==================== block 1
Figure 1. Signal wires on met3 (block 1).
Bar = 20 um.
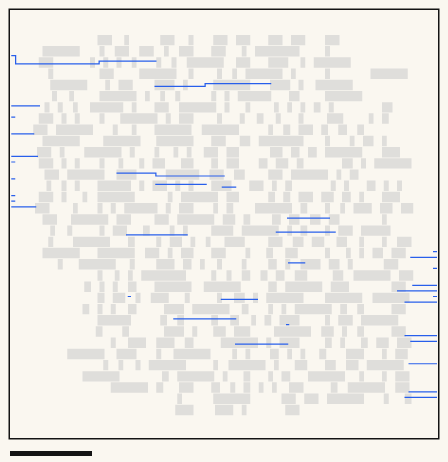

===== src/rtl/mastermind_pkg.sv =====
`default_nettype none
// ============================================================================
//  Module      : mastermind_pkg
//  Description : Shared constants, scoring state encoding and peg helper for
//                the Mastermind control, datapath and scoring blocks.
//  Revision    : 1.0 - initial release
// ============================================================================
package mastermind_pkg;

    localparam int PEGS    = 4;
    localparam int COLOR_W = 3;
    localparam int CODE_W  = PEGS * COLOR_W;

    // Scoring sequencer states, explicitly encoded
    typedef enum logic [2:0] {
        IDLE    = 3'd0,
        EXACT   = 3'd1,
        PARTIAL = 3'd2,
        REPORT  = 3'd3,
        OVER    = 3'd4
    } state_t;

    // Colour of peg 'idx' within a packed code word; peg 0 occupies the LSBs
    function automatic logic [COLOR_W-1:0] peg_at(input logic [CODE_W-1:0] word,
                                                  input logic [1:0]        idx);
        return word[int'(idx)*COLOR_W +: COLOR_W];
    endfunction

endpackage
`default_nettype wire


===== src/rtl/mastermind_score_seq.sv =====
`default_nettype none
// ============================================================================
//  Module      : mastermind_score_seq
//  Description : Multi-cycle Mastermind scorer. A single shared peg comparator
//                is stepped over 4 exact-position pairs and then 16 cross
//                pairs, producing black/white counts, a turn counter and
//                sticky win/lose flags.
//  Revision    : 1.0 - initial release
// ============================================================================
module mastermind_score_seq
    import mastermind_pkg::*;
#(
    parameter int MAX_TURNS = 10
) (
    input  logic              clk,
    input  logic              resetn,
    input  logic              start,
    input  logic              new_game,
    input  logic [CODE_W-1:0] code,
    input  logic [CODE_W-1:0] guess,
    output logic              busy,
    output logic              done,
    output logic [2:0]        black,
    output logic [2:0]        white,
    output logic [3:0]        turn,
    output logic              win,
    output logic              lose
);

    localparam logic [3:0] c_max_turns = 4'(MAX_TURNS);

    state_t            r_state;
    logic [CODE_W-1:0] r_code;
    logic [CODE_W-1:0] r_guess;
    logic [3:0]        r_step;
    logic [3:0]        r_used_code;
    logic [3:0]        r_used_guess;
    logic [2:0]        r_black_w;
    logic [2:0]        r_white_w;
    logic              r_done;
    logic [2:0]        r_black;
    logic [2:0]        r_white;
    logic [3:0]        r_turn;
    logic              r_win;
    logic              r_lose;

    logic [1:0]        w_code_idx;
    logic [1:0]        w_guess_idx;
    logic              w_eq;
    logic              w_free;

    // Operand muxing for the shared comparator: the code peg always follows
    // the low step bits; the guess peg follows them in EXACT and the high
    // step bits in PARTIAL so all 16 guess/code pairs get visited.
    always_comb begin
        w_code_idx  = r_step[1:0];
        w_guess_idx = (r_state == PARTIAL) ? r_step[3:2] : r_step[1:0];
        w_eq        = (peg_at(r_code, w_code_idx) == peg_at(r_guess, w_guess_idx));
        w_free      = !r_used_guess[w_guess_idx] && !r_used_code[w_code_idx];
    end

    // Scoring FSM, working counters, masks and registered result outputs
    always_ff @(posedge clk or negedge resetn) begin
        if (!resetn) begin
            r_state      <= IDLE;
            r_code       <= '0;
            r_guess      <= '0;
            r_step       <= '0;
            r_used_code  <= '0;
            r_used_guess <= '0;
            r_black_w    <= '0;
            r_white_w    <= '0;
            r_done       <= 1'b0;
            r_black      <= '0;
            r_white      <= '0;
            r_turn       <= '0;
            r_win        <= 1'b0;
            r_lose       <= 1'b0;
        end else if (new_game) begin
            // A new game wins over everything, including a pending start
            r_state <= IDLE;
            r_done  <= 1'b0;
            r_black <= '0;
            r_white <= '0;
            r_turn  <= '0;
            r_win   <= 1'b0;
            r_lose  <= 1'b0;
        end else begin
            case (r_state)
                IDLE: begin
                    r_done <= 1'b0;
                    if (start) begin
                        r_code       <= code;
                        r_guess      <= guess;
                        r_step       <= '0;
                        r_used_code  <= '0;
                        r_used_guess <= '0;
                        r_black_w    <= '0;
                        r_white_w    <= '0;
                        r_state      <= EXACT;
                    end
                end
                EXACT: begin
                    if (w_eq) begin
                        r_black_w                 <= r_black_w + 3'd1;
                        r_used_code[w_code_idx]   <= 1'b1;
                        r_used_guess[w_guess_idx] <= 1'b1;
                    end
                    if (r_step == 4'd3) begin
                        r_step  <= '0;
                        r_state <= PARTIAL;
                    end else begin
                        r_step <= r_step + 4'd1;
                    end
                end
                PARTIAL: begin
                    if (w_eq && w_free) begin
                        r_white_w                 <= r_white_w + 3'd1;
                        r_used_code[w_code_idx]   <= 1'b1;
                        r_used_guess[w_guess_idx] <= 1'b1;
                    end
                    if (r_step == 4'd15) begin
                        // Results are loaded on entry so they are visible
                        // during the REPORT cycle alongside done
                        r_state <= REPORT;
                        r_done  <= 1'b1;
                        r_black <= r_black_w;
                        r_white <= r_white_w + {2'b00, (w_eq && w_free)};
                        r_turn  <= r_turn + 4'd1;
                        if (r_black_w == 3'd4) begin
                            r_win <= 1'b1;
                        end else if (r_turn + 4'd1 == c_max_turns) begin
                            r_lose <= 1'b1;
                        end
                    end else begin
                        r_step <= r_step + 4'd1;
                    end
                end
                REPORT: begin
                    r_done  <= 1'b0;
                    r_state <= (r_win || r_lose) ? OVER : IDLE;
                end
                OVER: begin
                    r_done <= 1'b0;
                end
                default: begin
                    r_state <= IDLE;
                end
            endcase
        end
    end

    assign busy  = (r_state == EXACT) || (r_state == PARTIAL) || (r_state == REPORT);
    assign done  = r_done;
    assign black = r_black;
    assign white = r_white;
    assign turn  = r_turn;
    assign win   = r_win;
    assign lose  = r_lose;

endmodule
`default_nettype wire


===== config.mk =====
export PLATFORM = sky130hd
export DESIGN_NAME = mastermind_score_seq
export DESIGN_NICKNAME = d
export VERILOG_FILES = /design/src/rtl/mastermind_pkg.sv /design/src/rtl/mastermind_score_seq.sv
export SDC_FILE = /design/constraint.sdc
export NUM_CORES = 1
export LEC_CHECK = 0
export CAP_MARGIN = 30
export CELL_PAD_IN_SITES_DETAIL_PLACEMENT = 2
export CELL_PAD_IN_SITES_GLOBAL_PLACEMENT = 2
export CORE_MARGIN = 5
export CORE_UTILIZATION = 36
export CTS_CLUSTER_DIAMETER = 50
export CTS_CLUSTER_SIZE = 12
export DETAILED_ROUTE_END_ITERATION = 8
export GPL_TIMING_DRIVEN = 0
export PLACE_DENSITY = 0.87
export SYNTH_ARGS = -nofsm -noshare
export SYNTH_HDL_FRONTEND = slang
export SYNTH_SLANG_ARGS = --single-unit

===== constraint.sdc =====
create_clock -name clk -period 8.37 [get_ports clk]
set_input_delay 0.837 -clock clk [delete_from_list [all_inputs] [get_ports clk]]
set_output_delay 0.837 -clock clk [all_outputs]
set_load 0.005 [all_outputs]

==================== block 2
==> src/rtl/joint_stepper_pkg.sv <==
// joint_stepper_pkg: step-mode encodings, coil phase table and phase-advance helper
// shared by the joint stepper blocks.
package joint_stepper_pkg;

    typedef enum logic [1:0] {
        MODE_WAVE     = 2'd0,
        MODE_FULL     = 2'd1,
        MODE_HALF     = 2'd2,
        MODE_HALF_ALT = 2'd3
    } step_mode_e;

    typedef struct packed {
        logic a1;
        logic a2;
        logic b1;
        logic b2;
    } coil_t;

    localparam coil_t PHASE_TABLE [8] = '{
        4'b1000,
        4'b1010,
        4'b0010,
        4'b0110,
        4'b0100,
        4'b0101,
        4'b0001,
        4'b1001
    };

    // Wave settles on even indices and full-step on odd ones, so a parity mismatch
    // takes a single half-step to realign before regular double steps resume.
    function automatic logic [2:0] next_phase(input logic [2:0] idx,
                                              input logic [1:0] mode,
                                              input logic       fwd);
        logic single;
        single = mode[1] || (idx[0] != (mode == MODE_FULL));
        return fwd ? idx + (single ? 3'd1 : 3'd2) : idx - (single ? 3'd1 : 3'd2);
    endfunction

endpackage

==> src/rtl/joint_step_rate_gen.sv <==
// joint_step_rate_gen: converts a signed period command into a step event every
// max(|cmd|, MIN_PERIOD)+1 enabled cycles.
module joint_step_rate_gen
    import joint_stepper_pkg::*;
#(
    parameter int CMD_WIDTH  = 32,
    parameter int MIN_PERIOD = 2
) (
    input  logic                        clk,
    input  logic                        rst_n,
    input  logic                        enable,
    input  logic signed [CMD_WIDTH-1:0] cmd,
    output logic                        step_evt
);

    localparam logic [CMD_WIDTH-1:0] MIN_P   = CMD_WIDTH'(MIN_PERIOD);
    localparam logic [CMD_WIDTH-1:0] MAX_ABS = {1'b0, {(CMD_WIDTH-1){1'b1}}};
    localparam logic [CMD_WIDTH-1:0] MOST_NEG = {1'b1, {(CMD_WIDTH-1){1'b0}}};
    localparam logic [CMD_WIDTH-1:0] ONE     = CMD_WIDTH'(1);

    logic [CMD_WIDTH-1:0] cmd_abs_d, cmd_abs_q;
    logic [CMD_WIDTH-1:0] cnt_d, cnt_q;
    logic [CMD_WIDTH-1:0] period;
    logic                 run;

    // The most negative command has no positive twin, so it saturates instead of wrapping.
    always_comb begin
        cmd_abs_d = cmd[CMD_WIDTH-1]
                  ? ((cmd == MOST_NEG) ? MAX_ABS : $unsigned(-cmd))
                  : $unsigned(cmd);
        period    = (cmd_abs_q > MIN_P) ? cmd_abs_q : MIN_P;
        run       = enable && (cmd != '0);
        step_evt  = run && (cnt_q >= period);
        cnt_d     = (run && !step_evt) ? cnt_q + ONE : '0;
    end

    always_ff @(posedge clk or negedge rst_n) begin
        if (!rst_n) begin
            cmd_abs_q <= '0;
            cnt_q     <= '0;
        end else begin
            cmd_abs_q <= cmd_abs_d;
            cnt_q     <= cnt_d;
        end
    end

endmodule

==> src/rtl/joint_phase_stepper.sv <==
// joint_phase_stepper: two-coil stepper phase sequencer with wave, full and half-step
// modes, registered coil drives, step strobe and signed position feedback.
module joint_phase_stepper
    import joint_stepper_pkg::*;
#(
    parameter int CMD_WIDTH       = 32,
    parameter int POS_WIDTH       = 32,
    parameter int MIN_PERIOD      = 2,
    parameter int HOLD_ON_DISABLE = 0
) (
    input  logic                        clk,
    input  logic                        rst_n,
    input  logic                        jointEnable,
    input  logic signed [CMD_WIDTH-1:0] jointFreqCmd,
    input  logic [1:0]                  stepMode,
    output logic                        a1,
    output logic                        a2,
    output logic                        b1,
    output logic                        b2,
    output logic signed [POS_WIDTH-1:0] jointFeedback,
    output logic                        stepPulse
);

    localparam logic signed [POS_WIDTH-1:0] POS_ONE = POS_WIDTH'(1);

    logic                        step_evt;
    logic                        fwd;
    logic [2:0]                  idx_d, idx_q;
    logic signed [POS_WIDTH-1:0] pos_d, pos_q;
    logic                        pulse_d, pulse_q;
    coil_t                       coil_d, coil_q;

    joint_step_rate_gen #(
        .CMD_WIDTH  (CMD_WIDTH),
        .MIN_PERIOD (MIN_PERIOD)
    ) u_rate_gen (
        .clk      (clk),
        .rst_n    (rst_n),
        .enable   (jointEnable),
        .cmd      (jointFreqCmd),
        .step_evt (step_evt)
    );

    // Coils follow the index only, so a mode change alone never moves them.
    always_comb begin
        fwd     = !jointFreqCmd[CMD_WIDTH-1];
        idx_d   = step_evt ? next_phase(idx_q, stepMode, fwd) : idx_q;
        pos_d   = step_evt ? (fwd ? pos_q + POS_ONE : pos_q - POS_ONE) : pos_q;
        pulse_d = step_evt;
        coil_d  = (jointEnable || (HOLD_ON_DISABLE != 0)) ? PHASE_TABLE[idx_d] : '0;
    end

    always_ff @(posedge clk or negedge rst_n) begin
        if (!rst_n) begin
            idx_q   <= '0;
            pos_q   <= '0;
            pulse_q <= 1'b0;
            coil_q  <= '0;
        end else begin
            idx_q   <= idx_d;
            pos_q   <= pos_d;
            pulse_q <= pulse_d;
            coil_q  <= coil_d;
        end
    end

    assign {a1, a2, b1, b2} = coil_q;
    assign jointFeedback    = pos_q;
    assign stepPulse        = pulse_q;

endmodule

==> config.mk <==
export PLATFORM = sky130hd
export DESIGN_NAME = joint_phase_stepper
export DESIGN_NICKNAME = d
export VERILOG_FILES = /design/src/rtl/joint_stepper_pkg.sv /design/src/rtl/joint_step_rate_gen.sv /design/src/rtl/joint_phase_stepper.sv
export SDC_FILE = /design/constraint.sdc
export NUM_CORES = 1
export LEC_CHECK = 0
export CAP_MARGIN = 20
export CORE_MARGIN = 2
export CORE_UTILIZATION = 47
export CTS_CLUSTER_DIAMETER = 30
export DETAILED_ROUTE_END_ITERATION = 10
export GPL_ROUTABILITY_DRIVEN = 0
export PLACE_DENSITY = 0.72
export SYNTH_ARGS = -nofsm -noshare
export SYNTH_HDL_FRONTEND = slang
export SYNTH_SLANG_ARGS = --single-unit
export TNS_END_PERCENT = 100
==> constraint.sdc <==
create_clock -name clk -period 3.2 [get_ports clk]
set_clock_uncertainty 0.05 [all_clocks]
set_input_delay 0.64 -clock clk [delete_from_list [all_inputs] [get_ports clk]]
set_output_delay 0.64 -clock clk [all_outputs]
set_load 0.01 [all_outputs]
==================== block 3
==> src/rtl/pipe_ctrl_pkg.sv <==
// Shared types and constants for the pipeline stall/flush controller.
// Build option: PIPE_FWD_EN enables E-stage operand forwarding.
package pipe_ctrl_pkg;

  typedef enum logic [1:0] {
    RUN   = 2'd0,
    MWAIT = 2'd1,
    ERR   = 2'd2
  } state_e;

  localparam logic [1:0] FWD_RF = 2'b00;
  localparam logic [1:0] FWD_W  = 2'b01;
  localparam logic [1:0] FWD_M  = 2'b10;

  localparam logic [4:0] REG_X0 = 5'd0;

  // x0 is hard-wired to zero, so a match against it is never a dependency
  function automatic logic reg_match(input logic [4:0] rd, input logic [4:0] rs);
    return (rd != REG_X0) && (rd == rs);
  endfunction

endpackage

==> src/rtl/pipe_stall_ctrl_fwd_sel.sv <==
// Forwarding select for one E-stage source register; M has priority over W.
// Only present when built with PIPE_FWD_EN.
`ifdef PIPE_FWD_EN
module fwd_sel
  import pipe_ctrl_pkg::*;
(
  input  logic [4:0] rs,
  input  logic [4:0] rd_m,
  input  logic [4:0] rd_w,
  input  logic       reg_write_m,
  input  logic       reg_write_w,
  output logic [1:0] sel
);

  always_comb begin
    sel = FWD_RF;
    if (reg_write_m && reg_match(rd_m, rs)) begin
      sel = FWD_M;
    end else if (reg_write_w && reg_match(rd_w, rs)) begin
      sel = FWD_W;
    end
  end

endmodule
`endif

==> src/rtl/pipe_stall_ctrl.sv <==
// Pipeline hold/flush control: hazards, branch flushes, bounded memory wait, stall counter.
// Build option: PIPE_FWD_EN (forwarding from M/W; only load-use then stalls D).
module pipe_stall_ctrl
  import pipe_ctrl_pkg::*;
#(
  parameter int MAX_WAIT = 16,
  parameter int CNT_W    = 32
) (
  input  logic             clk,
  input  logic             rst,
  input  logic [4:0]       rs1_d,
  input  logic [4:0]       rs2_d,
  input  logic [4:0]       rs1_e,
  input  logic [4:0]       rs2_e,
  input  logic [4:0]       rd_e,
  input  logic [4:0]       rd_m,
  input  logic [4:0]       rd_w,
  input  logic             reg_write_e,
  input  logic             reg_write_m,
  input  logic             reg_write_w,
  input  logic             load_e,
  input  logic             pc_src_e,
  input  logic             mem_req_m,
  input  logic             mem_ready,
  output logic             stall_f,
  output logic             stall_d,
  output logic             stall_e,
  output logic             stall_m,
  output logic             flush_d,
  output logic             flush_e,
  output logic             flush_w,
  output logic [1:0]       fwd_a_e,
  output logic [1:0]       fwd_b_e,
  output logic             mem_err,
  output logic [CNT_W-1:0] stall_cnt
);

  localparam int WAIT_W = 8;
  localparam logic [WAIT_W-1:0] WAIT_LAST = WAIT_W'(MAX_WAIT - 1);

  state_e              state_q, state_d;
  logic [WAIT_W-1:0]   wait_ctr_q, wait_ctr_d;
  logic                mem_err_q, mem_err_d;
  logic [CNT_W-1:0]    stall_cnt_q, stall_cnt_d;

  logic                load_use;
  logic                hazard;
  logic [1:0]          fwd_a_raw;
  logic [1:0]          fwd_b_raw;

  assign load_use = load_e && (reg_match(rd_e, rs1_d) || reg_match(rd_e, rs2_d));

`ifdef PIPE_FWD_EN
  assign hazard = load_use;

  fwd_sel u_fwd_a (
    .rs          (rs1_e),
    .rd_m        (rd_m),
    .rd_w        (rd_w),
    .reg_write_m (reg_write_m),
    .reg_write_w (reg_write_w),
    .sel         (fwd_a_raw)
  );

  fwd_sel u_fwd_b (
    .rs          (rs2_e),
    .rd_m        (rd_m),
    .rd_w        (rd_w),
    .reg_write_m (reg_write_m),
    .reg_write_w (reg_write_w),
    .sel         (fwd_b_raw)
  );
`else
  logic hit_rs1_d;
  logic hit_rs2_d;
  logic unused_fwd_inputs;

  // W is not checked: the regfile writes in the first half-cycle
  assign hit_rs1_d = (reg_write_e && reg_match(rd_e, rs1_d)) ||
                     (reg_write_m && reg_match(rd_m, rs1_d));
  assign hit_rs2_d = (reg_write_e && reg_match(rd_e, rs2_d)) ||
                     (reg_write_m && reg_match(rd_m, rs2_d));
  assign hazard    = load_use || hit_rs1_d || hit_rs2_d;

  assign fwd_a_raw = FWD_RF;
  assign fwd_b_raw = FWD_RF;
  assign unused_fwd_inputs = ^{rs1_e, rs2_e, rd_w, reg_write_w};
`endif

  always_comb begin
    state_d    = state_q;
    wait_ctr_d = wait_ctr_q;
    mem_err_d  = mem_err_q;
    stall_f    = 1'b0;
    stall_d    = 1'b0;
    stall_e    = 1'b0;
    stall_m    = 1'b0;
    flush_d    = 1'b0;
    flush_e    = 1'b0;
    flush_w    = 1'b0;
    fwd_a_e    = fwd_a_raw;
    fwd_b_e    = fwd_b_raw;

    unique case (state_q)
      RUN: begin
        if (mem_req_m && !mem_ready) begin
          {stall_f, stall_d, stall_e, stall_m, flush_w} = 5'b11111;
          state_d    = MWAIT;
          wait_ctr_d = WAIT_W'(1);
        end else if (pc_src_e) begin
          flush_d = 1'b1;
          flush_e = 1'b1;
        end else if (hazard) begin
          stall_f = 1'b1;
          stall_d = 1'b1;
          flush_e = 1'b1;
        end
      end
      // E is frozen while waiting, so a taken branch there is resolved after release
      MWAIT: begin
        {stall_f, stall_d, stall_e, stall_m, flush_w} = 5'b11111;
        if (mem_ready) begin
          state_d    = RUN;
          wait_ctr_d = '0;
        end else if (wait_ctr_q == WAIT_LAST) begin
          state_d   = ERR;
          mem_err_d = 1'b1;
        end else begin
          wait_ctr_d = wait_ctr_q + WAIT_W'(1);
        end
      end
      ERR: begin
        {stall_f, stall_d, stall_e, stall_m, flush_w} = 5'b11111;
        mem_err_d = 1'b1;
      end
      default: begin
        state_d = RUN;
      end
    endcase

    if (rst) begin
      {stall_f, stall_d, stall_e, stall_m} = 4'b0000;
      {flush_d, flush_e, flush_w}          = 3'b000;
      fwd_a_e = FWD_RF;
      fwd_b_e = FWD_RF;
    end

    stall_cnt_d = stall_cnt_q;
    if (stall_f && (stall_cnt_q != {CNT_W{1'b1}})) begin
      stall_cnt_d = stall_cnt_q + CNT_W'(1);
    end
  end

  always_ff @(posedge clk) begin
    if (rst) begin
      state_q     <= RUN;
      wait_ctr_q  <= '0;
      mem_err_q   <= 1'b0;
      stall_cnt_q <= '0;
    end else begin
      state_q     <= state_d;
      wait_ctr_q  <= wait_ctr_d;
      mem_err_q   <= mem_err_d;
      stall_cnt_q <= stall_cnt_d;
    end
  end

  assign mem_err   = mem_err_q;
  assign stall_cnt = stall_cnt_q;

endmodule

==> config.mk <==
export PLATFORM = sky130hd
export DESIGN_NAME = pipe_stall_ctrl
export DESIGN_NICKNAME = d
export VERILOG_FILES = /design/src/rtl/pipe_ctrl_pkg.sv /design/src/rtl/pipe_stall_ctrl_fwd_sel.sv /design/src/rtl/pipe_stall_ctrl.sv
export SDC_FILE = /design/constraint.sdc
export NUM_CORES = 1
export LEC_CHECK = 0
export CORE_MARGIN = 1.5
export CORE_UTILIZATION = 47
export DETAILED_ROUTE_END_ITERATION = 8
export GPL_TIMING_DRIVEN = 0
export PLACE_DENSITY = 0.78
export SLEW_MARGIN = 30
export SYNTH_ARGS = -nofsm -noshare
export SYNTH_HDL_FRONTEND = slang
export SYNTH_HIERARCHICAL = 1
export SYNTH_SLANG_ARGS = --single-unit
==> constraint.sdc <==
create_clock -name clk -period 3.6 [get_ports clk]
set_input_delay 0.54 -clock clk [delete_from_list [all_inputs] [get_ports clk]]
set_output_delay 0.54 -clock clk [all_outputs]
set_load 0.02 [all_outputs]
==================== block 4
**src/rtl/hazard_scheduler.sv**
```systemverilog
// Decode-stage hazard scheduler for a 5-stage MIPS-style pipeline.
// A 3-entry shift-register scoreboard tracks in-flight destinations (EX/MEM/WB).
module hazard_scheduler (
  input  logic        clk,
  input  logic        reset,
  input  logic        id_valid,
  input  logic [31:0] id_instr,
  input  logic        ex_branch_taken,
  output logic        stall,
  output logic        bubble,
  output logic        flush,
  output logic        issue,
  output logic [31:0] busy_mask,
  output logic [15:0] stall_count
);

  typedef struct packed {
    logic       valid;
    logic [4:0] dest;
  } sb_entry_t;

  typedef struct packed {
    logic       rs_used;
    logic [4:0] rs;
    logic       rt_used;
    logic [4:0] rt;
    logic       dest_used;
    logic [4:0] dest;
  } decode_t;

  function automatic decode_t decode(input logic [31:0] instr);
    decode_t    d;
    logic [5:0] opcode;
    logic [5:0] funct;
    d      = '0;
    opcode = instr[31:26];
    funct  = instr[5:0];
    d.rs   = instr[25:21];
    d.rt   = instr[20:16];
    if (instr != 32'h0000_0000) begin
      case (opcode)
        6'h00: begin
          // Shifts take their operand from rt; the rs field is don't-care.
          d.rs_used   = !(funct == 6'h00 || funct == 6'h02);
          d.rt_used   = 1'b1;
          d.dest_used = 1'b1;
          d.dest      = instr[15:11];
        end
        6'h08, 6'h09, 6'h23, 6'h21, 6'h25: begin
          d.rs_used   = 1'b1;
          d.dest_used = 1'b1;
          d.dest      = instr[20:16];
        end
        6'h2b, 6'h04: begin
          d.rs_used = 1'b1;
          d.rt_used = 1'b1;
        end
        default: ;
      endcase
    end
    // $0 is hard-wired: never a producer and never a real dependence.
    if (d.rs == 5'd0)   d.rs_used   = 1'b0;
    if (d.rt == 5'd0)   d.rt_used   = 1'b0;
    if (d.dest == 5'd0) d.dest_used = 1'b0;
    return d;
  endfunction

  decode_t         dec;
  sb_entry_t [2:0] sb;
  logic            hazard;

  assign dec = decode(id_instr);

  // NOTE: every variable assigned in always_comb gets a default first, so no latch is inferred.
  always_comb begin
    hazard = 1'b0;
    for (int i = 0; i < 3; i++) begin
      if (sb[i].valid &&
          ((dec.rs_used && dec.rs == sb[i].dest) ||
           (dec.rt_used && dec.rt == sb[i].dest)))
        hazard = 1'b1;
    end
    hazard = hazard & id_valid;
  end

  // Gating by reset keeps issue low while the block is held in reset.
  assign flush  = ex_branch_taken;
  assign stall  = reset & id_valid & hazard & ~ex_branch_taken;
  assign issue  = reset & id_valid & ~hazard & ~ex_branch_taken;
  assign bubble = ~issue;

  always_comb begin
    busy_mask = '0;
    for (int i = 0; i < 3; i++) begin
      if (sb[i].valid) busy_mask[sb[i].dest] = 1'b1;
    end
    busy_mask[0] = 1'b0;
  end

  // NOTE: sequential state uses non-blocking assignments so all entries shift on the same edge.
  always_ff @(posedge clk or negedge reset) begin
    if (!reset) begin
      sb <= '0;
    end else begin
      sb[2]       <= sb[1];
      sb[1]       <= sb[0];
      sb[0].valid <= issue & dec.dest_used;
      sb[0].dest  <= dec.dest;
    end
  end

  always_ff @(posedge clk or negedge reset) begin
    if (!reset) begin
      stall_count <= '0;
    end else if (stall && stall_count != 16'hFFFF) begin
      stall_count <= stall_count + 16'd1;
    end
  end

endmodule

```
**config.mk**
```make
export PLATFORM = sky130hd
export DESIGN_NAME = hazard_scheduler
export DESIGN_NICKNAME = d
export VERILOG_FILES = /design/src/rtl/hazard_scheduler.sv
export SDC_FILE = /design/constraint.sdc
export NUM_CORES = 1
export LEC_CHECK = 0
export ABC_AREA = 1
export ABC_CLOCK_PERIOD_IN_PS = 2100
export CAP_MARGIN = 10
export CELL_PAD_IN_SITES_DETAIL_PLACEMENT = 0
export CELL_PAD_IN_SITES_GLOBAL_PLACEMENT = 1
export CORE_UTILIZATION = 32
export DETAILED_ROUTE_END_ITERATION = 10
export HOLD_SLACK_MARGIN = 0.1
export PLACE_DENSITY = 0.88
export SLEW_MARGIN = 0
export SYNTH_ARGS = -nofsm -noshare
export SYNTH_HDL_FRONTEND = slang
export SYNTH_SLANG_ARGS = --single-unit
```
**constraint.sdc**
```tcl
create_clock -name clk -period 2.1 [get_ports clk]
set_input_delay 0.525 -clock clk [delete_from_list [all_inputs] [get_ports clk]]
set_output_delay 0.525 -clock clk [all_outputs]
set_load 0.01 [all_outputs]
```

==> screenshots <==
Signal wires on met3.
panel A
Bar = 50 um.
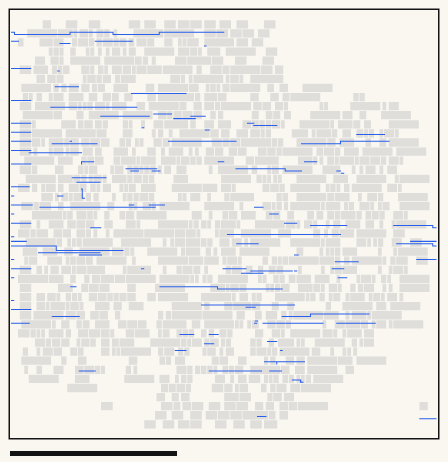
panel B
Bar = 20 um.
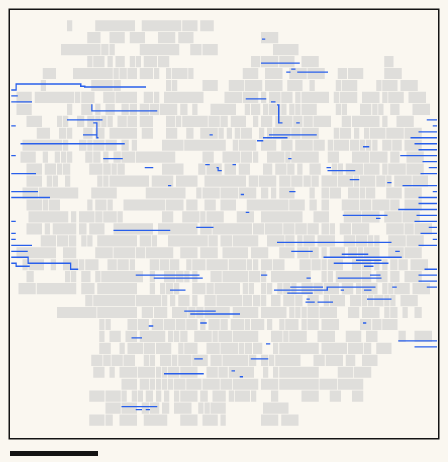
panel C
Bar = 20 um.
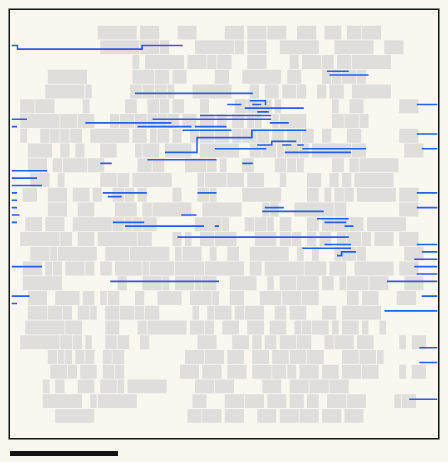
- largest die: panel A
- smallest die: panel C
panel C: block 3
panel A: block 2
panel B: block 4

Key to panel B:
The layer carries 555 um of wire. The longest straight run is 25.8 um.

Figure 2. Logic cells by family (block 4).
Bar = 20 um.
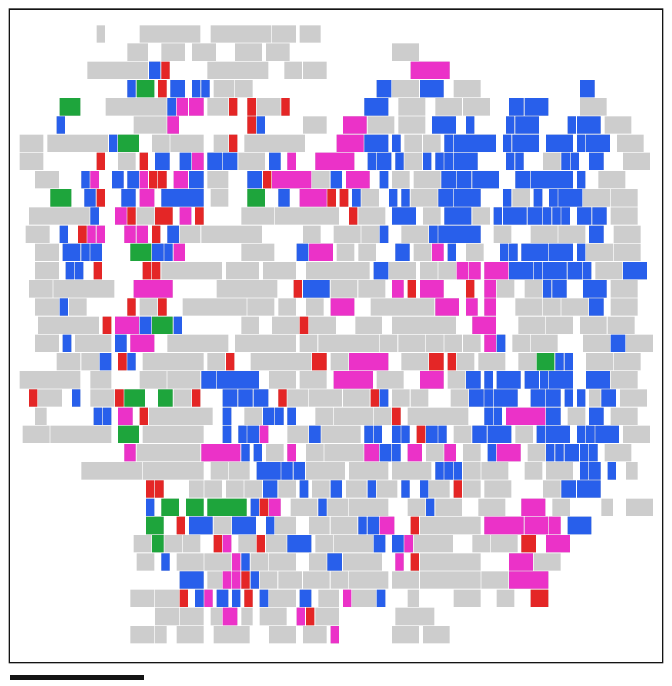
Blue marks NAND gates, cells 228, most used nand2_1. Magenta marks NOR gates, cells 73, most used nor3_1. Green marks inverting AOI/OAI gates, cells 16, most used o21ai_2. Red marks inverters, cells 59, most used inv_1.

Figure 3. M1 wires (block 4).
Bar = 20 um. Supply wires on this layer in grey.
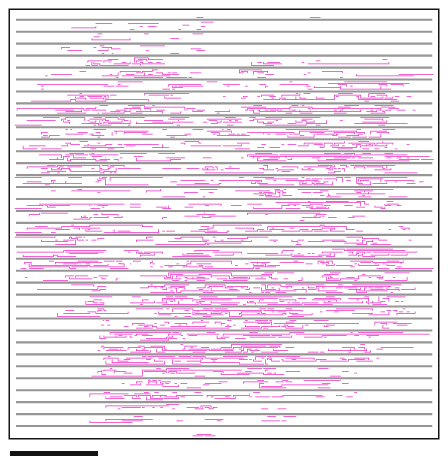
The wires run mostly horizontal. 621 nets have wire on it.

==> Slide: Implementation Results, block 4 <==
Implementation Results

Run status
  – Run status: complete, but fails checks
  – Failing checks: setup timing

Power
  – Switching power: 0.429 mW
  – Leakage power summed over all cells: 2.92 nW
  – Power of the combinational group: 0.350 mW

Routing
  – Top routing layer used: met4
  – Detail-routed net length per standard cell: 15.4 um
  – Router iterations before antenna repair: 4
  – Detailed-route DRC error count: 0
  – Vias per Instance: 5.16
  – DR vias: 3970

Worst setup path
  – Source of the critical timing path: sb[7]
  – Category of cells accounting for the largest share of critical-path delay: simple AND/OR/NAND/NOR gates
  – Critical Path Fanout Max: 3

Synthesis
  – Cell types with the highest counts after synthesis: nand2_1, nand3_1, inv_1
  – Largest logic family: simple AND/OR/NAND/NOR gates
  – Post-synthesis mux area share: 0%

Finish
  – FF+latch area: 860 um2
  – Final non-filler cell total: 769
  – Proportion of layout cells with a drive suffix above 1: 52.8%

Hold path
  – Hold path start: sb[5]

Clock network
  – Clk sinks: 34
  – Clk pin slew, worst setup/hold paths: 70 ps

Global route
  – Grt peak-use layer: met2

Timing
  – Post-route setup slack: -244 ps
  – Final number of setup-violating endpoints: 21

Floorplanning
  – Row Count: 34
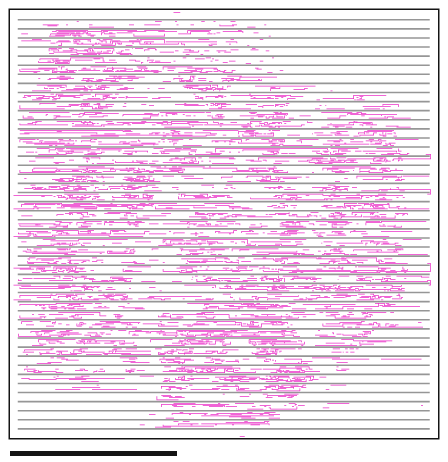
Figure 4: block 2, M1 wires.
Bar = 50 um. Supply wires on this layer in grey.
The longest straight run is 33.6 um. 1046 nets have wire on it. The layer carries 8110 um of wire.

==> Slide: Implementation Results, block 2 <==
Implementation Results

Run status
  – Run status: complete, no violations

Floorplanning
  – Well-Tap Cells: 188
  – Die y size: 128 um

Finish
  – Most numerous logic cell after layout: dfrtp_1
  – Portion of the layout cell area used by non-clock buffers: 17.1%
  – Commonest cells after routing, fill and taps aside: dfrtp_1, o21ai_0, nand2_1, buf_4, nor2_1
  – Relative area change from synthesis to final layout: 28.9%
  – Post-route cell area: 9320 um2

Worst setup path
  – Nature of the critical path endpoint: flip-flop
  – Critical path launch point type: flip-flop
  – Arrival time reported for the critical path endpoint: 3400 ps

Clock network
  – Buffer type at the clock tree root: clkbuf_16

Timing
  – Highest attainable clock frequency: 313 MHz

Power
  – Power of the combinational group: 0.734 mW
  – Sequential fraction of design power: 42.8%
  – P_int: 2.38 mW

Global route
  – First-pass GRT wire length: 30.7 mm
  – Congestion Overflow GR: 0

Routing
  – Detailed router's first-iteration violation count: 325

Synthesis
  – Post-synth EDFFs: 0
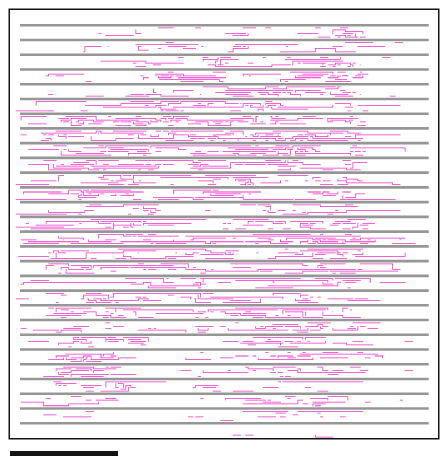
Figure 5: block 3, M1 wires.
Bar = 20 um. Supply wires on this layer in grey.
392 nets have wire on it. The longest straight run is 32.2 um. The wires run mostly horizontal.

==> Slide: Implementation Results, block 3 <==
Implementation Results

Timing
  – Worst Max-Slew Pin Slew: 727 ps
  – Highest attainable clock frequency: 296 MHz
  – Post-route setup slack: 217 ps
  – Worst slew slack as a fraction of its limit: 51.2%
  – Final hold violation count: 0
  – Maximum clock skew at final layout: 9.47 ps

Run status
  – Run status: complete, no violations

Clock network
  – Clk sinks: 43
  – Clk pin slew, worst setup/hold paths: 90 ps
  – Number of buffers inserted during clock tree synthesis: 5

Place
  – Dpl hpwl: 5.39 mm
  – Last weighted congestion value of the routability-driven placer: 0.873
  – Number of placed instances with taps included: 473

Routing
  – Detailed-route DRC error count: 0
  – Detailed router's first-iteration violation count: 189

Synthesis
  – Post-synthesis mux area share: 3.64%
  – Synth Register Bits: 43
  – Fraction of synthesis flops using an asynchronous set or reset pin: 0%
  – Synth Area in Compound Gates: 17.4%
  – Xor/xnor share: 8.07%
  – Largest type area fraction: 31.7%
  – Adder and majority cell fraction of the synthesized area: 2.77%

Worst setup path
  – Arrival time reported for the critical path endpoint: 2840 ps
  – Classification of the worst setup path: input pin to output port
  – Reg2reg path depth: 11
  – Cell seen most often among critical-path stages: buf_4
  – Endpoint of the most critical setup path: stall_f
  – Register-to-register setup slack: 630 ps

Power
  – Power attributed to sequential cells: 0.486 mW
  – Sequential fraction of design power: 48.1%
  – P_int: 0.712 mW
  – Power of the combinational group: 0.216 mW

Floorplanning
  – X dimension of the die: 79.0 um
  – Die outline area: 6240 um2

Global route
  – Met2 Resource Use GR: 37.7%
  – GRT met1 Usage: 33.3%
  – Congestion Overflow GR: 0

Hold path
  – Endpoint with the worst hold slack: stall_cnt[18]

Finish
  – Most numerous logic cell after layout: clkdlybuf4s50_1
  – Sequential portion of the cell area: 24.1%
  – FF+latch area: 861 um2
  – Area used by multi-input combinational logic: 1710 um2

Run
  – Count of max-cap constraint violations: 0
  – Log Warnings: 45
Figure 6. Logic cells by family (block 1).
Bar = 20 um.
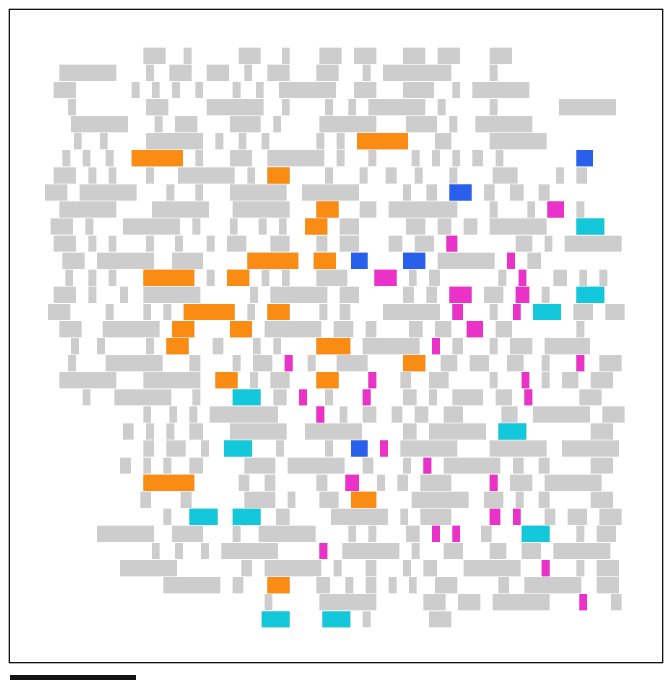
Magenta marks NOR gates, cells 30, most used nor2_1. Cyan marks adder and majority cells, cells 11, most used ha_1. Orange marks multiplexers, cells 21, most used mux2i_1. Blue marks AND-OR and OR-AND gates, cells 5, most used a21o_1.

About Figure 1:
The layer carries 281 um of wire. The wires run mostly horizontal. 27 nets have wire on it. The layer holds 2.8% of the routed length.

==> Slide: Implementation Results, block 1 <==
Implementation Results

Synthesis
  – Synthesis warning total: 0
  – Count of instantiated cells in the yosys netlist: 350
  – Area of the synthesized netlist per yosys stat: 3170 um2
  – Post-synthesis mux area share: 9.19%
  – Largest type area fraction: 45.8%
  – Adder and majority cell fraction of the synthesized area: 4.34%

Timing
  – Maximum clock skew at final layout: 5.58 ps
  – Highest attainable clock frequency: 272 MHz
  – Shortest clock period the worst path allows after layout: 3680 ps
  – Worst Max-Slew Pin Slew: 883 ps
  – Post-route setup slack: 4690 ps
  – Period utilisation layout: 44.0%

Power
  – PD cells: 332 nW/um2
  – Peak supply drop: 130 uV
  – Net switching share of the total power: 39.5%
  – Part of the power in the clock network: 25.6%

Clock network
  – Number of H-tree branching levels: 3
  – Number of buffers inserted during clock tree synthesis: 9
  – Clk buf depth: 2

Floorplanning
  – Row Count: 34
  – Well-Tap Cells: 108

Place
  – Number of placed instances with taps included: 500
  – Placed instance area: 3730 um2
  – Dpl hpwl: 7.33 mm
  – Last weighted congestion value of the routability-driven placer: 0.780

Worst setup path
  – Worst endpoint required time: 8620 ps
  – Reg2reg path depth: 10
  – Crit-path cells: clkbuf_1 > buf_1 > mux4_2 > a221oi_1 > o21ai_0 > nor3_2 > ha_1 > ha_1 > xnor2_1 > a211oi_1

Finish
  – Clock-cell share: 6.31%
  – Clock buffer count: 11
  – Largest registers: r_code (12), r_guess (12)
  – FF+latch area: 1450 um2
  – Dominant class by area: logic gates
  – Multi-input gate count: 262
  – Final core utilization: 46.1%

Global route
  – Global-route track usage on met3: 5.21%

Routing
  – Detailed-route DRC error count: 0

Run status
  – Run status: complete, no violations

==================== block 5
Figure 7. M1 wires (block 5).
Bar = 20 um. Supply wires on this layer in grey.
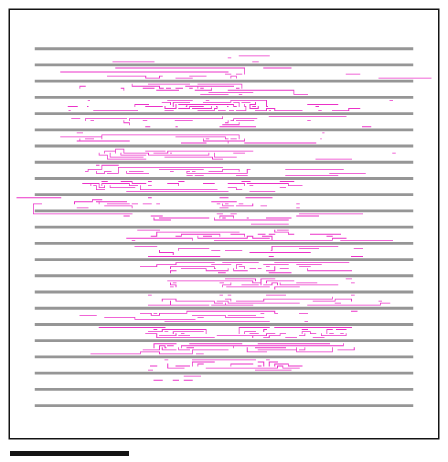

--- config.mk ---
export PLATFORM = sky130hd
export DESIGN_NAME = morse_key_ctrl
export DESIGN_NICKNAME = d
export VERILOG_FILES = /design/src/rtl/morse_key_ctrl.sv
export SDC_FILE = /design/constraint.sdc
export NUM_CORES = 1
export LEC_CHECK = 0
export ABC_AREA = 1
export CAP_MARGIN = 30
export CELL_PAD_IN_SITES_DETAIL_PLACEMENT = 0
export CELL_PAD_IN_SITES_GLOBAL_PLACEMENT = 1
export CORE_MARGIN = 4
export CORE_UTILIZATION = 30
export CTS_BUF_LIST = sky130_fd_sc_hd__clkbuf_4 sky130_fd_sc_hd__clkbuf_8 sky130_fd_sc_hd__clkbuf_16
export DETAILED_ROUTE_END_ITERATION = 12
export PLACE_DENSITY = 0.58
export SKIP_CTS_REPAIR_TIMING = 1
export SLEW_MARGIN = 10
export SYNTH_ARGS = -nofsm -noshare
export SYNTH_HDL_FRONTEND = slang
export SYNTH_SLANG_ARGS = --single-unit
--- constraint.sdc ---
create_clock -name clk -period 2.24 [get_ports clk]
set_input_delay 0.336 -clock clk [delete_from_list [all_inputs] [get_ports clk]]
set_output_delay 0.336 -clock clk [all_outputs]
set_load 0.01 [all_outputs]
--- src/rtl/morse_key_ctrl.sv ---
// rtl/morse_key_ctrl.sv - straight-key mark/gap timer producing Morse element strobes
//
// Purpose: times key-down (mark) and key-up (gap) durations against a
// programmable unit length and emits one-cycle strobes for the translator:
// dot, dash, character space, word space, plus an over-long-press error.
//
// Optional feature macro: MORSE_KEY_DEBOUNCE_EN
//   defined   - key_in passes through a 2-flop synchronizer and a
//               DEBOUNCE_CYCLES debounce filter before timing
//   undefined - key_in is used directly (must be synchronous, glitch-free)
//
// Ports:
//   clk            in  single clock, rising edge
//   rst            in  asynchronous active-low reset
//   key_in         in  raw key level, 1 = pressed
//   enable         in  1 = keying accepted, 0 = abort to idle
//   dot_out        out one-cycle dot strobe
//   dash_out       out one-cycle dash strobe
//   char_space_out out one-cycle character-space strobe
//   word_space_out out one-cycle word-space strobe
//   err_out        out one-cycle over-long-press strobe
//   busy           out high whenever the controller is not idle

module morse_key_ctrl #(
    parameter int UNIT_CYCLES     = 4,
    parameter int CNT_W           = 8,
    parameter int DEBOUNCE_CYCLES = 3
) (
    input  logic clk,
    input  logic rst,
    input  logic key_in,
    input  logic enable,
    output logic dot_out,
    output logic dash_out,
    output logic char_space_out,
    output logic word_space_out,
    output logic err_out,
    output logic busy
);

    localparam logic [2:0] S_IDLE = 3'd0;
    localparam logic [2:0] S_MARK = 3'd1;
    localparam logic [2:0] S_GAP  = 3'd2;
    localparam logic [2:0] S_WGAP = 3'd3;
    localparam logic [2:0] S_LOCK = 3'd4;

    localparam logic [CNT_W-1:0] CNT_ONE   = CNT_W'(1);
    localparam logic [CNT_W-1:0] DASH_MIN  = CNT_W'(2 * UNIT_CYCLES);
    localparam logic [CNT_W-1:0] CHAR_GAP  = CNT_W'(2 * UNIT_CYCLES);
    localparam logic [CNT_W-1:0] WORD_GAP  = CNT_W'(5 * UNIT_CYCLES);
    localparam logic [CNT_W-1:0] ERR_LEN   = CNT_W'(8 * UNIT_CYCLES);

    // Reject parameter sets where the error threshold would not fit the counter.
    if (UNIT_CYCLES < 1 || DEBOUNCE_CYCLES < 1 || (8 * UNIT_CYCLES) >= (2 ** CNT_W)) begin : g_param_check
        $error("morse_key_ctrl: illegal parameter combination");
    end

    logic key_c;

`ifdef MORSE_KEY_DEBOUNCE_EN
    localparam int DB_W = $clog2(DEBOUNCE_CYCLES + 1);

    logic            sync_1;
    logic            sync_2;
    logic            key_db;
    logic [DB_W-1:0] db_cnt;

    // key_db follows sync_2 only after DEBOUNCE_CYCLES consecutive
    // disagreeing samples; any agreeing sample restarts the count.
    always_ff @(posedge clk or negedge rst) begin
        if (!rst) begin
            sync_1 <= 1'b0;
            sync_2 <= 1'b0;
            key_db <= 1'b0;
            db_cnt <= '0;
        end else begin
            sync_1 <= key_in;
            sync_2 <= sync_1;
            if (sync_2 != key_db) begin
                if (db_cnt == DB_W'(DEBOUNCE_CYCLES - 1)) begin
                    key_db <= sync_2;
                    db_cnt <= '0;
                end else begin
                    db_cnt <= db_cnt + DB_W'(1);
                end
            end else begin
                db_cnt <= '0;
            end
        end
    end

    assign key_c = key_db;
`else
    assign key_c = key_in;
`endif

    logic [2:0]       state;
    logic [2:0]       state_n;
    logic [CNT_W-1:0] cnt;
    logic [CNT_W-1:0] cnt_n;
    logic [CNT_W-1:0] cnt_inc;
    logic             dot_n;
    logic             dash_n;
    logic             cs_n;
    logic             ws_n;
    logic             err_n;

    assign cnt_inc = (cnt == '1) ? cnt : cnt + CNT_ONE;

    // Thresholds compare the incremented count so the strobe lands in the
    // cycle right after the deciding sample.
    always_comb begin
        state_n = state;
        cnt_n   = cnt;
        dot_n   = 1'b0;
        dash_n  = 1'b0;
        cs_n    = 1'b0;
        ws_n    = 1'b0;
        err_n   = 1'b0;
        if (!enable) begin
            state_n = S_IDLE;
            cnt_n   = '0;
        end else begin
            case (state)
                S_IDLE: begin
                    if (key_c) begin
                        state_n = S_MARK;
                        cnt_n   = CNT_ONE;
                    end
                end
                S_MARK: begin
                    if (key_c) begin
                        cnt_n = cnt_inc;
                        if (cnt_inc == ERR_LEN) begin
                            err_n   = 1'b1;
                            state_n = S_LOCK;
                        end
                    end else begin
                        if (cnt < DASH_MIN) begin
                            dot_n = 1'b1;
                        end else begin
                            dash_n = 1'b1;
                        end
                        state_n = S_GAP;
                        cnt_n   = CNT_ONE;
                    end
                end
                S_GAP: begin
                    if (key_c) begin
                        state_n = S_MARK;
                        cnt_n   = CNT_ONE;
                    end else begin
                        cnt_n = cnt_inc;
                        if (cnt_inc == CHAR_GAP) begin
                            cs_n    = 1'b1;
                            state_n = S_WGAP;
                        end
                    end
                end
                S_WGAP: begin
                    if (key_c) begin
                        state_n = S_MARK;
                        cnt_n   = CNT_ONE;
                    end else begin
                        cnt_n = cnt_inc;
                        if (cnt_inc == WORD_GAP) begin
                            ws_n    = 1'b1;
                            state_n = S_IDLE;
                            cnt_n   = '0;
                        end
                    end
                end
                S_LOCK: begin
                    // Release reopens the gap so the partial character still
                    // gets closed by a character space.
                    if (!key_c) begin
                        state_n = S_GAP;
                        cnt_n   = CNT_ONE;
                    end
                end
                default: begin
                    state_n = S_IDLE;
                    cnt_n   = '0;
                end
            endcase
        end
    end

    always_ff @(posedge clk or negedge rst) begin
        if (!rst) begin
            state          <= S_IDLE;
            cnt            <= '0;
            dot_out        <= 1'b0;
            dash_out       <= 1'b0;
            char_space_out <= 1'b0;
            word_space_out <= 1'b0;
            err_out        <= 1'b0;
            busy           <= 1'b0;
        end else begin
            state          <= state_n;
            cnt            <= cnt_n;
            dot_out        <= dot_n;
            dash_out       <= dash_n;
            char_space_out <= cs_n;
            word_space_out <= ws_n;
            err_out        <= err_n;
            busy           <= (state_n != S_IDLE);
        end
    end

endmodule

==================== block 6
==> src/rtl/rot_pkg.sv <==
// rot_pkg: shared constants, FSM states and fixed-point helpers for the rotation sequencer
package rot_pkg;
  localparam int FRAC = 12;
  localparam int W = 16;
  localparam logic [W-1:0] ONE = 16'h1000;
  localparam logic [W-1:0] SAT_MAX = 16'h7FFF;
  localparam logic [W-1:0] SAT_MIN = 16'h8000;
  typedef enum logic [1:0] {IDLE, MUL1, MUL2, DONE} state_t;
  typedef enum logic [1:0] {AX_Z, AX_Y, AX_X} axis_t;
  function automatic logic [W-1:0] sat_neg(input logic [W-1:0] v);
    return v == SAT_MIN ? SAT_MAX : -v;
  endfunction
  // Round half up at the binary point, then clamp to the W-bit signed range.
  function automatic logic [W-1:0] round_sat(input logic signed [33:0] acc);
    logic signed [33:0] r;
    r = (acc + 34'(1 << (FRAC - 1))) >>> FRAC;
    return r > 34'sd32767 ? SAT_MAX : (r < -34'sd32768 ? SAT_MIN : r[W-1:0]);
  endfunction
endpackage

==> src/rtl/rot_elem_matrix.sv <==
// rot_elem_matrix: elementary single-axis rotation matrix from cos/sin
//   i_axis  axis select (AX_Z, AX_Y, AX_X)
//   i_c     cosine, Q3.12
//   i_s     sine, Q3.12
//   o_e     9 entries, row-major, entry r*3+c at bits [(r*3+c)*W +: W]
module rot_elem_matrix import rot_pkg::*; (
  input  logic [1:0]     i_axis,
  input  logic [W-1:0]   i_c,
  input  logic [W-1:0]   i_s,
  output logic [9*W-1:0] o_e
);
  logic [W-1:0] w_ns, w_zero;
  logic w_z, w_y, w_x;
  assign w_ns = sat_neg(i_s);
  assign w_zero = '0;
  assign w_z = i_axis == AX_Z;
  assign w_y = i_axis == AX_Y;
  assign w_x = i_axis == AX_X;
  assign o_e = {
    w_z ? ONE  : i_c,
    w_x ? i_s  : w_zero,
    w_y ? w_ns : w_zero,
    w_x ? w_ns : w_zero,
    w_y ? ONE  : i_c,
    w_z ? i_s  : w_zero,
    w_y ? i_s  : w_zero,
    w_z ? w_ns : w_zero,
    w_x ? ONE  : i_c
  };
endmodule

==> src/rtl/rot_compose_seq.sv <==
// rot_compose_seq: builds R = Rz*Ry*Rx in Q3.12 with one time-shared MAC
//   clk, rst_n          clock, async active-low reset
//   in_valid/in_ready   angle-set handshake (cos1/sin1 z, cos2/sin2 y, cos3/sin3 x)
//   busy                high while multiplying
//   out_valid/out_ready result handshake, m11..m33 registered result
module rot_compose_seq import rot_pkg::*; (
  input  logic         clk,
  input  logic         rst_n,
  input  logic         in_valid,
  output logic         in_ready,
  input  logic [W-1:0] cos1,
  input  logic [W-1:0] sin1,
  input  logic [W-1:0] cos2,
  input  logic [W-1:0] sin2,
  input  logic [W-1:0] cos3,
  input  logic [W-1:0] sin3,
  output logic         busy,
  output logic         out_valid,
  input  logic         out_ready,
  output logic [W-1:0] m11, m12, m13,
  output logic [W-1:0] m21, m22, m23,
  output logic [W-1:0] m31, m32, m33
);
  state_t r_state;
  logic [1:0] r_i, r_j, r_k;
  logic signed [33:0] r_acc;
  logic [W-1:0] r_c1, r_s1, r_c2, r_s2, r_c3, r_s3;
  logic [W-1:0] r_mm [9];
  logic [W-1:0] r_m [9];
  logic [9*W-1:0] w_rz, w_ry, w_rx;
  logic [3:0] w_aidx, w_bidx, w_oidx;
  logic signed [W-1:0] w_a, w_b;
  logic signed [31:0] w_prod;
  logic signed [33:0] w_sum;
  logic w_kend, w_last;
  rot_elem_matrix u_rz (.i_axis(AX_Z), .i_c(r_c1), .i_s(r_s1), .o_e(w_rz));
  rot_elem_matrix u_ry (.i_axis(AX_Y), .i_c(r_c2), .i_s(r_s2), .o_e(w_ry));
  rot_elem_matrix u_rx (.i_axis(AX_X), .i_c(r_c3), .i_s(r_s3), .o_e(w_rx));
  assign w_aidx = {2'b0, r_i} * 4'd3 + {2'b0, r_k};
  assign w_bidx = {2'b0, r_k} * 4'd3 + {2'b0, r_j};
  assign w_oidx = {2'b0, r_i} * 4'd3 + {2'b0, r_j};
  // MUL1 multiplies Rz*Ry; MUL2 multiplies the stored M by Rx.
  assign w_a = r_state == MUL2 ? r_mm[w_aidx] : w_rz[w_aidx*W +: W];
  assign w_b = r_state == MUL2 ? w_rx[w_bidx*W +: W] : w_ry[w_bidx*W +: W];
  assign w_prod = 32'(w_a) * 32'(w_b);
  assign w_sum = (r_k == 2'd0 ? 34'sd0 : r_acc) + 34'(w_prod);
  assign w_kend = r_k == 2'd2;
  assign w_last = w_kend && r_j == 2'd2 && r_i == 2'd2;
  assign in_ready = r_state == IDLE;
  assign busy = r_state == MUL1 || r_state == MUL2;
  assign out_valid = r_state == DONE;
  assign {m33, m32, m31, m23, m22, m21, m13, m12, m11} =
    {r_m[8], r_m[7], r_m[6], r_m[5], r_m[4], r_m[3], r_m[2], r_m[1], r_m[0]};
  always_ff @(posedge clk or negedge rst_n) begin
    if (!rst_n) begin
      r_state <= IDLE;
      r_i <= '0;
      r_j <= '0;
      r_k <= '0;
      r_acc <= '0;
      {r_c1, r_s1, r_c2, r_s2, r_c3, r_s3} <= '0;
      for (int n = 0; n < 9; n++) begin
        r_mm[n] <= '0;
        r_m[n] <= '0;
      end
    end else begin
      case (r_state)
        IDLE: if (in_valid) begin
          {r_c1, r_s1, r_c2, r_s2, r_c3, r_s3} <= {cos1, sin1, cos2, sin2, cos3, sin3};
          r_state <= MUL1;
        end
        MUL1, MUL2: begin
          r_acc <= w_sum;
          r_k <= w_kend ? 2'd0 : r_k + 2'd1;
          if (w_kend) begin
            r_j <= r_j == 2'd2 ? 2'd0 : r_j + 2'd1;
            if (r_j == 2'd2) r_i <= r_i == 2'd2 ? 2'd0 : r_i + 2'd1;
            if (r_state == MUL1) r_mm[w_oidx] <= round_sat(w_sum);
            else r_m[w_oidx] <= round_sat(w_sum);
          end
          if (w_last) r_state <= r_state == MUL1 ? MUL2 : DONE;
        end
        DONE: if (out_ready) r_state <= IDLE;
        default: r_state <= IDLE;
      endcase
    end
  end
endmodule

==> config.mk <==
export PLATFORM = sky130hd
export DESIGN_NAME = rot_compose_seq
export DESIGN_NICKNAME = d
export VERILOG_FILES = /design/src/rtl/rot_pkg.sv /design/src/rtl/rot_elem_matrix.sv /design/src/rtl/rot_compose_seq.sv
export SDC_FILE = /design/constraint.sdc
export NUM_CORES = 2
export LEC_CHECK = 0
export CORE_AREA = 2 2 198 347
export CTS_BUF_LIST = sky130_fd_sc_hd__clkbuf_4 sky130_fd_sc_hd__clkbuf_8 sky130_fd_sc_hd__clkbuf_16
export DETAILED_ROUTE_END_ITERATION = 10
export DIE_AREA = 0 0 200 349
export GPL_TIMING_DRIVEN = 1
export PLACE_DENSITY = 0.67
export RECOVER_POWER = 100
export SYNTH_ARGS = -nofsm -noshare
export SYNTH_HDL_FRONTEND = slang
export SYNTH_SLANG_ARGS = --single-unit
export TNS_END_PERCENT = 1
==> constraint.sdc <==
create_clock -name clk -period 24 [get_ports clk]
set_clock_uncertainty 0.05 [all_clocks]
set_input_delay 4.8 -clock clk [delete_from_list [all_inputs] [get_ports clk]]
set_output_delay 4.8 -clock clk [all_outputs]
set_load 0.02 [all_outputs]
==================== block 7
File: src/rtl/blink_monitor_if.sv
// Bundle of the blink line, fault clear and measurement/status outputs of blink_monitor.
// master drives the blink line and clear; slave is the monitor.
interface blink_monitor_if #(
  parameter int CNT_W = 28
);
  logic             blink_in;
  logic             clear_fault;
  logic [CNT_W-1:0] half_period;
  logic             period_valid;
  logic [7:0]       edge_count;
  logic             locked;
  logic             fault;
  logic [3:0]       led;

  modport master (
    output blink_in, clear_fault,
    input  half_period, period_valid, edge_count, locked, fault, led
  );

  modport slave (
    input  blink_in, clear_fault,
    output half_period, period_valid, edge_count, locked, fault, led
  );
endinterface

File: src/rtl/blink_monitor.sv
// Measures edge-to-edge intervals of an asynchronous blink line and tracks lock/fault.
// Outputs update one clock after the synchronized edge cycle; there is no backpressure.
module blink_monitor #(
  parameter int CNT_W       = 28,
  parameter int EXP_HALF    = 2**27,
  parameter int TOL         = 1024,
  parameter int LOCK_CNT    = 4,
  parameter int SYNC_STAGES = 2
) (
  input  logic            clk,
  input  logic            rst,
  blink_monitor_if.slave  bus
);

  localparam int GC_W = $clog2(LOCK_CNT + 1);
  localparam int LO_I = (EXP_HALF > TOL) ? EXP_HALF - TOL : 0;
  localparam int HI_I = EXP_HALF + TOL;
  localparam int TO_I = HI_I + 1;
  localparam logic [CNT_W:0]  LO_BOUND = LO_I[CNT_W:0];
  localparam logic [CNT_W:0]  HI_BOUND = HI_I[CNT_W:0];
  localparam logic [CNT_W:0]  TO_BOUND = TO_I[CNT_W:0];
  localparam logic [GC_W-1:0] LOCK_GC  = LOCK_CNT[GC_W-1:0];

  typedef enum logic [1:0] {IDLE, ACQUIRE, LOCKED, FAULT} state_t;

  state_t                 state_q, state_d;
  logic [SYNC_STAGES-1:0] sync_q;
  logic                   prev_q;
  logic [CNT_W-1:0]       cnt_q;
  logic [GC_W-1:0]        good_q, good_d, good_inc;
  logic [CNT_W-1:0]       half_period_q;
  logic                   period_valid_q;
  logic [7:0]             edge_count_q;
  logic                   sync_lvl, edge_det, in_tol, timeout;
  logic                   meas_upd, cnt_clr;
  logic [CNT_W:0]         cnt_ext;

  assign sync_lvl = sync_q[SYNC_STAGES-1];
  assign edge_det = sync_lvl ^ prev_q;
  assign cnt_ext  = {1'b0, cnt_q};
  assign good_inc = good_q + 1'b1;

  // A saturated counter means the true interval is unknown, so it never qualifies.
  assign in_tol  = (cnt_q != '1) && (cnt_ext >= LO_BOUND) && (cnt_ext <= HI_BOUND);
  assign timeout = (cnt_ext == TO_BOUND);

  always_ff @(posedge clk) begin
    if (rst) begin
      sync_q <= '0;
      prev_q <= 1'b0;
    end else begin
      sync_q <= {sync_q[SYNC_STAGES-2:0], bus.blink_in};
      prev_q <= sync_lvl;
    end
  end

  always_ff @(posedge clk) begin
    if (rst) begin
      state_q <= IDLE;
      good_q  <= '0;
    end else begin
      state_q <= state_d;
      good_q  <= good_d;
    end
  end

  always_comb begin
    state_d  = state_q;
    good_d   = good_q;
    meas_upd = 1'b0;
    cnt_clr  = 1'b0;
    if ((state_q == FAULT) && bus.clear_fault) begin
      // Clear beats a coincident edge: that edge only bumps edge_count.
      state_d = IDLE;
      good_d  = '0;
      cnt_clr = 1'b1;
    end else if (edge_det) begin
      unique case (state_q)
        IDLE: begin
          state_d = ACQUIRE;
          good_d  = '0;
        end
        ACQUIRE: begin
          meas_upd = 1'b1;
          if (!in_tol) begin
            good_d = '0;
          end else if (good_inc == LOCK_GC) begin
            state_d = LOCKED;
            good_d  = '0;
          end else begin
            good_d = good_inc;
          end
        end
        LOCKED: begin
          meas_upd = 1'b1;
          if (!in_tol) state_d = FAULT;
        end
        FAULT: meas_upd = 1'b1;
        default: ;
      endcase
    end else if (timeout) begin
      unique case (state_q)
        ACQUIRE: good_d  = '0;
        LOCKED:  state_d = FAULT;
        default: ;
      endcase
    end
  end

  // Counter holds cycles since the last edge; it passes the timeout value once per gap.
  always_ff @(posedge clk) begin
    if (rst || cnt_clr) begin
      cnt_q <= '0;
    end else if (edge_det) begin
      cnt_q <= {{(CNT_W-1){1'b0}}, 1'b1};
    end else if ((state_q != IDLE) && (cnt_q != '1)) begin
      cnt_q <= cnt_q + 1'b1;
    end
  end

  always_ff @(posedge clk) begin
    if (rst) begin
      half_period_q  <= '0;
      period_valid_q <= 1'b0;
      edge_count_q   <= '0;
    end else begin
      period_valid_q <= meas_upd;
      if (meas_upd) half_period_q <= cnt_q;
      if (edge_det) edge_count_q <= edge_count_q + 1'b1;
    end
  end

  assign bus.half_period  = half_period_q;
  assign bus.period_valid = period_valid_q;
  assign bus.edge_count   = edge_count_q;
  assign bus.locked       = (state_q == LOCKED);
  assign bus.fault        = (state_q == FAULT);
  assign bus.led          = {state_q == FAULT, state_q == LOCKED, state_q == ACQUIRE, sync_lvl};

endmodule

File: src/flat_wrapper.sv
// flat-port wrapper written by rule: the top's interface ports become plain ports
module blink_monitor_flat 
#(
  parameter int CNT_W       = 28,
  parameter int EXP_HALF    = 2**27,
  parameter int TOL         = 1024,
  parameter int LOCK_CNT    = 4,
  parameter int SYNC_STAGES = 2
)
  (clk, rst, bus_blink_in, bus_clear_fault, bus_half_period, bus_period_valid, bus_edge_count, bus_locked, bus_fault, bus_led);
  blink_monitor_if #(.CNT_W(CNT_W)) bus_i ();
  input  logic clk;
  input  logic rst;
  input wire logic [$bits(bus_i.blink_in)-1:0] bus_blink_in;
  input wire logic [$bits(bus_i.clear_fault)-1:0] bus_clear_fault;
  output wire logic [$bits(bus_i.half_period)-1:0] bus_half_period;
  output wire logic [$bits(bus_i.period_valid)-1:0] bus_period_valid;
  output wire logic [$bits(bus_i.edge_count)-1:0] bus_edge_count;
  output wire logic [$bits(bus_i.locked)-1:0] bus_locked;
  output wire logic [$bits(bus_i.fault)-1:0] bus_fault;
  output wire logic [$bits(bus_i.led)-1:0] bus_led;
  assign bus_i.blink_in = bus_blink_in;
  assign bus_i.clear_fault = bus_clear_fault;
  assign bus_half_period = bus_i.half_period;
  assign bus_period_valid = bus_i.period_valid;
  assign bus_edge_count = bus_i.edge_count;
  assign bus_locked = bus_i.locked;
  assign bus_fault = bus_i.fault;
  assign bus_led = bus_i.led;
  blink_monitor #(.CNT_W(CNT_W), .EXP_HALF(EXP_HALF), .TOL(TOL), .LOCK_CNT(LOCK_CNT), .SYNC_STAGES(SYNC_STAGES)) u_core (.clk(clk), .rst(rst), .bus(bus_i));
endmodule
File: config.mk
export PLATFORM = sky130hd
export DESIGN_NAME = blink_monitor_flat
export DESIGN_NICKNAME = d
export VERILOG_FILES = /design/src/rtl/blink_monitor_if.sv /design/src/rtl/blink_monitor.sv /design/src/flat_wrapper.sv
export SDC_FILE = /design/constraint.sdc
export NUM_CORES = 1
export LEC_CHECK = 0
export ABC_CLOCK_PERIOD_IN_PS = 2500
export CAP_MARGIN = 20
export CORE_MARGIN = 2
export CORE_UTILIZATION = 54
export CTS_BUF_LIST = sky130_fd_sc_hd__clkbuf_8 sky130_fd_sc_hd__clkbuf_16
export DETAILED_ROUTE_END_ITERATION = 6
export PLACE_DENSITY = 0.77
export SYNTH_ARGS = -nofsm -noshare
export SYNTH_HDL_FRONTEND = slang
export SYNTH_SLANG_ARGS = --single-unit
File: constraint.sdc
create_clock -name clk -period 2.5 [get_ports clk]
set_clock_uncertainty 0.05 [all_clocks]
set_input_delay 0.625 -clock clk [delete_from_list [all_inputs] [get_ports clk]]
set_output_delay 0.625 -clock clk [all_outputs]
set_load 0.005 [all_outputs]
==================== block 8
<file path="src/rtl/seg_scan4.sv">
// seg_scan4: four-digit multiplexed seven-segment scan controller with frame-synchronous value updates
module seg_scan4 #(
  parameter int PRESCALE = 50000,
  parameter bit BLANK_LZ = 1'b1
) (
  input  logic        clk,
  input  logic        rst,
  input  logic        en,
  input  logic        load,
  input  logic [15:0] din,
  input  logic [3:0]  dp_in,
  output logic [1:0]  sel,
  output logic [6:0]  seg,
  output logic        dp,
  output logic        blank,
  output logic        frame_done
);
  localparam int CW = $clog2(PRESCALE);
  localparam logic [CW-1:0] LAST = CW'(PRESCALE - 1);
  logic [CW-1:0] cnt;
  logic [15:0] disp_val, pend_val;
  logic [3:0] disp_dp, pend_dp, nib;
  logic [6:0] glyph;
  logic pend, tick, wrap, xfer;
  assign tick = en && cnt == LAST;
  assign wrap = tick && sel == 2'd3;
  assign xfer = wrap || !en;
  // prescaler, digit index, frame pulse and the pending/display update path
  always_ff @(posedge clk) begin
    if (rst) begin
      cnt <= '0;
      sel <= '0;
      frame_done <= 1'b0;
      disp_val <= '0;
      disp_dp <= '0;
      pend_val <= '0;
      pend_dp <= '0;
      pend <= 1'b0;
    end else begin
      cnt <= tick ? '0 : en ? cnt + 1'b1 : cnt;
      sel <= tick ? sel + 2'd1 : sel;
      frame_done <= wrap;
      if (xfer) begin
        disp_val <= load ? din : pend ? pend_val : disp_val;
        disp_dp <= load ? dp_in : pend ? pend_dp : disp_dp;
        pend <= 1'b0;
      end else if (load) begin
        pend_val <= din;
        pend_dp <= dp_in;
        pend <= 1'b1;
      end
    end
  end
  // current nibble, leading-zero blanking and decimal point for the selected digit
  always_comb begin
    nib = disp_val[{sel, 2'b00} +: 4];
    blank = BLANK_LZ && (sel == 2'd3 ? disp_val[15:12] == 4'd0 :
                         sel == 2'd2 ? disp_val[15:8] == 8'd0 :
                         sel == 2'd1 ? disp_val[15:4] == 12'd0 : 1'b0);
    dp = disp_dp[sel];
    seg = blank ? 7'h00 : glyph;
  end
  // hex font, segments ordered {g,f,e,d,c,b,a}
  always_comb begin
    case (nib)
      4'h0: glyph = 7'h3F;
      4'h1: glyph = 7'h06;
      4'h2: glyph = 7'h5B;
      4'h3: glyph = 7'h4F;
      4'h4: glyph = 7'h66;
      4'h5: glyph = 7'h6D;
      4'h6: glyph = 7'h7D;
      4'h7: glyph = 7'h07;
      4'h8: glyph = 7'h7F;
      4'h9: glyph = 7'h6F;
      4'hA: glyph = 7'h77;
      4'hB: glyph = 7'h7C;
      4'hC: glyph = 7'h39;
      4'hD: glyph = 7'h5E;
      4'hE: glyph = 7'h79;
      default: glyph = 7'h71;
    endcase
  end
endmodule
</file>
<file path="config.mk">
export PLATFORM = sky130hd
export DESIGN_NAME = seg_scan4
export DESIGN_NICKNAME = d
export VERILOG_FILES = /design/src/rtl/seg_scan4.sv
export SDC_FILE = /design/constraint.sdc
export NUM_CORES = 1
export LEC_CHECK = 0
export CORE_MARGIN = 10
export CORE_UTILIZATION = 30
export CTS_CLUSTER_SIZE = 25
export DETAILED_ROUTE_END_ITERATION = 12
export SYNTH_ARGS = -nofsm -noshare
export SYNTH_HDL_FRONTEND = slang
export SYNTH_SLANG_ARGS = --single-unit
</file>
<file path="constraint.sdc">
create_clock -name clk -period 3 [get_ports clk]
set_input_delay 0.45 -clock clk [delete_from_list [all_inputs] [get_ports clk]]
set_output_delay 0.45 -clock clk [all_outputs]
set_load 0.03 [all_outputs]
</file>

## Gallery

Signal wires on met3.
picture 1
Bar = 50 um.
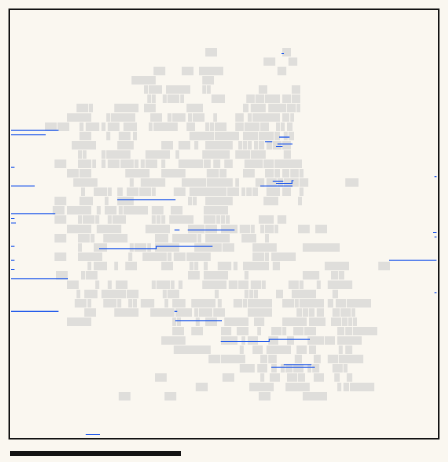
picture 2
Bar = 20 um.
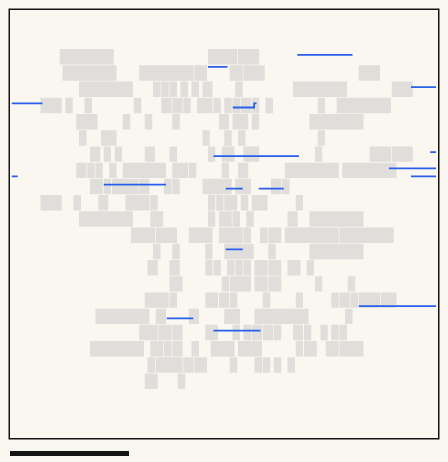
picture 3
Bar = 50 um.
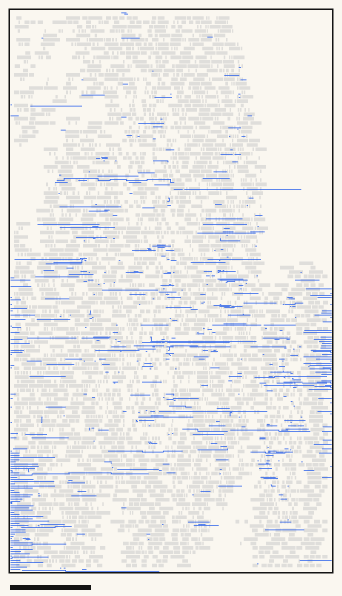
picture 4
Bar = 20 um.
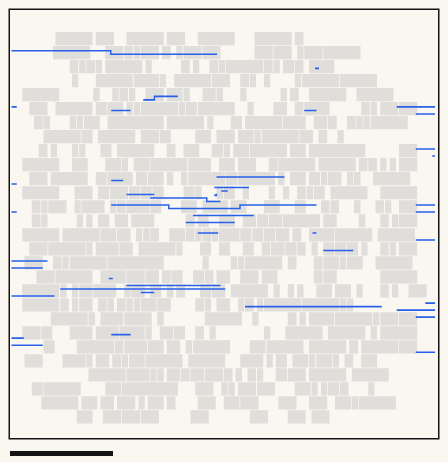
- block 7 = picture 4
- block 6 = picture 3
- block 5 = picture 2
- block 8 = picture 1
Of these, smallest die: picture 2
Of these, largest die: picture 3

Figure 8. Zoomed window (block 6).
Bar = 10 um. Region (130, 67) to (170, 107) um. Cells in grey, sequential cells in the stronger grey; small squares are vias.
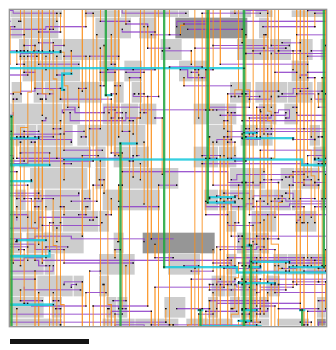
Green marks metal 4. Purple marks metal 1. Orange marks metal 2. Cyan marks metal 3.
113 logic cells have their middle in the window. Netlist names of flops here include r_c2 (1), r_s3 (1). Most frequent: nor2_1 (19), inv_1 (18), fa_1 (11). Sequential cells in the window: 2.

Figure 9. M1 wires (block 6).
Bar = 50 um. Supply wires on this layer in grey.
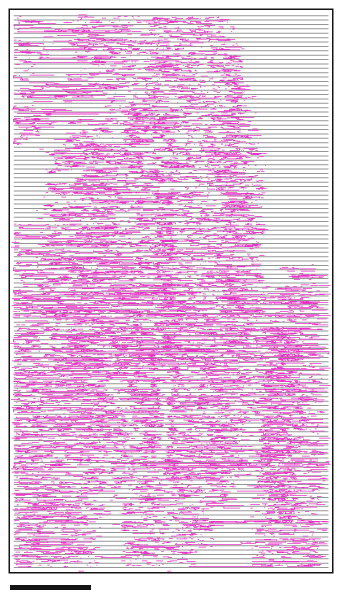
The longest straight run is 69.9 um. The layer carries 33.4 mm of wire. 3702 nets have wire on it.

==> Slide: Implementation Results, block 6 <==
Implementation Results

Run status
  – Run status: complete, but fails checks
  – Failing checks: capacitance limit, slew limit

Routing
  – Detailed router's first-iteration violation count: 1564
  – Routed Antenna Nets: 0
  – Wire length the detailed router placed on met1: 33.4 mm

Global route
  – Pin count of the biggest net entering global routing: 190

Run
  – Count of max-cap constraint violations: 14

Finish
  – Area used by multi-input combinational logic: 19000 um2

Timing
  – Max Slew Vio Count: 529
  – Final hold violation count: 0

Worst setup path
  – Category of cells accounting for the largest share of critical-path delay: AND-OR/OR-AND gates

Synthesis
  – Synth Register Bits: 426
  – Synth Seq Share: 33.4%
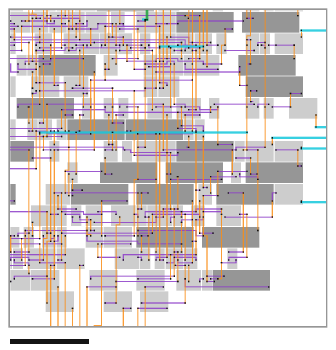
Figure 10: block 7, zoomed window.
Bar = 10 um. Region (42, 1) to (82, 41) um. Cells in grey, sequential cells in the stronger grey; small squares are vias.
Orange marks metal 2. Cyan marks metal 3. Purple marks metal 1. Green marks metal 4.
108 logic cells have their middle in the window. Most frequent: dfxtp_1 (18), nor2_1 (15). Netlist names of flops here include u_core.bus.edge_count (6), u_core.bus.half_period (6), u_core.cnt_q (5). Sequential cells in the window: 18.

==> Slide: Implementation Results, block 7 <==
Implementation Results

Run status
  – Run status: complete, no violations

Finish
  – Number of inserted diodes: 0
  – Plain + repair buffers: 61

Hold path
  – Endpoint with the worst hold slack: u_core.bus.half_period[22]

Floorplanning
  – X dimension of the die: 83.1 um
  – Well-Tap Cells: 75

Worst setup path
  – Reg2reg path depth: 7
  – Critical path launch point type: flip-flop
  – RR Startpoint: u_core.cnt_q[1]

Timing
  – Max Slew Vio Count: 0

Place
  – Worst slack at placement: 69.1 ps
  – Number of placed instances with taps included: 511

Global route
  – Global-route usage over all layers: 22.6%
  – Number of global-route vias before repair: 2874
  – Global-route track usage on met3: 4.47%

Synthesis
  – Adder and majority cell fraction of the synthesized area: 4.08%
  – Area of the synthesized netlist per yosys stat: 3380 um2
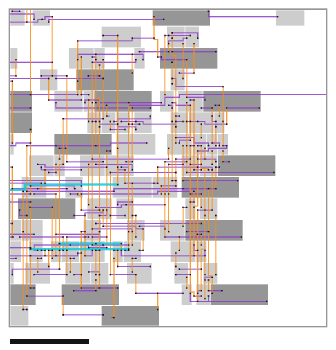
Figure 11: block 8, zoomed window.
Bar = 10 um. Region (74, 11) to (114, 51) um. Cells in grey, sequential cells in the stronger grey; small squares are vias.
Orange marks metal 2. Purple marks metal 1. Cyan marks metal 3.
Sequential cells in the window: 13. Netlist names of flops here include cnt (12), frame_done (1). 76 logic cells have their middle in the window. Most frequent: dfxtp_1 (13), nor2_1 (9), nand4_1 (7).

==> Slide: Implementation Results, block 8 <==
Implementation Results

Run status
  – Run status: complete, no violations

Clock network
  – Clock Latency Late Sink: 340 ps
  – Clk buf depth: 2

Finish
  – Plain + repair buffers: 48
  – Multi-input gate count: 274
  – Number of inserted diodes: 0
  – Number of nets in the layout: 436
  – Commonest cells after routing, fill and taps aside: nand2_1, dfxtp_1, mux2i_1, clkdlybuf4s50_1

Place
  – Last weighted congestion value of the routability-driven placer: 0.832

Timing
  – Final hold violation count: 0
  – Post-route setup slack: 117 ps
  – Worst Max-Slew Pin Slew: 883 ps

Synthesis
  – Xor/xnor share: 3.95%
  – Syn_nets: 400

Global route
  – Global-route track usage on met3: 2.32%
  – Grt peak-use layer: met2

Hold path
  – Hold path start: pend_val[14]
Figure 12. Zoomed window (block 5).
Bar = 10 um. Region (32, 0) to (72, 40) um. Cells in grey, sequential cells in the stronger grey; small squares are vias.
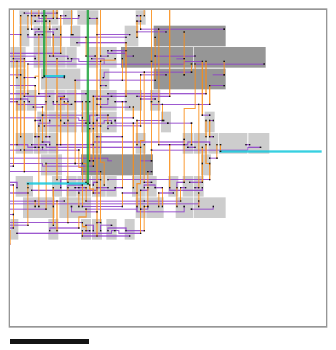
Purple marks metal 1. Green marks metal 4. Cyan marks metal 3. Orange marks metal 2.
Netlist names of flops here include cnt (5). Most frequent: nand2_1 (21), inv_1 (8), nor2_1 (7). 72 logic cells have their middle in the window. Sequential cells in the window: 5.

Figure 13. Logic cells by family (block 5).
Bar = 20 um.
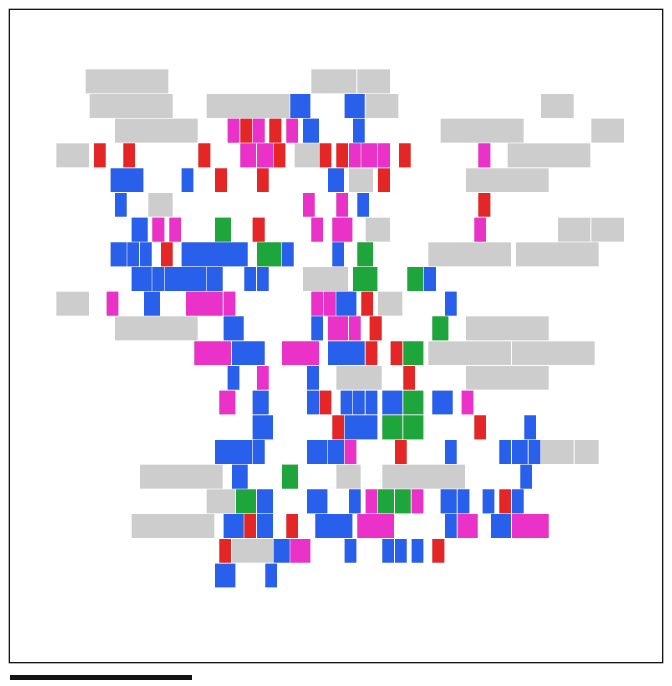
Blue marks NAND gates, cells 71, most used nand2_1. Green marks inverting AOI/OAI gates, cells 14, most used o22ai_1. Magenta marks NOR gates, cells 35, most used nor2_1. Red marks inverters, cells 29, most used inv_1.

## Picture notes: Figure 7
The wires run mostly horizontal. The layer carries 1560 um of wire. The longest straight run is 28.1 um.

==> Slide: Implementation Results, block 5 <==
Implementation Results

Finish
  – Fill cell count: 412
  – Largest registers: cnt (8), state (3)
  – Proportion of layout cells with a drive suffix above 1: 20.3%
  – Most numerous logic cell after layout: nand2_1
  – Number of nets in the layout: 193
  – Clock buffer count: 4
  – Final non-filler cell total: 235
  – FF+latch area: 425 um2
  – Register ranked first by flip-flop count: cnt
  – Final core utilization: 38.1%
  – Sequential portion of the cell area: 29.4%

Timing
  – Shortest clock period the worst path allows after layout: 2020 ps
  – RSZ-0062 raised after global routing: false
  – Tightest hold margin: 401 ps
  – Maximum clock skew at final layout: 4.46 ps

Place
  – Dpl hpwl: 2.52 mm

Run
  – Log Warnings: 26

Synthesis
  – Synth Area in Compound Gates: 7.28%
  – Count of instantiated cells in the yosys netlist: 171
  – Post-Synthesis Cells: 171
  – Adder and majority cell fraction of the synthesized area: 1.03%
  – Largest type area fraction: 34.9%
  – Dominant synthesized flop cell: dfrtp_1

Floorplanning
  – Die outline area: 5150 um2
  – Die y size: 71.8 um

Hold path
  – Tightest Hold Check Type: input pin to asynchronous set/reset pin

Worst setup path
  – Critical path buffer and inverter count: 0
  – Crit-path max cell delay: 430 ps
  – Worst endpoint required time: 2380 ps
  – Register-to-register setup slack: 220 ps
  – Critical path launch point type: flip-flop

Clock network
  – Clk buf depth: 2
  – Clk sinks: 17

Routing
  – Detailed router's first-iteration violation count: 56
  – DR vias: 1129

Global route
  – Global-route track usage on met3: 2.66%
  – First-pass GRT wire length: 5.24 mm
  – Congestion Overflow GR: 0

Run status
  – Run status: complete, no violations

==================== block 9
===== config.mk =====
export PLATFORM = sky130hd
export DESIGN_NAME = booth_seq_multiplier
export DESIGN_NICKNAME = d
export VERILOG_FILES = /design/src/rtl/booth_seq_multiplier.sv
export SDC_FILE = /design/constraint.sdc
export NUM_CORES = 1
export LEC_CHECK = 0
export ABC_CLOCK_PERIOD_IN_PS = 2200
export CORE_MARGIN = 10
export CORE_UTILIZATION = 43
export CTS_BUF_LIST = sky130_fd_sc_hd__clkbuf_8 sky130_fd_sc_hd__clkbuf_16
export CTS_CLUSTER_DIAMETER = 80
export DETAILED_ROUTE_END_ITERATION = 16
export GPL_ROUTABILITY_DRIVEN = 0
export MAX_ROUTING_LAYER = met4
export PLACE_DENSITY = 0.7
export RECOVER_POWER = 100
export SETUP_SLACK_MARGIN = 0.15
export SYNTH_ARGS = -nofsm -noshare
export SYNTH_HDL_FRONTEND = slang
export SYNTH_SLANG_ARGS = --single-unit

===== constraint.sdc =====
create_clock -name clk -period 2.2 [get_ports clk]
set_input_delay 0.33 -clock clk [delete_from_list [all_inputs] [get_ports clk]]
set_output_delay 0.33 -clock clk [all_outputs]
set_load 0.02 [all_outputs]

===== src/rtl/booth_seq_multiplier.sv =====
// booth_seq_multiplier: sequential radix-2 Booth multiplier, signed/unsigned, one step per clock
module booth_seq_multiplier #(
  parameter int WIDTH = 8
) (
  input  logic               clk,
  input  logic               rst,
  input  logic               start,
  input  logic               signed_mode,
  input  logic [WIDTH-1:0]   a,
  input  logic [WIDTH-1:0]   b,
  output logic               busy,
  output logic               done,
  output logic [2*WIDTH-1:0] product
);
  localparam int CW = $clog2(WIDTH + 1);
  typedef enum logic [1:0] {IDLE, CALC, DONE} state_t;
  state_t         r_state;
  logic [WIDTH:0] r_m;
  logic [WIDTH:0] r_acc;
  logic [WIDTH:0] r_q;
  logic           r_qm1;
  logic [CW-1:0]  r_cnt;
  logic [WIDTH:0] w_sum;
  logic [WIDTH:0] w_acc;
  logic [WIDTH:0] w_q;
  logic           w_last;
  logic           w_accept;
  // one Booth step: add/subtract by {Q[0], q_m1}, then arithmetic shift of {ACC, Q, q_m1}
  always_comb begin
    w_sum    = (r_q[0] & ~r_qm1) ? r_acc - r_m : (~r_q[0] & r_qm1) ? r_acc + r_m : r_acc;
    w_acc    = {w_sum[WIDTH], w_sum[WIDTH:1]};
    w_q      = {w_sum[0], r_q[WIDTH:1]};
    w_last   = r_cnt == CW'(WIDTH);
    w_accept = start & (r_state != CALC);
  end
  // FSM with operand capture, step iteration and registered handshake outputs
  always_ff @(posedge clk or posedge rst) begin
    if (rst) begin
      r_state <= IDLE;
      r_m     <= '0;
      r_acc   <= '0;
      r_q     <= '0;
      r_qm1   <= 1'b0;
      r_cnt   <= '0;
      busy    <= 1'b0;
      done    <= 1'b0;
      product <= '0;
    end else if (w_accept) begin
      r_state <= CALC;
      r_m     <= {signed_mode & a[WIDTH-1], a};
      r_q     <= {signed_mode & b[WIDTH-1], b};
      r_acc   <= '0;
      r_qm1   <= 1'b0;
      r_cnt   <= '0;
      busy    <= 1'b1;
      done    <= 1'b0;
    end else if (r_state == CALC) begin
      r_acc <= w_acc;
      r_q   <= w_q;
      r_qm1 <= r_q[0];
      r_cnt <= r_cnt + CW'(1);
      if (w_last) begin
        r_state <= DONE;
        busy    <= 1'b0;
        done    <= 1'b1;
        product <= {w_acc[WIDTH-2:0], w_q};
      end
    end else begin
      r_state <= IDLE;
      done    <= 1'b0;
    end
  end
endmodule


==================== block 10
[config.mk]
export PLATFORM = sky130hd
export DESIGN_NAME = feature_weight_sel_sequencer
export DESIGN_NICKNAME = d
export VERILOG_FILES = /design/src/rtl/fwseq_pkg.sv /design/src/rtl/fwseq_phase_counter.sv /design/src/rtl/feature_weight_sel_sequencer.sv
export SDC_FILE = /design/constraint.sdc
export NUM_CORES = 1
export LEC_CHECK = 0
export ABC_AREA = 1
export CAP_MARGIN = 30
export CORE_MARGIN = 4
export CORE_UTILIZATION = 45
export CTS_CLUSTER_DIAMETER = 30
export CTS_CLUSTER_SIZE = 14
export DETAILED_ROUTE_END_ITERATION = 12
export PLACE_DENSITY = 0.7
export SYNTH_ARGS = -nofsm -noshare
export SYNTH_HDL_FRONTEND = slang
export SYNTH_SLANG_ARGS = --single-unit
[constraint.sdc]
create_clock -name clk -period 2.2 [get_ports clk]
set_input_delay 0.66 -clock clk [delete_from_list [all_inputs] [get_ports clk]]
set_output_delay 0.66 -clock clk [all_outputs]
set_load 0.02 [all_outputs]
[src/rtl/fwseq_pkg.sv]
// Shared definitions for the feature/weight select sequencer: FSM state
// encoding, per-phase select modes, default phase lengths and small helpers.
package fwseq_pkg;

  // Default phase lengths; these reproduce the legacy 25-step select table.
  localparam int DEF_PRE_LEN   = 4;
  localparam int DEF_LOAD_LEN  = 6;
  localparam int DEF_ILV_A_LEN = 6;
  localparam int DEF_ILV_B_LEN = 4;
  localparam int DEF_FLUSH_LEN = 5;
  localparam int DEF_CNT_W     = 5;

  // Sequencer FSM states, 3-bit encoding.
  typedef enum logic [2:0] {
    ST_IDLE  = 3'd0,
    ST_PRE   = 3'd1,
    ST_LOAD  = 3'd2,
    ST_ILV_A = 3'd3,
    ST_ILV_B = 3'd4,
    ST_FLUSH = 3'd5,
    ST_DONE  = 3'd6
  } fwseq_state_t;

  // How the select is derived within a phase.
  typedef enum logic [1:0] {
    SEL_ZERO = 2'd0,  // constant 0 (feature path)
    SEL_ONE  = 2'd1,  // constant 1 (weight path)
    SEL_ODD  = 2'd2,  // 1 on odd local counts
    SEL_EVEN = 2'd3   // 1 on even local counts
  } sel_mode_t;

  // Phase that follows a given phase once its local count terminates.
  function automatic fwseq_state_t fwseq_next_phase(input fwseq_state_t st);
    fwseq_state_t nxt;
    case (st)
      ST_PRE:   nxt = ST_LOAD;
      ST_LOAD:  nxt = ST_ILV_A;
      ST_ILV_A: nxt = ST_ILV_B;
      ST_ILV_B: nxt = ST_FLUSH;
      ST_FLUSH: nxt = ST_DONE;
      default:  nxt = ST_IDLE;
    endcase
    return nxt;
  endfunction

  // True for the states in which the sequence is running.
  function automatic logic fwseq_is_active(input fwseq_state_t st);
    return (st == ST_PRE) || (st == ST_LOAD) || (st == ST_ILV_A) ||
           (st == ST_ILV_B) || (st == ST_FLUSH);
  endfunction

  // Select mode used in each state; IDLE and DONE drive the feature path.
  function automatic sel_mode_t fwseq_sel_mode(input fwseq_state_t st);
    sel_mode_t m;
    case (st)
      ST_LOAD:  m = SEL_ONE;
      ST_ILV_A: m = SEL_ODD;
      ST_ILV_B: m = SEL_EVEN;
      ST_FLUSH: m = SEL_ONE;
      default:  m = SEL_ZERO;
    endcase
    return m;
  endfunction

  // Resolve a select mode against the local-count parity.
  function automatic logic fwseq_sel(input sel_mode_t m, input logic lsb);
    logic s;
    case (m)
      SEL_ONE:  s = 1'b1;
      SEL_ODD:  s = lsb;
      SEL_EVEN: s = ~lsb;
      default:  s = 1'b0;
    endcase
    return s;
  endfunction

endpackage

[src/rtl/fwseq_phase_counter.sv]
// Per-phase local counter shared by all phases. The phase length (minus one)
// is supplied by the caller, so one counter serves every phase. Exposes the
// terminal-count flag and the parity of the next count value, which is all
// the select logic needs.
module fwseq_phase_counter #(
  parameter int W = 5
) (
  input  logic         clk,
  input  logic         reset_n,
  input  logic         clear,     // force the count to 0 on the next edge
  input  logic         adv,       // advance; wraps to 0 after the terminal count
  input  logic [W-1:0] len_m1,    // current phase length minus one
  output logic         tc,        // count has reached len_m1
  output logic         next_lsb   // bit 0 of the value the count takes next
);

  logic [W-1:0] count_reg;
  logic [W-1:0] count_next;

  // Next-count selection: clear dominates, then advance-with-wrap, else hold.
  always_comb begin
    tc         = (count_reg == len_m1);
    count_next = count_reg;
    if (clear) begin
      count_next = '0;
    end else if (adv) begin
      count_next = tc ? '0 : count_reg + 1'b1;
    end
    next_lsb = count_next[0];
  end

  // Local count register.
  always_ff @(posedge clk or negedge reset_n) begin
    if (!reset_n) begin
      count_reg <= '0;
    end else begin
      count_reg <= count_next;
    end
  end

endmodule

[src/rtl/feature_weight_sel_sequencer.sv]
// Feature/weight select sequencer. Runs PRE -> LOAD -> ILV_A -> ILV_B ->
// FLUSH once per accepted start, emitting a global step count and the
// PE-array input mux select (0 = feature path, 1 = weight path), then pulses
// done for one cycle. All outputs are registered; the select is derived from
// the next state and next local count so it lines up with cnt.
// Optional build macro: FWSEQ_STALL_EN adds a stall input that freezes the
// running sequence.
module feature_weight_sel_sequencer
  import fwseq_pkg::*;
#(
  parameter int PRE_LEN   = DEF_PRE_LEN,
  parameter int LOAD_LEN  = DEF_LOAD_LEN,
  parameter int ILV_A_LEN = DEF_ILV_A_LEN,
  parameter int ILV_B_LEN = DEF_ILV_B_LEN,
  parameter int FLUSH_LEN = DEF_FLUSH_LEN,
  parameter int CNT_W     = DEF_CNT_W
) (
  input  logic             clk,
  input  logic             reset_n,
  input  logic             start,
`ifdef FWSEQ_STALL_EN
  input  logic             stall,
`endif
  output logic [CNT_W-1:0] cnt,
  output logic             feature_weight_en_sel,
  output logic             active,
  output logic             done
);

  localparam int TOTAL = PRE_LEN + LOAD_LEN + ILV_A_LEN + ILV_B_LEN + FLUSH_LEN;
  localparam logic [4:0][31:0] LENS = {32'(FLUSH_LEN), 32'(ILV_B_LEN),
                                       32'(ILV_A_LEN), 32'(LOAD_LEN), 32'(PRE_LEN)};

  // Elaboration-time parameter sanity: every phase non-empty, cnt wide enough.
  genvar gi;
  generate
    for (gi = 0; gi < 5; gi++) begin : g_len_chk
      if ($signed(LENS[gi]) < 1) begin : g_bad_len
        $error("feature_weight_sel_sequencer: phase length %0d must be >= 1", gi);
      end
    end
    if ((64'd1 << CNT_W) < 64'(TOTAL)) begin : g_bad_cnt_w
      $error("feature_weight_sel_sequencer: CNT_W too narrow for TOTAL steps");
    end
  endgenerate

  logic stall_int;
`ifdef FWSEQ_STALL_EN
  assign stall_int = stall;
`else
  assign stall_int = 1'b0;
`endif

  fwseq_state_t     state_reg, state_next;
  logic [CNT_W-1:0] cnt_reg, cnt_next;
  logic             sel_reg, sel_next;
  logic             active_reg, active_next;
  logic             done_reg, done_next;

  logic             lcl_clear;
  logic             lcl_adv;
  logic             lcl_tc;
  logic             lcl_next_lsb;
  logic [CNT_W-1:0] len_m1;

  // Length of the phase currently running, fed to the shared local counter.
  always_comb begin
    len_m1 = '0;
    case (state_reg)
      ST_PRE:   len_m1 = CNT_W'(PRE_LEN - 1);
      ST_LOAD:  len_m1 = CNT_W'(LOAD_LEN - 1);
      ST_ILV_A: len_m1 = CNT_W'(ILV_A_LEN - 1);
      ST_ILV_B: len_m1 = CNT_W'(ILV_B_LEN - 1);
      ST_FLUSH: len_m1 = CNT_W'(FLUSH_LEN - 1);
      default:  len_m1 = '0;
    endcase
  end

  fwseq_phase_counter #(
    .W(CNT_W)
  ) u_phase_counter (
    .clk      (clk),
    .reset_n  (reset_n),
    .clear    (lcl_clear),
    .adv      (lcl_adv),
    .len_m1   (len_m1),
    .tc       (lcl_tc),
    .next_lsb (lcl_next_lsb)
  );

  // Next-state, global count and registered-output next values.
  always_comb begin
    state_next = state_reg;
    cnt_next   = cnt_reg;
    lcl_clear  = 1'b0;
    lcl_adv    = 1'b0;
    case (state_reg)
      ST_IDLE: begin
        cnt_next = '0;
        if (start) begin
          state_next = ST_PRE;
          lcl_clear  = 1'b1;
        end
      end
      ST_PRE, ST_LOAD, ST_ILV_A, ST_ILV_B, ST_FLUSH: begin
        if (!stall_int) begin
          lcl_adv = 1'b1;
          if (lcl_tc) begin
            state_next = fwseq_next_phase(state_reg);
          end
          // The last FLUSH step leaves cnt at TOTAL-1 for the DONE cycle.
          if (!(state_reg == ST_FLUSH && lcl_tc)) begin
            cnt_next = cnt_reg + 1'b1;
          end
        end
      end
      ST_DONE: begin
        state_next = ST_IDLE;
        cnt_next   = '0;
        lcl_clear  = 1'b1;
      end
      default: begin
        state_next = ST_IDLE;
        cnt_next   = '0;
        lcl_clear  = 1'b1;
      end
    endcase
    active_next = fwseq_is_active(state_next);
    done_next   = (state_next == ST_DONE);
    sel_next    = fwseq_sel(fwseq_sel_mode(state_next), lcl_next_lsb);
  end

  // State and output registers.
  always_ff @(posedge clk or negedge reset_n) begin
    if (!reset_n) begin
      state_reg  <= ST_IDLE;
      cnt_reg    <= '0;
      sel_reg    <= 1'b0;
      active_reg <= 1'b0;
      done_reg   <= 1'b0;
    end else begin
      state_reg  <= state_next;
      cnt_reg    <= cnt_next;
      sel_reg    <= sel_next;
      active_reg <= active_next;
      done_reg   <= done_next;
    end
  end

  assign cnt                   = cnt_reg;
  assign feature_weight_en_sel = sel_reg;
  assign active                = active_reg;
  assign done                  = done_reg;

endmodule

==================== block 11
===== src/rtl/fx2_bridge.sv =====
// FX2 slave-FIFO command stream to fx configuration-bus bridge.
// Define FX2_BRIDGE_ACK_EN to answer every completed write with an 0xA5 packet.
module fx2_bridge #(
   parameter int ADDR_W  = 22,
   parameter int TIMEOUT = 1024
) (
   input  logic              clk_sys,
   input  logic              rst_n,
   input  logic [7:0]        usb_fd_i,
   output logic [7:0]        usb_fd_o,
   output logic              usb_fd_oe,
   input  logic              usb_ef_n,
   input  logic              usb_ff_n,
   output logic [1:0]        usb_fifoadr,
   output logic              usb_sloe_n,
   output logic              usb_slrd_n,
   output logic              usb_slwr_n,
   output logic              usb_pktend_n,
   output logic [ADDR_W-1:0] fx_waddr,
   output logic              fx_wr,
   output logic [7:0]        fx_data,
   output logic [ADDR_W-1:0] fx_raddr,
   output logic              fx_rd,
   input  logic [7:0]        fx_q
);

   localparam int TW = $clog2(TIMEOUT + 1);

   typedef enum logic [3:0] {
      S_IDLE, S_CMD, S_ADR2, S_ADR1, S_ADR0, S_LEN, S_WDATA,
      S_RREQ, S_RCAP, S_RPUSH, S_PKTEND
`ifdef FX2_BRIDGE_ACK_EN
      , S_ACK
`endif
   } state_t;

   state_t            state_q;
   logic [ADDR_W-1:0] addr_q;
   logic [ADDR_W-1:0] addr_nx;
   logic [13:0]       hi_q;
   logic [21:0]       adr_in;
   logic              wr_q;
   logic [8:0]        cnt_q;
   logic [TW-1:0]     tmo_q;
   logic [7:0]        fd_o_q;
   logic              fd_oe_q;
   logic [1:0]        fifoadr_q;
   logic              sloe_n_q;
   logic              slrd_n_q;
   logic              slwr_n_q;
   logic              pktend_n_q;
   logic [ADDR_W-1:0] waddr_q;
   logic [ADDR_W-1:0] raddr_q;
   logic [7:0]        wdata_q;
   logic              fx_wr_q;
   logic              fx_rd_q;

   logic out_st, in_st, got, put, fetch, stall, expire;

   assign out_st = state_q inside {S_CMD, S_ADR2, S_ADR1, S_ADR0,
                                   S_LEN, S_WDATA};
`ifdef FX2_BRIDGE_ACK_EN
   assign in_st = (state_q == S_RPUSH) || (state_q == S_ACK);
`else
   assign in_st = (state_q == S_RPUSH);
`endif
   assign got     = out_st && !slrd_n_q;
   assign put     = in_st && !slwr_n_q;
   assign fetch   = out_st && slrd_n_q && usb_ef_n &&
                    !(state_q == S_WDATA && cnt_q == 9'd0);
   assign stall   = (out_st && slrd_n_q && !usb_ef_n) ||
                    (in_st && slwr_n_q && !usb_ff_n);
   assign expire  = stall && (tmo_q == TW'(TIMEOUT - 1));
   assign addr_nx = addr_q + ADDR_W'(1);
   assign adr_in  = {hi_q, usb_fd_i};

   always_ff @(posedge clk_sys or negedge rst_n) begin
      if (!rst_n) begin
         state_q    <= S_IDLE;
         addr_q     <= '0;
         hi_q       <= '0;
         wr_q       <= 1'b0;
         cnt_q      <= '0;
         tmo_q      <= '0;
         fd_o_q     <= '0;
         fd_oe_q    <= 1'b0;
         fifoadr_q  <= 2'b00;
         sloe_n_q   <= 1'b1;
         slrd_n_q   <= 1'b1;
         slwr_n_q   <= 1'b1;
         pktend_n_q <= 1'b1;
         waddr_q    <= '0;
         raddr_q    <= '0;
         wdata_q    <= '0;
         fx_wr_q    <= 1'b0;
         fx_rd_q    <= 1'b0;
      end else begin
         fx_wr_q    <= 1'b0;
         fx_rd_q    <= 1'b0;
         pktend_n_q <= 1'b1;
         if (got) slrd_n_q <= 1'b1;
         if (fetch) slrd_n_q <= 1'b0;
         if (put) slwr_n_q <= 1'b1;
         if (in_st && slwr_n_q && usb_ff_n) slwr_n_q <= 1'b0;
         if (state_q == S_IDLE || got || put) tmo_q <= '0;
         else if (stall) tmo_q <= tmo_q + TW'(1);
         // abort drops the partial command silently
         if (expire) begin
            state_q  <= S_IDLE;
            sloe_n_q <= 1'b1;
            fd_oe_q  <= 1'b0;
         end else begin
            unique case (state_q)
               S_IDLE: begin
                  fifoadr_q <= 2'b00;
                  if (usb_ef_n) begin
                     state_q  <= S_CMD;
                     sloe_n_q <= 1'b0;
                  end
               end
               S_CMD: if (got) begin
                  if (usb_fd_i == 8'h01 || usb_fd_i == 8'h02) begin
                     wr_q    <= (usb_fd_i == 8'h01);
                     state_q <= S_ADR2;
                  end else begin
                     state_q  <= S_IDLE;
                     sloe_n_q <= 1'b1;
                  end
               end
               S_ADR2: if (got) begin
                  hi_q[13:8] <= usb_fd_i[5:0];
                  state_q    <= S_ADR1;
               end
               S_ADR1: if (got) begin
                  hi_q[7:0] <= usb_fd_i;
                  state_q   <= S_ADR0;
               end
               S_ADR0: if (got) begin
                  addr_q  <= ADDR_W'(adr_in);
                  state_q <= S_LEN;
               end
               S_LEN: if (got) begin
                  cnt_q <= (usb_fd_i == 8'd0) ? 9'd256 : {1'b0, usb_fd_i};
                  if (wr_q) begin
                     state_q <= S_WDATA;
                  end else begin
                     state_q  <= S_RREQ;
                     sloe_n_q <= 1'b1;
                     fx_rd_q  <= 1'b1;
                     raddr_q  <= addr_q;
                  end
               end
               S_WDATA: begin
                  if (cnt_q == 9'd0) begin
                     sloe_n_q <= 1'b1;
`ifdef FX2_BRIDGE_ACK_EN
                     state_q   <= S_ACK;
                     fifoadr_q <= 2'b10;
                     fd_oe_q   <= 1'b1;
                     fd_o_q    <= 8'hA5;
`else
                     state_q <= S_IDLE;
`endif
                  end else if (got) begin
                     fx_wr_q <= 1'b1;
                     waddr_q <= addr_q;
                     wdata_q <= usb_fd_i;
                     addr_q  <= addr_nx;
                     cnt_q   <= cnt_q - 9'd1;
                  end
               end
               S_RREQ: state_q <= S_RCAP;
               S_RCAP: begin
                  fd_o_q    <= fx_q;
                  fifoadr_q <= 2'b10;
                  fd_oe_q   <= 1'b1;
                  state_q   <= S_RPUSH;
               end
               S_RPUSH: if (put) begin
                  addr_q <= addr_nx;
                  cnt_q  <= cnt_q - 9'd1;
                  if (cnt_q == 9'd1) begin
                     state_q    <= S_PKTEND;
                     pktend_n_q <= 1'b0;
                     fd_oe_q    <= 1'b0;
                  end else begin
                     state_q <= S_RREQ;
                     fx_rd_q <= 1'b1;
                     raddr_q <= addr_nx;
                  end
               end
`ifdef FX2_BRIDGE_ACK_EN
               S_ACK: if (put) begin
                  state_q    <= S_PKTEND;
                  pktend_n_q <= 1'b0;
                  fd_oe_q    <= 1'b0;
               end
`endif
               S_PKTEND: state_q <= S_IDLE;
               default:  state_q <= S_IDLE;
            endcase
         end
      end
   end

   assign usb_fd_o     = fd_o_q;
   assign usb_fd_oe    = fd_oe_q;
   assign usb_fifoadr  = fifoadr_q;
   assign usb_sloe_n   = sloe_n_q;
   assign usb_slrd_n   = slrd_n_q;
   assign usb_slwr_n   = slwr_n_q;
   assign usb_pktend_n = pktend_n_q;
   assign fx_waddr     = waddr_q;
   assign fx_wr        = fx_wr_q;
   assign fx_data      = wdata_q;
   assign fx_raddr     = raddr_q;
   assign fx_rd        = fx_rd_q;

endmodule

===== config.mk =====
export PLATFORM = sky130hd
export DESIGN_NAME = fx2_bridge
export DESIGN_NICKNAME = d
export VERILOG_FILES = /design/src/rtl/fx2_bridge.sv
export SDC_FILE = /design/constraint.sdc
export NUM_CORES = 1
export LEC_CHECK = 0
export ABC_AREA = 1
export CELL_PAD_IN_SITES_DETAIL_PLACEMENT = 0
export CELL_PAD_IN_SITES_GLOBAL_PLACEMENT = 1
export CORE_MARGIN = 8
export CORE_UTILIZATION = 45
export CTS_BUF_LIST = sky130_fd_sc_hd__clkbuf_8
export CTS_CLUSTER_SIZE = 25
export DETAILED_ROUTE_END_ITERATION = 7
export PLACE_DENSITY = 0.93
export SLEW_MARGIN = 0
export SYNTH_ARGS = -nofsm -noshare
export SYNTH_HDL_FRONTEND = slang
export SYNTH_SLANG_ARGS = --single-unit

===== constraint.sdc =====
create_clock -name clk_sys -period 2.9 [get_ports clk_sys]
set_clock_uncertainty 0.1 [all_clocks]
set_input_delay 0.58 -clock clk_sys [delete_from_list [all_inputs] [get_ports clk_sys]]
set_output_delay 0.58 -clock clk_sys [all_outputs]
set_load 0.02 [all_outputs]

==================== block 12
==> src/rtl/decade_borrow_tracker.sv <==
// Resynchronises a rippling decade count, tracks units/tens digits, borrows and a 00 alarm.
// Optional SEG7_EN adds registered 7-segment (gfedcba) encodings of both digits.
module decade_borrow_tracker #(
   parameter int unsigned WIDTH     = 5,
   parameter logic [3:0]  TENS_INIT = 4'd9
) (
   input  logic             clk,
   input  logic             clear,
   input  logic [WIDTH-1:0] count_in,
   input  logic             alarm_ack,
   output logic [3:0]       units,
   output logic [3:0]       tens,
   output logic             borrow,
   output logic             tens_wrap,
   output logic             alarm,
`ifdef SEG7_EN
   output logic [6:0]       seg_units,
   output logic [6:0]       seg_tens,
`endif
   output logic             err
);

   typedef enum logic [1:0] {StIdle, StRun, StAlarm} state_e;

   state_e     state_q, state_d;
   logic [3:0] sync1_q, sync2_q, s3_q;
   logic       hi1_q, hi2_q, hi3_q;
   logic [1:0] fill_q;
   logic       seen_q;
   logic [3:0] units_q, units_d, tens_q, tens_d;
   logic       borrow_q, borrow_d, wrap_q, wrap_d, err_q, err_d, alarm_q;
   logic       stable, valid, accept, zero_entry;

   always_comb begin
      // Stability is only meaningful once the pipeline holds post-reset samples.
      stable     = (fill_q == 2'd3) && (sync2_q == s3_q) && (hi2_q == hi3_q);
      valid      = !hi3_q && (s3_q <= 4'd9);
      accept     = stable && valid && (!seen_q || (s3_q != units_q));
      units_d    = units_q;
      tens_d     = tens_q;
      borrow_d   = 1'b0;
      wrap_d     = 1'b0;
      err_d      = err_q | (stable & ~valid);
      if (accept) begin
         units_d = s3_q;
         if ((units_q == 4'd0) && (s3_q == 4'd9)) begin
            borrow_d = 1'b1;
            if (tens_q == 4'd0) begin
               tens_d = TENS_INIT;
               wrap_d = 1'b1;
            end else begin
               tens_d = tens_q - 4'd1;
            end
         end
      end
      zero_entry = accept && (units_d == 4'd0) && (tens_d == 4'd0);
   end

   always_comb begin
      state_d = state_q;
      unique case (state_q)
         StIdle:  if (accept) state_d = StRun;
         StRun:   if (zero_entry) state_d = StAlarm;
         StAlarm: if (!zero_entry && alarm_ack) state_d = StRun;
         default: state_d = StIdle;
      endcase
   end

   always_ff @(posedge clk or negedge clear) begin
      if (!clear) begin
         sync1_q  <= 4'd0;
         sync2_q  <= 4'd0;
         s3_q     <= 4'd0;
         hi1_q    <= 1'b0;
         hi2_q    <= 1'b0;
         hi3_q    <= 1'b0;
         fill_q   <= 2'd0;
         seen_q   <= 1'b0;
         units_q  <= 4'd0;
         tens_q   <= TENS_INIT;
         borrow_q <= 1'b0;
         wrap_q   <= 1'b0;
         err_q    <= 1'b0;
         alarm_q  <= 1'b0;
         state_q  <= StIdle;
      end else begin
         sync1_q  <= count_in[3:0];
         sync2_q  <= sync1_q;
         s3_q     <= sync2_q;
         hi1_q    <= |count_in[WIDTH-1:4];
         hi2_q    <= hi1_q;
         hi3_q    <= hi2_q;
         if (fill_q != 2'd3) fill_q <= fill_q + 2'd1;
         if (accept) seen_q <= 1'b1;
         units_q  <= units_d;
         tens_q   <= tens_d;
         borrow_q <= borrow_d;
         wrap_q   <= wrap_d;
         err_q    <= err_d;
         alarm_q  <= (state_d == StAlarm);
         state_q  <= state_d;
      end
   end

   assign units     = units_q;
   assign tens      = tens_q;
   assign borrow    = borrow_q;
   assign tens_wrap = wrap_q;
   assign alarm     = alarm_q;
   assign err       = err_q;

`ifdef SEG7_EN
   function automatic logic [6:0] seg7(input logic [3:0] d);
      case (d)
         4'd0:    seg7 = 7'b0111111;
         4'd1:    seg7 = 7'b0000110;
         4'd2:    seg7 = 7'b1011011;
         4'd3:    seg7 = 7'b1001111;
         4'd4:    seg7 = 7'b1100110;
         4'd5:    seg7 = 7'b1101101;
         4'd6:    seg7 = 7'b1111101;
         4'd7:    seg7 = 7'b0000111;
         4'd8:    seg7 = 7'b1111111;
         4'd9:    seg7 = 7'b1101111;
         default: seg7 = 7'b0000000;
      endcase
   endfunction

   logic [6:0] seg_units_q, seg_tens_q;

   always_ff @(posedge clk or negedge clear) begin
      if (!clear) begin
         seg_units_q <= seg7(4'd0);
         seg_tens_q  <= seg7(TENS_INIT);
      end else begin
         seg_units_q <= seg7(units_q);
         seg_tens_q  <= seg7(tens_q);
      end
   end

   assign seg_units = seg_units_q;
   assign seg_tens  = seg_tens_q;
`endif

endmodule
==> config.mk <==
export PLATFORM = sky130hd
export DESIGN_NAME = decade_borrow_tracker
export DESIGN_NICKNAME = d
export VERILOG_FILES = /design/src/rtl/decade_borrow_tracker.sv
export SDC_FILE = /design/constraint.sdc
export NUM_CORES = 1
export LEC_CHECK = 0
export ABC_AREA = 0
export CAP_MARGIN = 40
export CORE_ASPECT_RATIO = 1.2
export CORE_MARGIN = 3
export CORE_UTILIZATION = 51
export CTS_CLUSTER_SIZE = 30
export DETAILED_ROUTE_END_ITERATION = 10
export PLACE_DENSITY = 0.88
export SLEW_MARGIN = 10
export SYNTH_ARGS = -nofsm -noshare
export SYNTH_HDL_FRONTEND = slang
export SYNTH_SLANG_ARGS = --single-unit
==> constraint.sdc <==
create_clock -name clk -period 2.39 [get_ports clk]
set_clock_uncertainty 0.2 [all_clocks]
set_input_delay 0.478 -clock clk [delete_from_list [all_inputs] [get_ports clk]]
set_output_delay 0.478 -clock clk [all_outputs]
set_load 0.03 [all_outputs]
Figure 14. Signal wires on met3 (block 10).
Bar = 20 um.
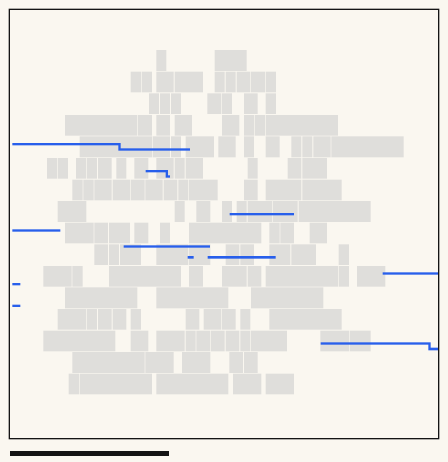
The layer holds 4.7% of the routed length. The wires run mostly horizontal. The longest straight run is 13.6 um. 9 nets have wire on it. The layer carries 82.1 um of wire.

==> Slide: Implementation Results, block 10 <==
Implementation Results

Run status
  – Run status: complete, no violations

Routing
  – Detailed router's first-iteration violation count: 10

Floorplanning
  – Row Count: 16
  – # IOs: 11

Worst setup path
  – Worst endpoint required time: 1540 ps
  – Nature of the critical path endpoint: output port
  – Worst R2R End: feature_weight_en_sel

Power
  – Clock group: 0.190 mW
  – Gate power share: 60.9%
  – P_int: 0.832 mW

Timing
  – Worst Max-Slew Pin Slew: 281 ps
  – Maximum clock skew at final layout: 1.58 ps
  – Worst slew slack as a fraction of its limit: 81.1%
  – Period utilisation layout: 88.3%
  – Setup Total Neg Slack: 0 ps
  – Tightest hold margin: 567 ps

Finish
  – Post-route cell area: 1120 um2
  – Number of nets in the layout: 138
  – Multi-input logic portion of the cell area: 40.9%
  – Most numerous logic cell after layout: nand3_1

Synthesis
  – Syn_nets: 123

Clock network
  – Clk pin slew, worst setup/hold paths: 90 ps
  – Clock Latency Late Sink: 280 ps

Place
  – Worst slack at placement: 401 ps
Figure 15. M1 wires (block 9).
Bar = 20 um. Supply wires on this layer in grey.
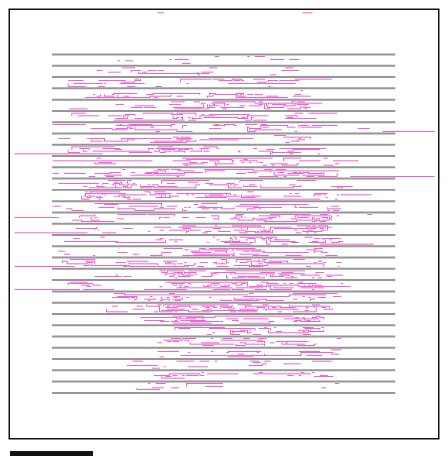
The longest straight run is 29.7 um. The wires run mostly horizontal. The layer carries 3250 um of wire. The layer holds 42% of the routed length. 384 nets have wire on it.

==> Slide: Implementation Results, block 9 <==
Implementation Results

Floorplanning
  – Die outline area: 10700 um2
  – X dimension of the die: 103 um

Finish
  – Largest register FFs: 16
  – Final core utilization: 54.7%

Timing
  – Shortest clock period the worst path allows after layout: 2130 ps
  – Post-route setup slack: 72.8 ps

Global route
  – Global-route usage over all layers: 15.2%
  – Global-route track usage on met3: 2.66%

Synthesis
  – Largest logic family: simple AND/OR/NAND/NOR gates
  – Post-synthesis mux area share: 6.76%
  – Synth Seq Share: 42.0%
  – Xor/xnor share: 1.76%

Worst setup path
  – Endpoint of the most critical setup path: r_acc[7]
  – Worst R2R End: r_acc[7]
  – Arrival time reported for the critical path endpoint: 2320 ps
  – Reg2reg path depth: 8

Power
  – Leakage power summed over all cells: 1.71 nW

Routing
  – Detailed-route DRC error count: 0

Run status
  – Run status: complete, no violations

Hold path
  – Tightest Hold Check Type: flip-flop to flip-flop
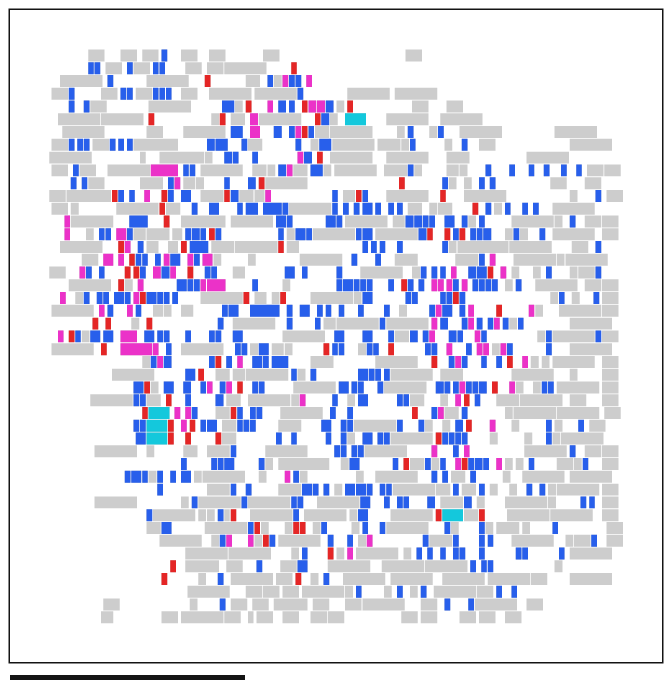
Figure 16: block 11, logic cells by family.
Bar = 50 um.
Magenta marks NOR gates, cells 80, most used nor2_1. Blue marks NAND gates, cells 435, most used nand2_1. Cyan marks adder and majority cells, cells 5, most used ha_1. Red marks inverters, cells 78, most used inv_1.

Figure 17. Track usage over the die (block 11).
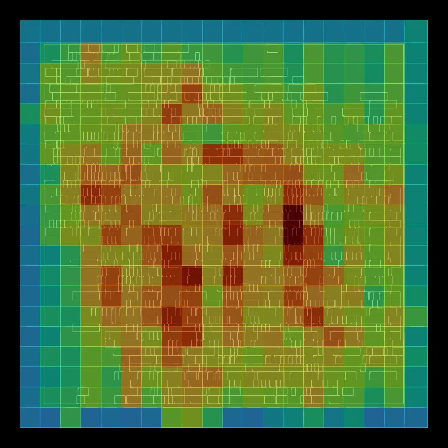
global-route track usage on met3: 4.65%
global-route usage over all layers: 19.2%
GRT met1 Usage: 24.8%
grt peak-use layer: met2

==> Slide: Implementation Results, block 11 <==
Implementation Results

Synthesis
  – Largest type area fraction: 46.0%
  – Adder and majority cell fraction of the synthesized area: 0.921%
  – Largest logic family: simple AND/OR/NAND/NOR gates
  – Xor/xnor share: 3.09%
  – Post-synthesis instance area: 6800 um2
  – Post-Synthesis Cells: 909
  – Synth Seq Share: 47.6%
  – Synthesis warning total: 0
  – Biggest area cells: dfrtp_1, nand2_1, o21ai_0

Worst setup path
  – Worst R2R End: addr_q[11]
  – Register-to-register setup slack: 450 ps
  – Cell seen most often among critical-path stages: nand2_1
  – Category of cells accounting for the largest share of critical-path delay: simple AND/OR/NAND/NOR gates
  – Nature of the critical path endpoint: flip-flop

Power
  – Net switching share of the total power: 45.0%
  – Switching power: 4.12 mW
  – Clock group: 1.50 mW
  – Power attributed to sequential cells: 3.13 mW
  – PD cells: 1110 nW/um2

Timing
  – Shortest clock period the worst path allows after layout: 2450 ps

Clock network
  – Number of H-tree branching levels: 4

Routing
  – Top routing layer used: met4
  – Detailed router's first-iteration violation count: 496

Global route
  – Pin count of the biggest net entering global routing: 55

Place
  – Number of placed instances with taps included: 1159
  – Last weighted congestion value of the routability-driven placer: 0.947

Hold path
  – Endpoint with the worst hold slack: fx_waddr[7]

Run status
  – Run status: complete, no violations

Finish
  – Clock-cell share: 4.62%
Figure 18. Track usage over the die (block 12).
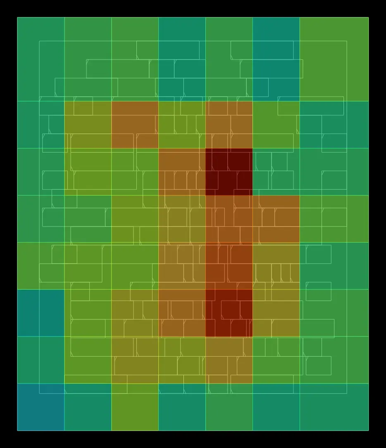
detail-routed net length per standard cell: 14.3 um
global-route usage over all layers: 17.0%
grt peak-use layer: met2
GRT met1 Usage: 16.6%
final core utilization: 68.9%

==> Slide: Implementation Results, block 12 <==
Implementation Results

Clock network
  – Clock Latency Late Sink: 330 ps
  – TritonCTS clock tree: built

Power
  – P_int: 0.969 mW
  – Sequential fraction of design power: 48.8%
  – Clock group: 0.450 mW

Routing
  – Top routing layer used: met4
  – Detailed-route DRC error count: 0

Worst setup path
  – Worst R2R End: state_q[0]
  – Critical path buffer and inverter count: 1
  – Register-to-register setup slack: 150 ps
  – Worst endpoint required time: 1710 ps

Finish
  – Post-route cell area: 1610 um2
  – Clock buffer count: 7
  – Dominant class by area: sequential cells
  – Multi-input gate count: 58

Timing
  – Setup Total Neg Slack: 0 ps
  – RSZ-0062 raised after global routing: false
  – Final hold violation count: 0
  – Tightest hold margin: 157 ps

Synthesis
  – Fraction of synthesis flops using an asynchronous set or reset pin: 100%
  – Synth Seq Share: 63.4%
  – Count of instantiated cells in the yosys netlist: 92
  – Post-synthesis instance area: 1270 um2
  – Simple-gate share of the synthesized area: 14.8%

Run
  – Log Warnings: 26
  – Count of max-cap constraint violations: 0

Hold path
  – Number of cells on the worst hold path: 0

Run status
  – Run status: complete, no violations

Floorplanning
  – Row Count: 19

==================== block 13
### src/rtl/game_pkg.sv
// game_pkg
// Shared definitions for the LED reaction game round controller:
//   - state_e     : round-sequencing states (PLAY, DARK, WIN)
//   - *_CYCLES_DEF: default timing constants, in 512 Hz game-clock cycles
//   - PAT0..PAT3  : leds_ctrl patterns stepped through during PLAY
//   - WIN_PAT     : leds_ctrl pattern held during the win celebration
//   - DARK_PAT    : leds_ctrl pattern while waiting in the dark
package game_pkg;

  typedef enum logic [1:0] {
    PLAY = 2'd0,
    DARK = 2'd1,
    WIN  = 2'd2
  } state_e;

  localparam int PLAY_CYCLES_DEF  = 512;
  localparam int WIN_CYCLES_DEF   = 1024;
  localparam int STEP_CYCLES_DEF  = 128;
  localparam int BLINK_CYCLES_DEF = 64;
  localparam int CNT_W_DEF        = 11;

  localparam logic [1:0] PAT0     = 2'b00;
  localparam logic [1:0] PAT1     = 2'b01;
  localparam logic [1:0] PAT2     = 2'b10;
  localparam logic [1:0] PAT3     = 2'b11;
  localparam logic [1:0] WIN_PAT  = 2'b11;
  localparam logic [1:0] DARK_PAT = 2'b00;

endpackage

### src/rtl/state_timer.sv
// state_timer
// Loadable / clearable up-counter with a terminal-count compare.
// Ports:
//   clk        : game clock, rising edge
//   rst        : asynchronous active-low reset, count -> 0
//   clear_i    : synchronous clear to 0 (highest priority)
//   load_i     : synchronous load of load_val_i
//   en_i       : count enable (count holds when low)
//   load_val_i : value loaded when load_i is high
//   tc_val_i   : terminal-count compare value
//   cnt_o      : current count
//   tc_o       : high while cnt_o == tc_val_i
module state_timer #(
  parameter int CNT_W = 11
) (
  input  logic             clk,
  input  logic             rst,
  input  logic             clear_i,
  input  logic             load_i,
  input  logic             en_i,
  input  logic [CNT_W-1:0] load_val_i,
  input  logic [CNT_W-1:0] tc_val_i,
  output logic [CNT_W-1:0] cnt_o,
  output logic             tc_o
);

  logic [CNT_W-1:0] cnt_q;
  logic [CNT_W-1:0] cnt_d;

  // Clear wins over load, load wins over counting.
  always_comb begin
    cnt_d = cnt_q;
    if (clear_i) begin
      cnt_d = '0;
    end else if (load_i) begin
      cnt_d = load_val_i;
    end else if (en_i) begin
      cnt_d = cnt_q + 1'b1;
    end
  end

  always_ff @(posedge clk or negedge rst) begin
    if (!rst) begin
      cnt_q <= '0;
    end else begin
      cnt_q <= cnt_d;
    end
  end

  assign cnt_o = cnt_q;
  assign tc_o  = (cnt_q == tc_val_i);

endmodule

### src/rtl/top_game.sv
// top_game
// Round-sequencing controller for the LED reaction game. Runs a timed
// LED play sequence, waits dark for a won round, then blinks a win
// celebration before starting the next round.
// Ports:
//   clk       : 512 Hz game clock, rising edge
//   rst       : asynchronous active-low reset
//   winrnd    : round-won level from the game logic (sync to clk)
//   clr       : one-cycle clear pulse to the external round timer,
//               high for the first cycle spent in DARK
//   leds_on   : LED enable
//   leds_ctrl : LED pattern select
module top_game
  import game_pkg::*;
#(
  parameter int PLAY_CYCLES  = PLAY_CYCLES_DEF,
  parameter int WIN_CYCLES   = WIN_CYCLES_DEF,
  parameter int STEP_CYCLES  = STEP_CYCLES_DEF,
  parameter int BLINK_CYCLES = BLINK_CYCLES_DEF,
  parameter int CNT_W        = CNT_W_DEF
) (
  input  logic       clk,
  input  logic       rst,
  input  logic       winrnd,
  output logic       clr,
  output logic       leds_on,
  output logic [1:0] leds_ctrl
);

  localparam logic [CNT_W-1:0] PLAY_LAST = CNT_W'(PLAY_CYCLES - 1);
  localparam logic [CNT_W-1:0] WIN_LAST  = CNT_W'(WIN_CYCLES - 1);

  state_e           state_q;
  state_e           state_d;
  logic             clr_q;
  logic             clr_d;
  logic [CNT_W-1:0] cnt;
  logic             timerTc;
  logic             timerClear;
  logic             timerEn;
  logic [CNT_W-1:0] tcVal;

  // The terminal value depends on which timed state we are in; DARK has
  // no timeout so its compare value is never acted on.
  always_comb begin
    tcVal = PLAY_LAST;
    if (state_q == WIN) begin
      tcVal = WIN_LAST;
    end
  end

  // Timer restarts from 0 on every state change. It is frozen in DARK,
  // where it sits at the 0 it was cleared to on entry.
  assign timerClear = (state_d != state_q);
  assign timerEn    = (state_q != DARK);

  state_timer #(
    .CNT_W(CNT_W)
  ) u_timer (
    .clk       (clk),
    .rst       (rst),
    .clear_i   (timerClear),
    .load_i    (1'b0),
    .en_i      (timerEn),
    .load_val_i('0),
    .tc_val_i  (tcVal),
    .cnt_o     (cnt),
    .tc_o      (timerTc)
  );

  // Next-state logic; winrnd only matters while waiting in DARK.
  always_comb begin
    state_d = state_q;
    unique case (state_q)
      PLAY: if (timerTc) state_d = DARK;
      DARK: if (winrnd)  state_d = WIN;
      WIN:  if (timerTc) state_d = PLAY;
      default: state_d = PLAY;
    endcase
  end

  // clr is registered so it is a clean pulse covering exactly the first
  // DARK cycle.
  assign clr_d = (state_q == PLAY) && (state_d == DARK);

  always_ff @(posedge clk or negedge rst) begin
    if (!rst) begin
      state_q <= PLAY;
      clr_q   <= 1'b0;
    end else begin
      state_q <= state_d;
      clr_q   <= clr_d;
    end
  end

  assign clr = clr_q;

  // Moore decode of the LED outputs from state and timer.
  always_comb begin
    leds_on   = 1'b1;
    leds_ctrl = PAT0;
    unique case (state_q)
      PLAY: begin
        leds_on   = 1'b1;
        leds_ctrl = 2'((32'(cnt) / STEP_CYCLES) % 4);
      end
      DARK: begin
        leds_on   = 1'b0;
        leds_ctrl = DARK_PAT;
      end
      WIN: begin
        leds_ctrl = WIN_PAT;
        leds_on   = (((32'(cnt) / BLINK_CYCLES) % 2) == 0);
      end
      default: begin
        leds_on   = 1'b1;
        leds_ctrl = PAT0;
      end
    endcase
  end

endmodule

### config.mk
export PLATFORM = sky130hd
export DESIGN_NAME = top_game
export DESIGN_NICKNAME = d
export VERILOG_FILES = /design/src/rtl/game_pkg.sv /design/src/rtl/state_timer.sv /design/src/rtl/top_game.sv
export SDC_FILE = /design/constraint.sdc
export NUM_CORES = 1
export LEC_CHECK = 0
export CAP_MARGIN = 15
export CORE_MARGIN = 2
export CORE_UTILIZATION = 30
export CTS_CLUSTER_SIZE = 28
export DETAILED_ROUTE_END_ITERATION = 12
export PLACE_DENSITY = 0.54
export SLEW_MARGIN = 5
export SYNTH_ARGS = -nofsm -noshare
export SYNTH_HDL_FRONTEND = slang
export SYNTH_SLANG_ARGS = --single-unit
### constraint.sdc
create_clock -name clk -period 3.6 [get_ports clk]
set_input_delay 0.72 -clock clk [delete_from_list [all_inputs] [get_ports clk]]
set_output_delay 0.72 -clock clk [all_outputs]
set_load 0.02 [all_outputs]
Figure 19. Supply network (block 13).
Pins as bars on the die edge.
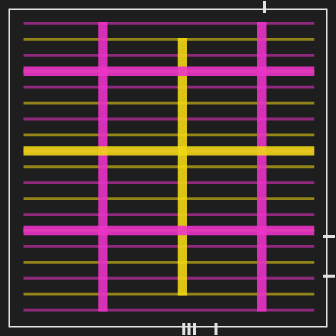
Magenta marks VSS. Yellow marks VDD.
7 signal pins sit on the boundary. 19 met1 rails follow the rows. 3 straps on met5. The core has 18 rows. 3 straps on met4.

==> Slide: Implementation Results <==
Implementation Results

Floorplanning
  – Row Count: 18
  – FP Util: 30.8%
  – X dimension of the die: 54.0 um

Worst setup path
  – Reg2reg path depth: 4
  – Crit-path cells: nor2b_1 > a21oi_1 > clkdlybuf4s50_1
  – Source of the critical timing path: state_q[1]
  – Critical path buffer and inverter count: 1
  – Critical Path Fanout Max: 9
  – Worst endpoint required time: 2880 ps

Run status
  – Run status: complete, no violations

Power
  – Switching power: 0.147 mW
  – Peak supply drop: 191 uV
  – Clock group: 0.0865 mW
  – Leading power group: registers
  – PD cells: 520 nW/um2

Place
  – Last weighted congestion value of the routability-driven placer: 0.752
  – Number of placed instances with taps included: 105
  – Number of input and output port buffers inserted: 6
  – Dpl hpwl: 925 um

Finish
  – Largest register FFs: 11
  – Sequential portion of the cell area: 41.4%

Synthesis
  – Synth Area in Compound Gates: 5.84%
  – Synth Register Bits: 14
  – Post-Synthesis Cells: 73
  – Synthesis warning total: 0
  – Adder and majority cell fraction of the synthesized area: 1.67%
  – Post-synth EDFFs: 0

Routing
  – Met2 wire length: 588 um
  – Top routing layer used: met4
  – DR vias: 537

Timing
  – Setup Total Neg Slack: 0 ps
  – Final number of setup-violating endpoints: 0

Clock network
  – Post-cts hold buffer count: 0
  – Clk sinks: 14

Hold path
  – Tightest Hold Check Type: flip-flop to flip-flop
Figure 20. Track usage over the die (block 13).
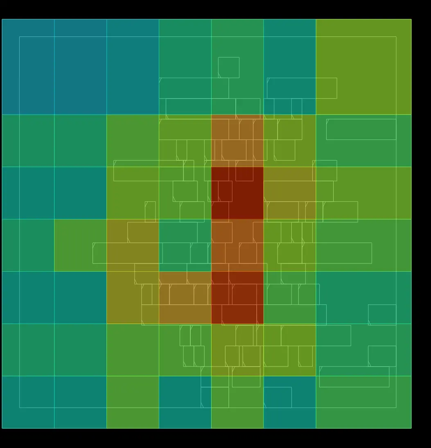
grt peak-use layer: met2
final core utilization: 34.8%
detail-routed net length per standard cell: 11.9 um



==> screenshots <==
Zoomed window.
Plate I
Bar = 10 um. Region (76, 12) to (116, 52) um. Cells in grey, sequential cells in the stronger grey; small squares are vias.
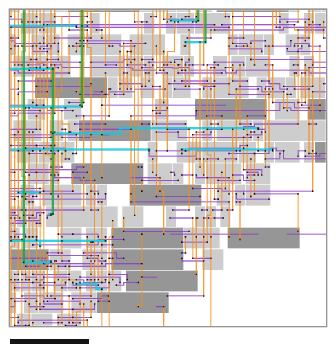
Plate II
Bar = 10 um. Region (57, 6) to (97, 46) um. Cells in grey, sequential cells in the stronger grey; small squares are vias.
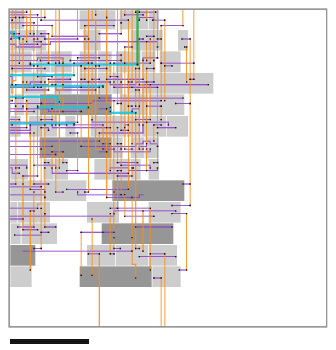
Plate III
Bar = 10 um. Region (84, 15) to (124, 55) um. Cells in grey, sequential cells in the stronger grey; small squares are vias.
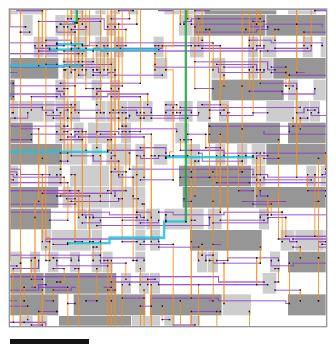
Plate IV
Bar = 10 um. Region (39, 0) to (79, 40) um. Cells in grey, sequential cells in the stronger grey; small squares are vias.
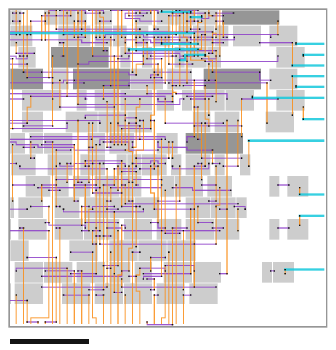
Plate V
Bar = 10 um. Region (53, 4) to (93, 44) um. Cells in grey, sequential cells in the stronger grey; small squares are vias.
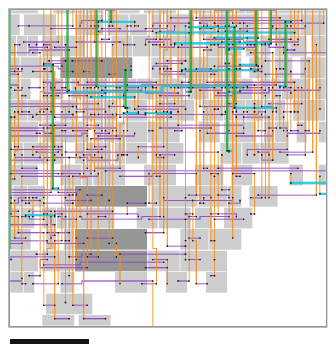
Plate VI
Bar = 10 um. Region (58, 6) to (98, 46) um. Cells in grey, sequential cells in the stronger grey; small squares are vias.
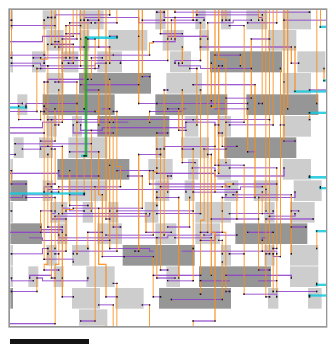
- largest die: Plate III
- block 2 = Plate I
- block 1 = Plate VI
- block 4 = Plate V
- block 3 = Plate IV
- block 11 = Plate III
- block 9 = Plate II

Key to Plate I:
Cyan marks metal 3. Green marks metal 4. Orange marks metal 2. Purple marks metal 1.
123 logic cells have their middle in the window. Sequential cells in the window: 11. Most frequent: nor2_1 (19), o21ai_0 (15), inv_1 (13). Netlist names of flops here include u_rate_gen.cmd_abs_q (8), u_rate_gen.cnt_q (3).


==> screenshots <==
M1 wires.
image #1
Bar = 50 um. Supply wires on this layer in grey.
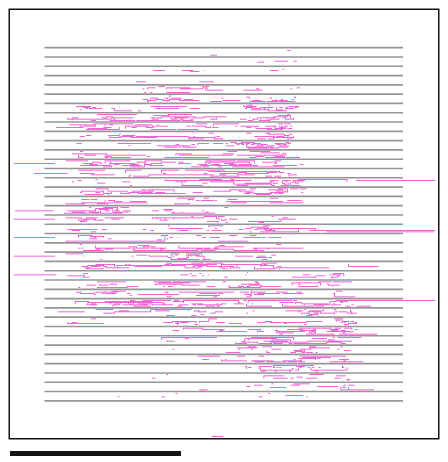
image #2
Bar = 20 um. Supply wires on this layer in grey.
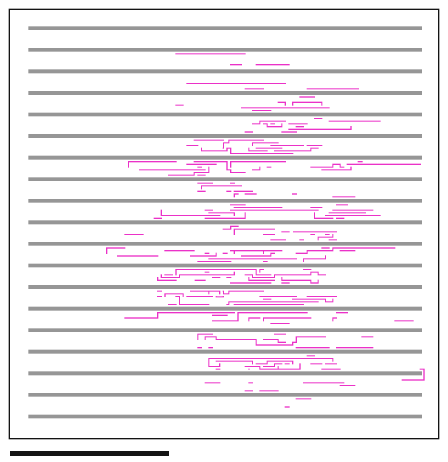
image #3
Bar = 20 um. Supply wires on this layer in grey.
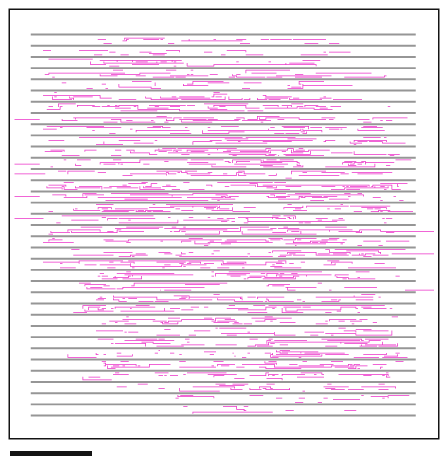
image #4
Bar = 20 um. Supply wires on this layer in grey.
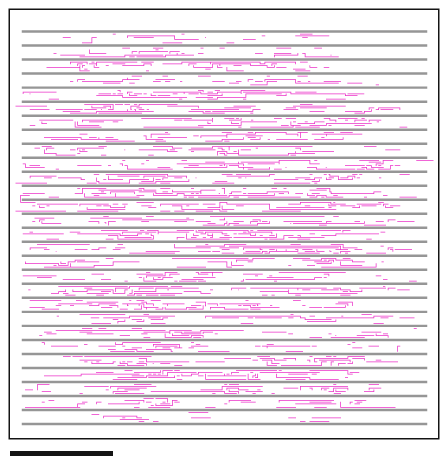
image #5
Bar = 20 um. Supply wires on this layer in grey.
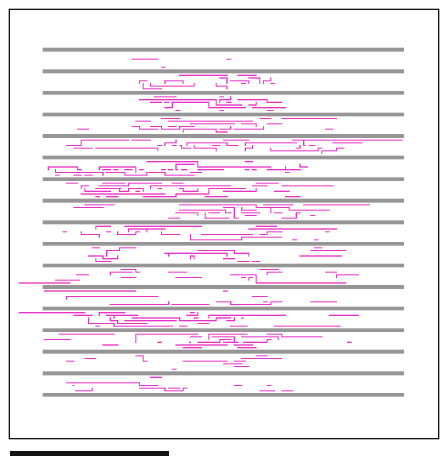
image #6
Bar = 20 um. Supply wires on this layer in grey.
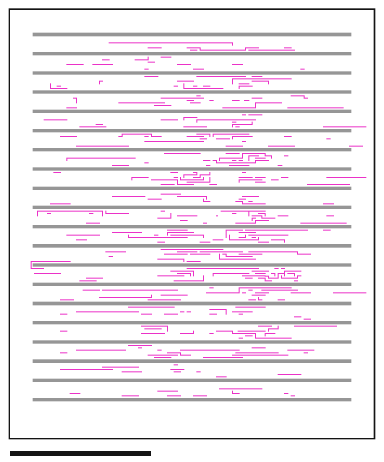
Image #1 is block 8.
Image #5 is block 10.
Image #4 is block 7.
Image #3 is block 1.
Image #2 is block 13.
Image #6 is block 12.
The one with the largest die is image #1.

Power and IR drop assume default switching activity.
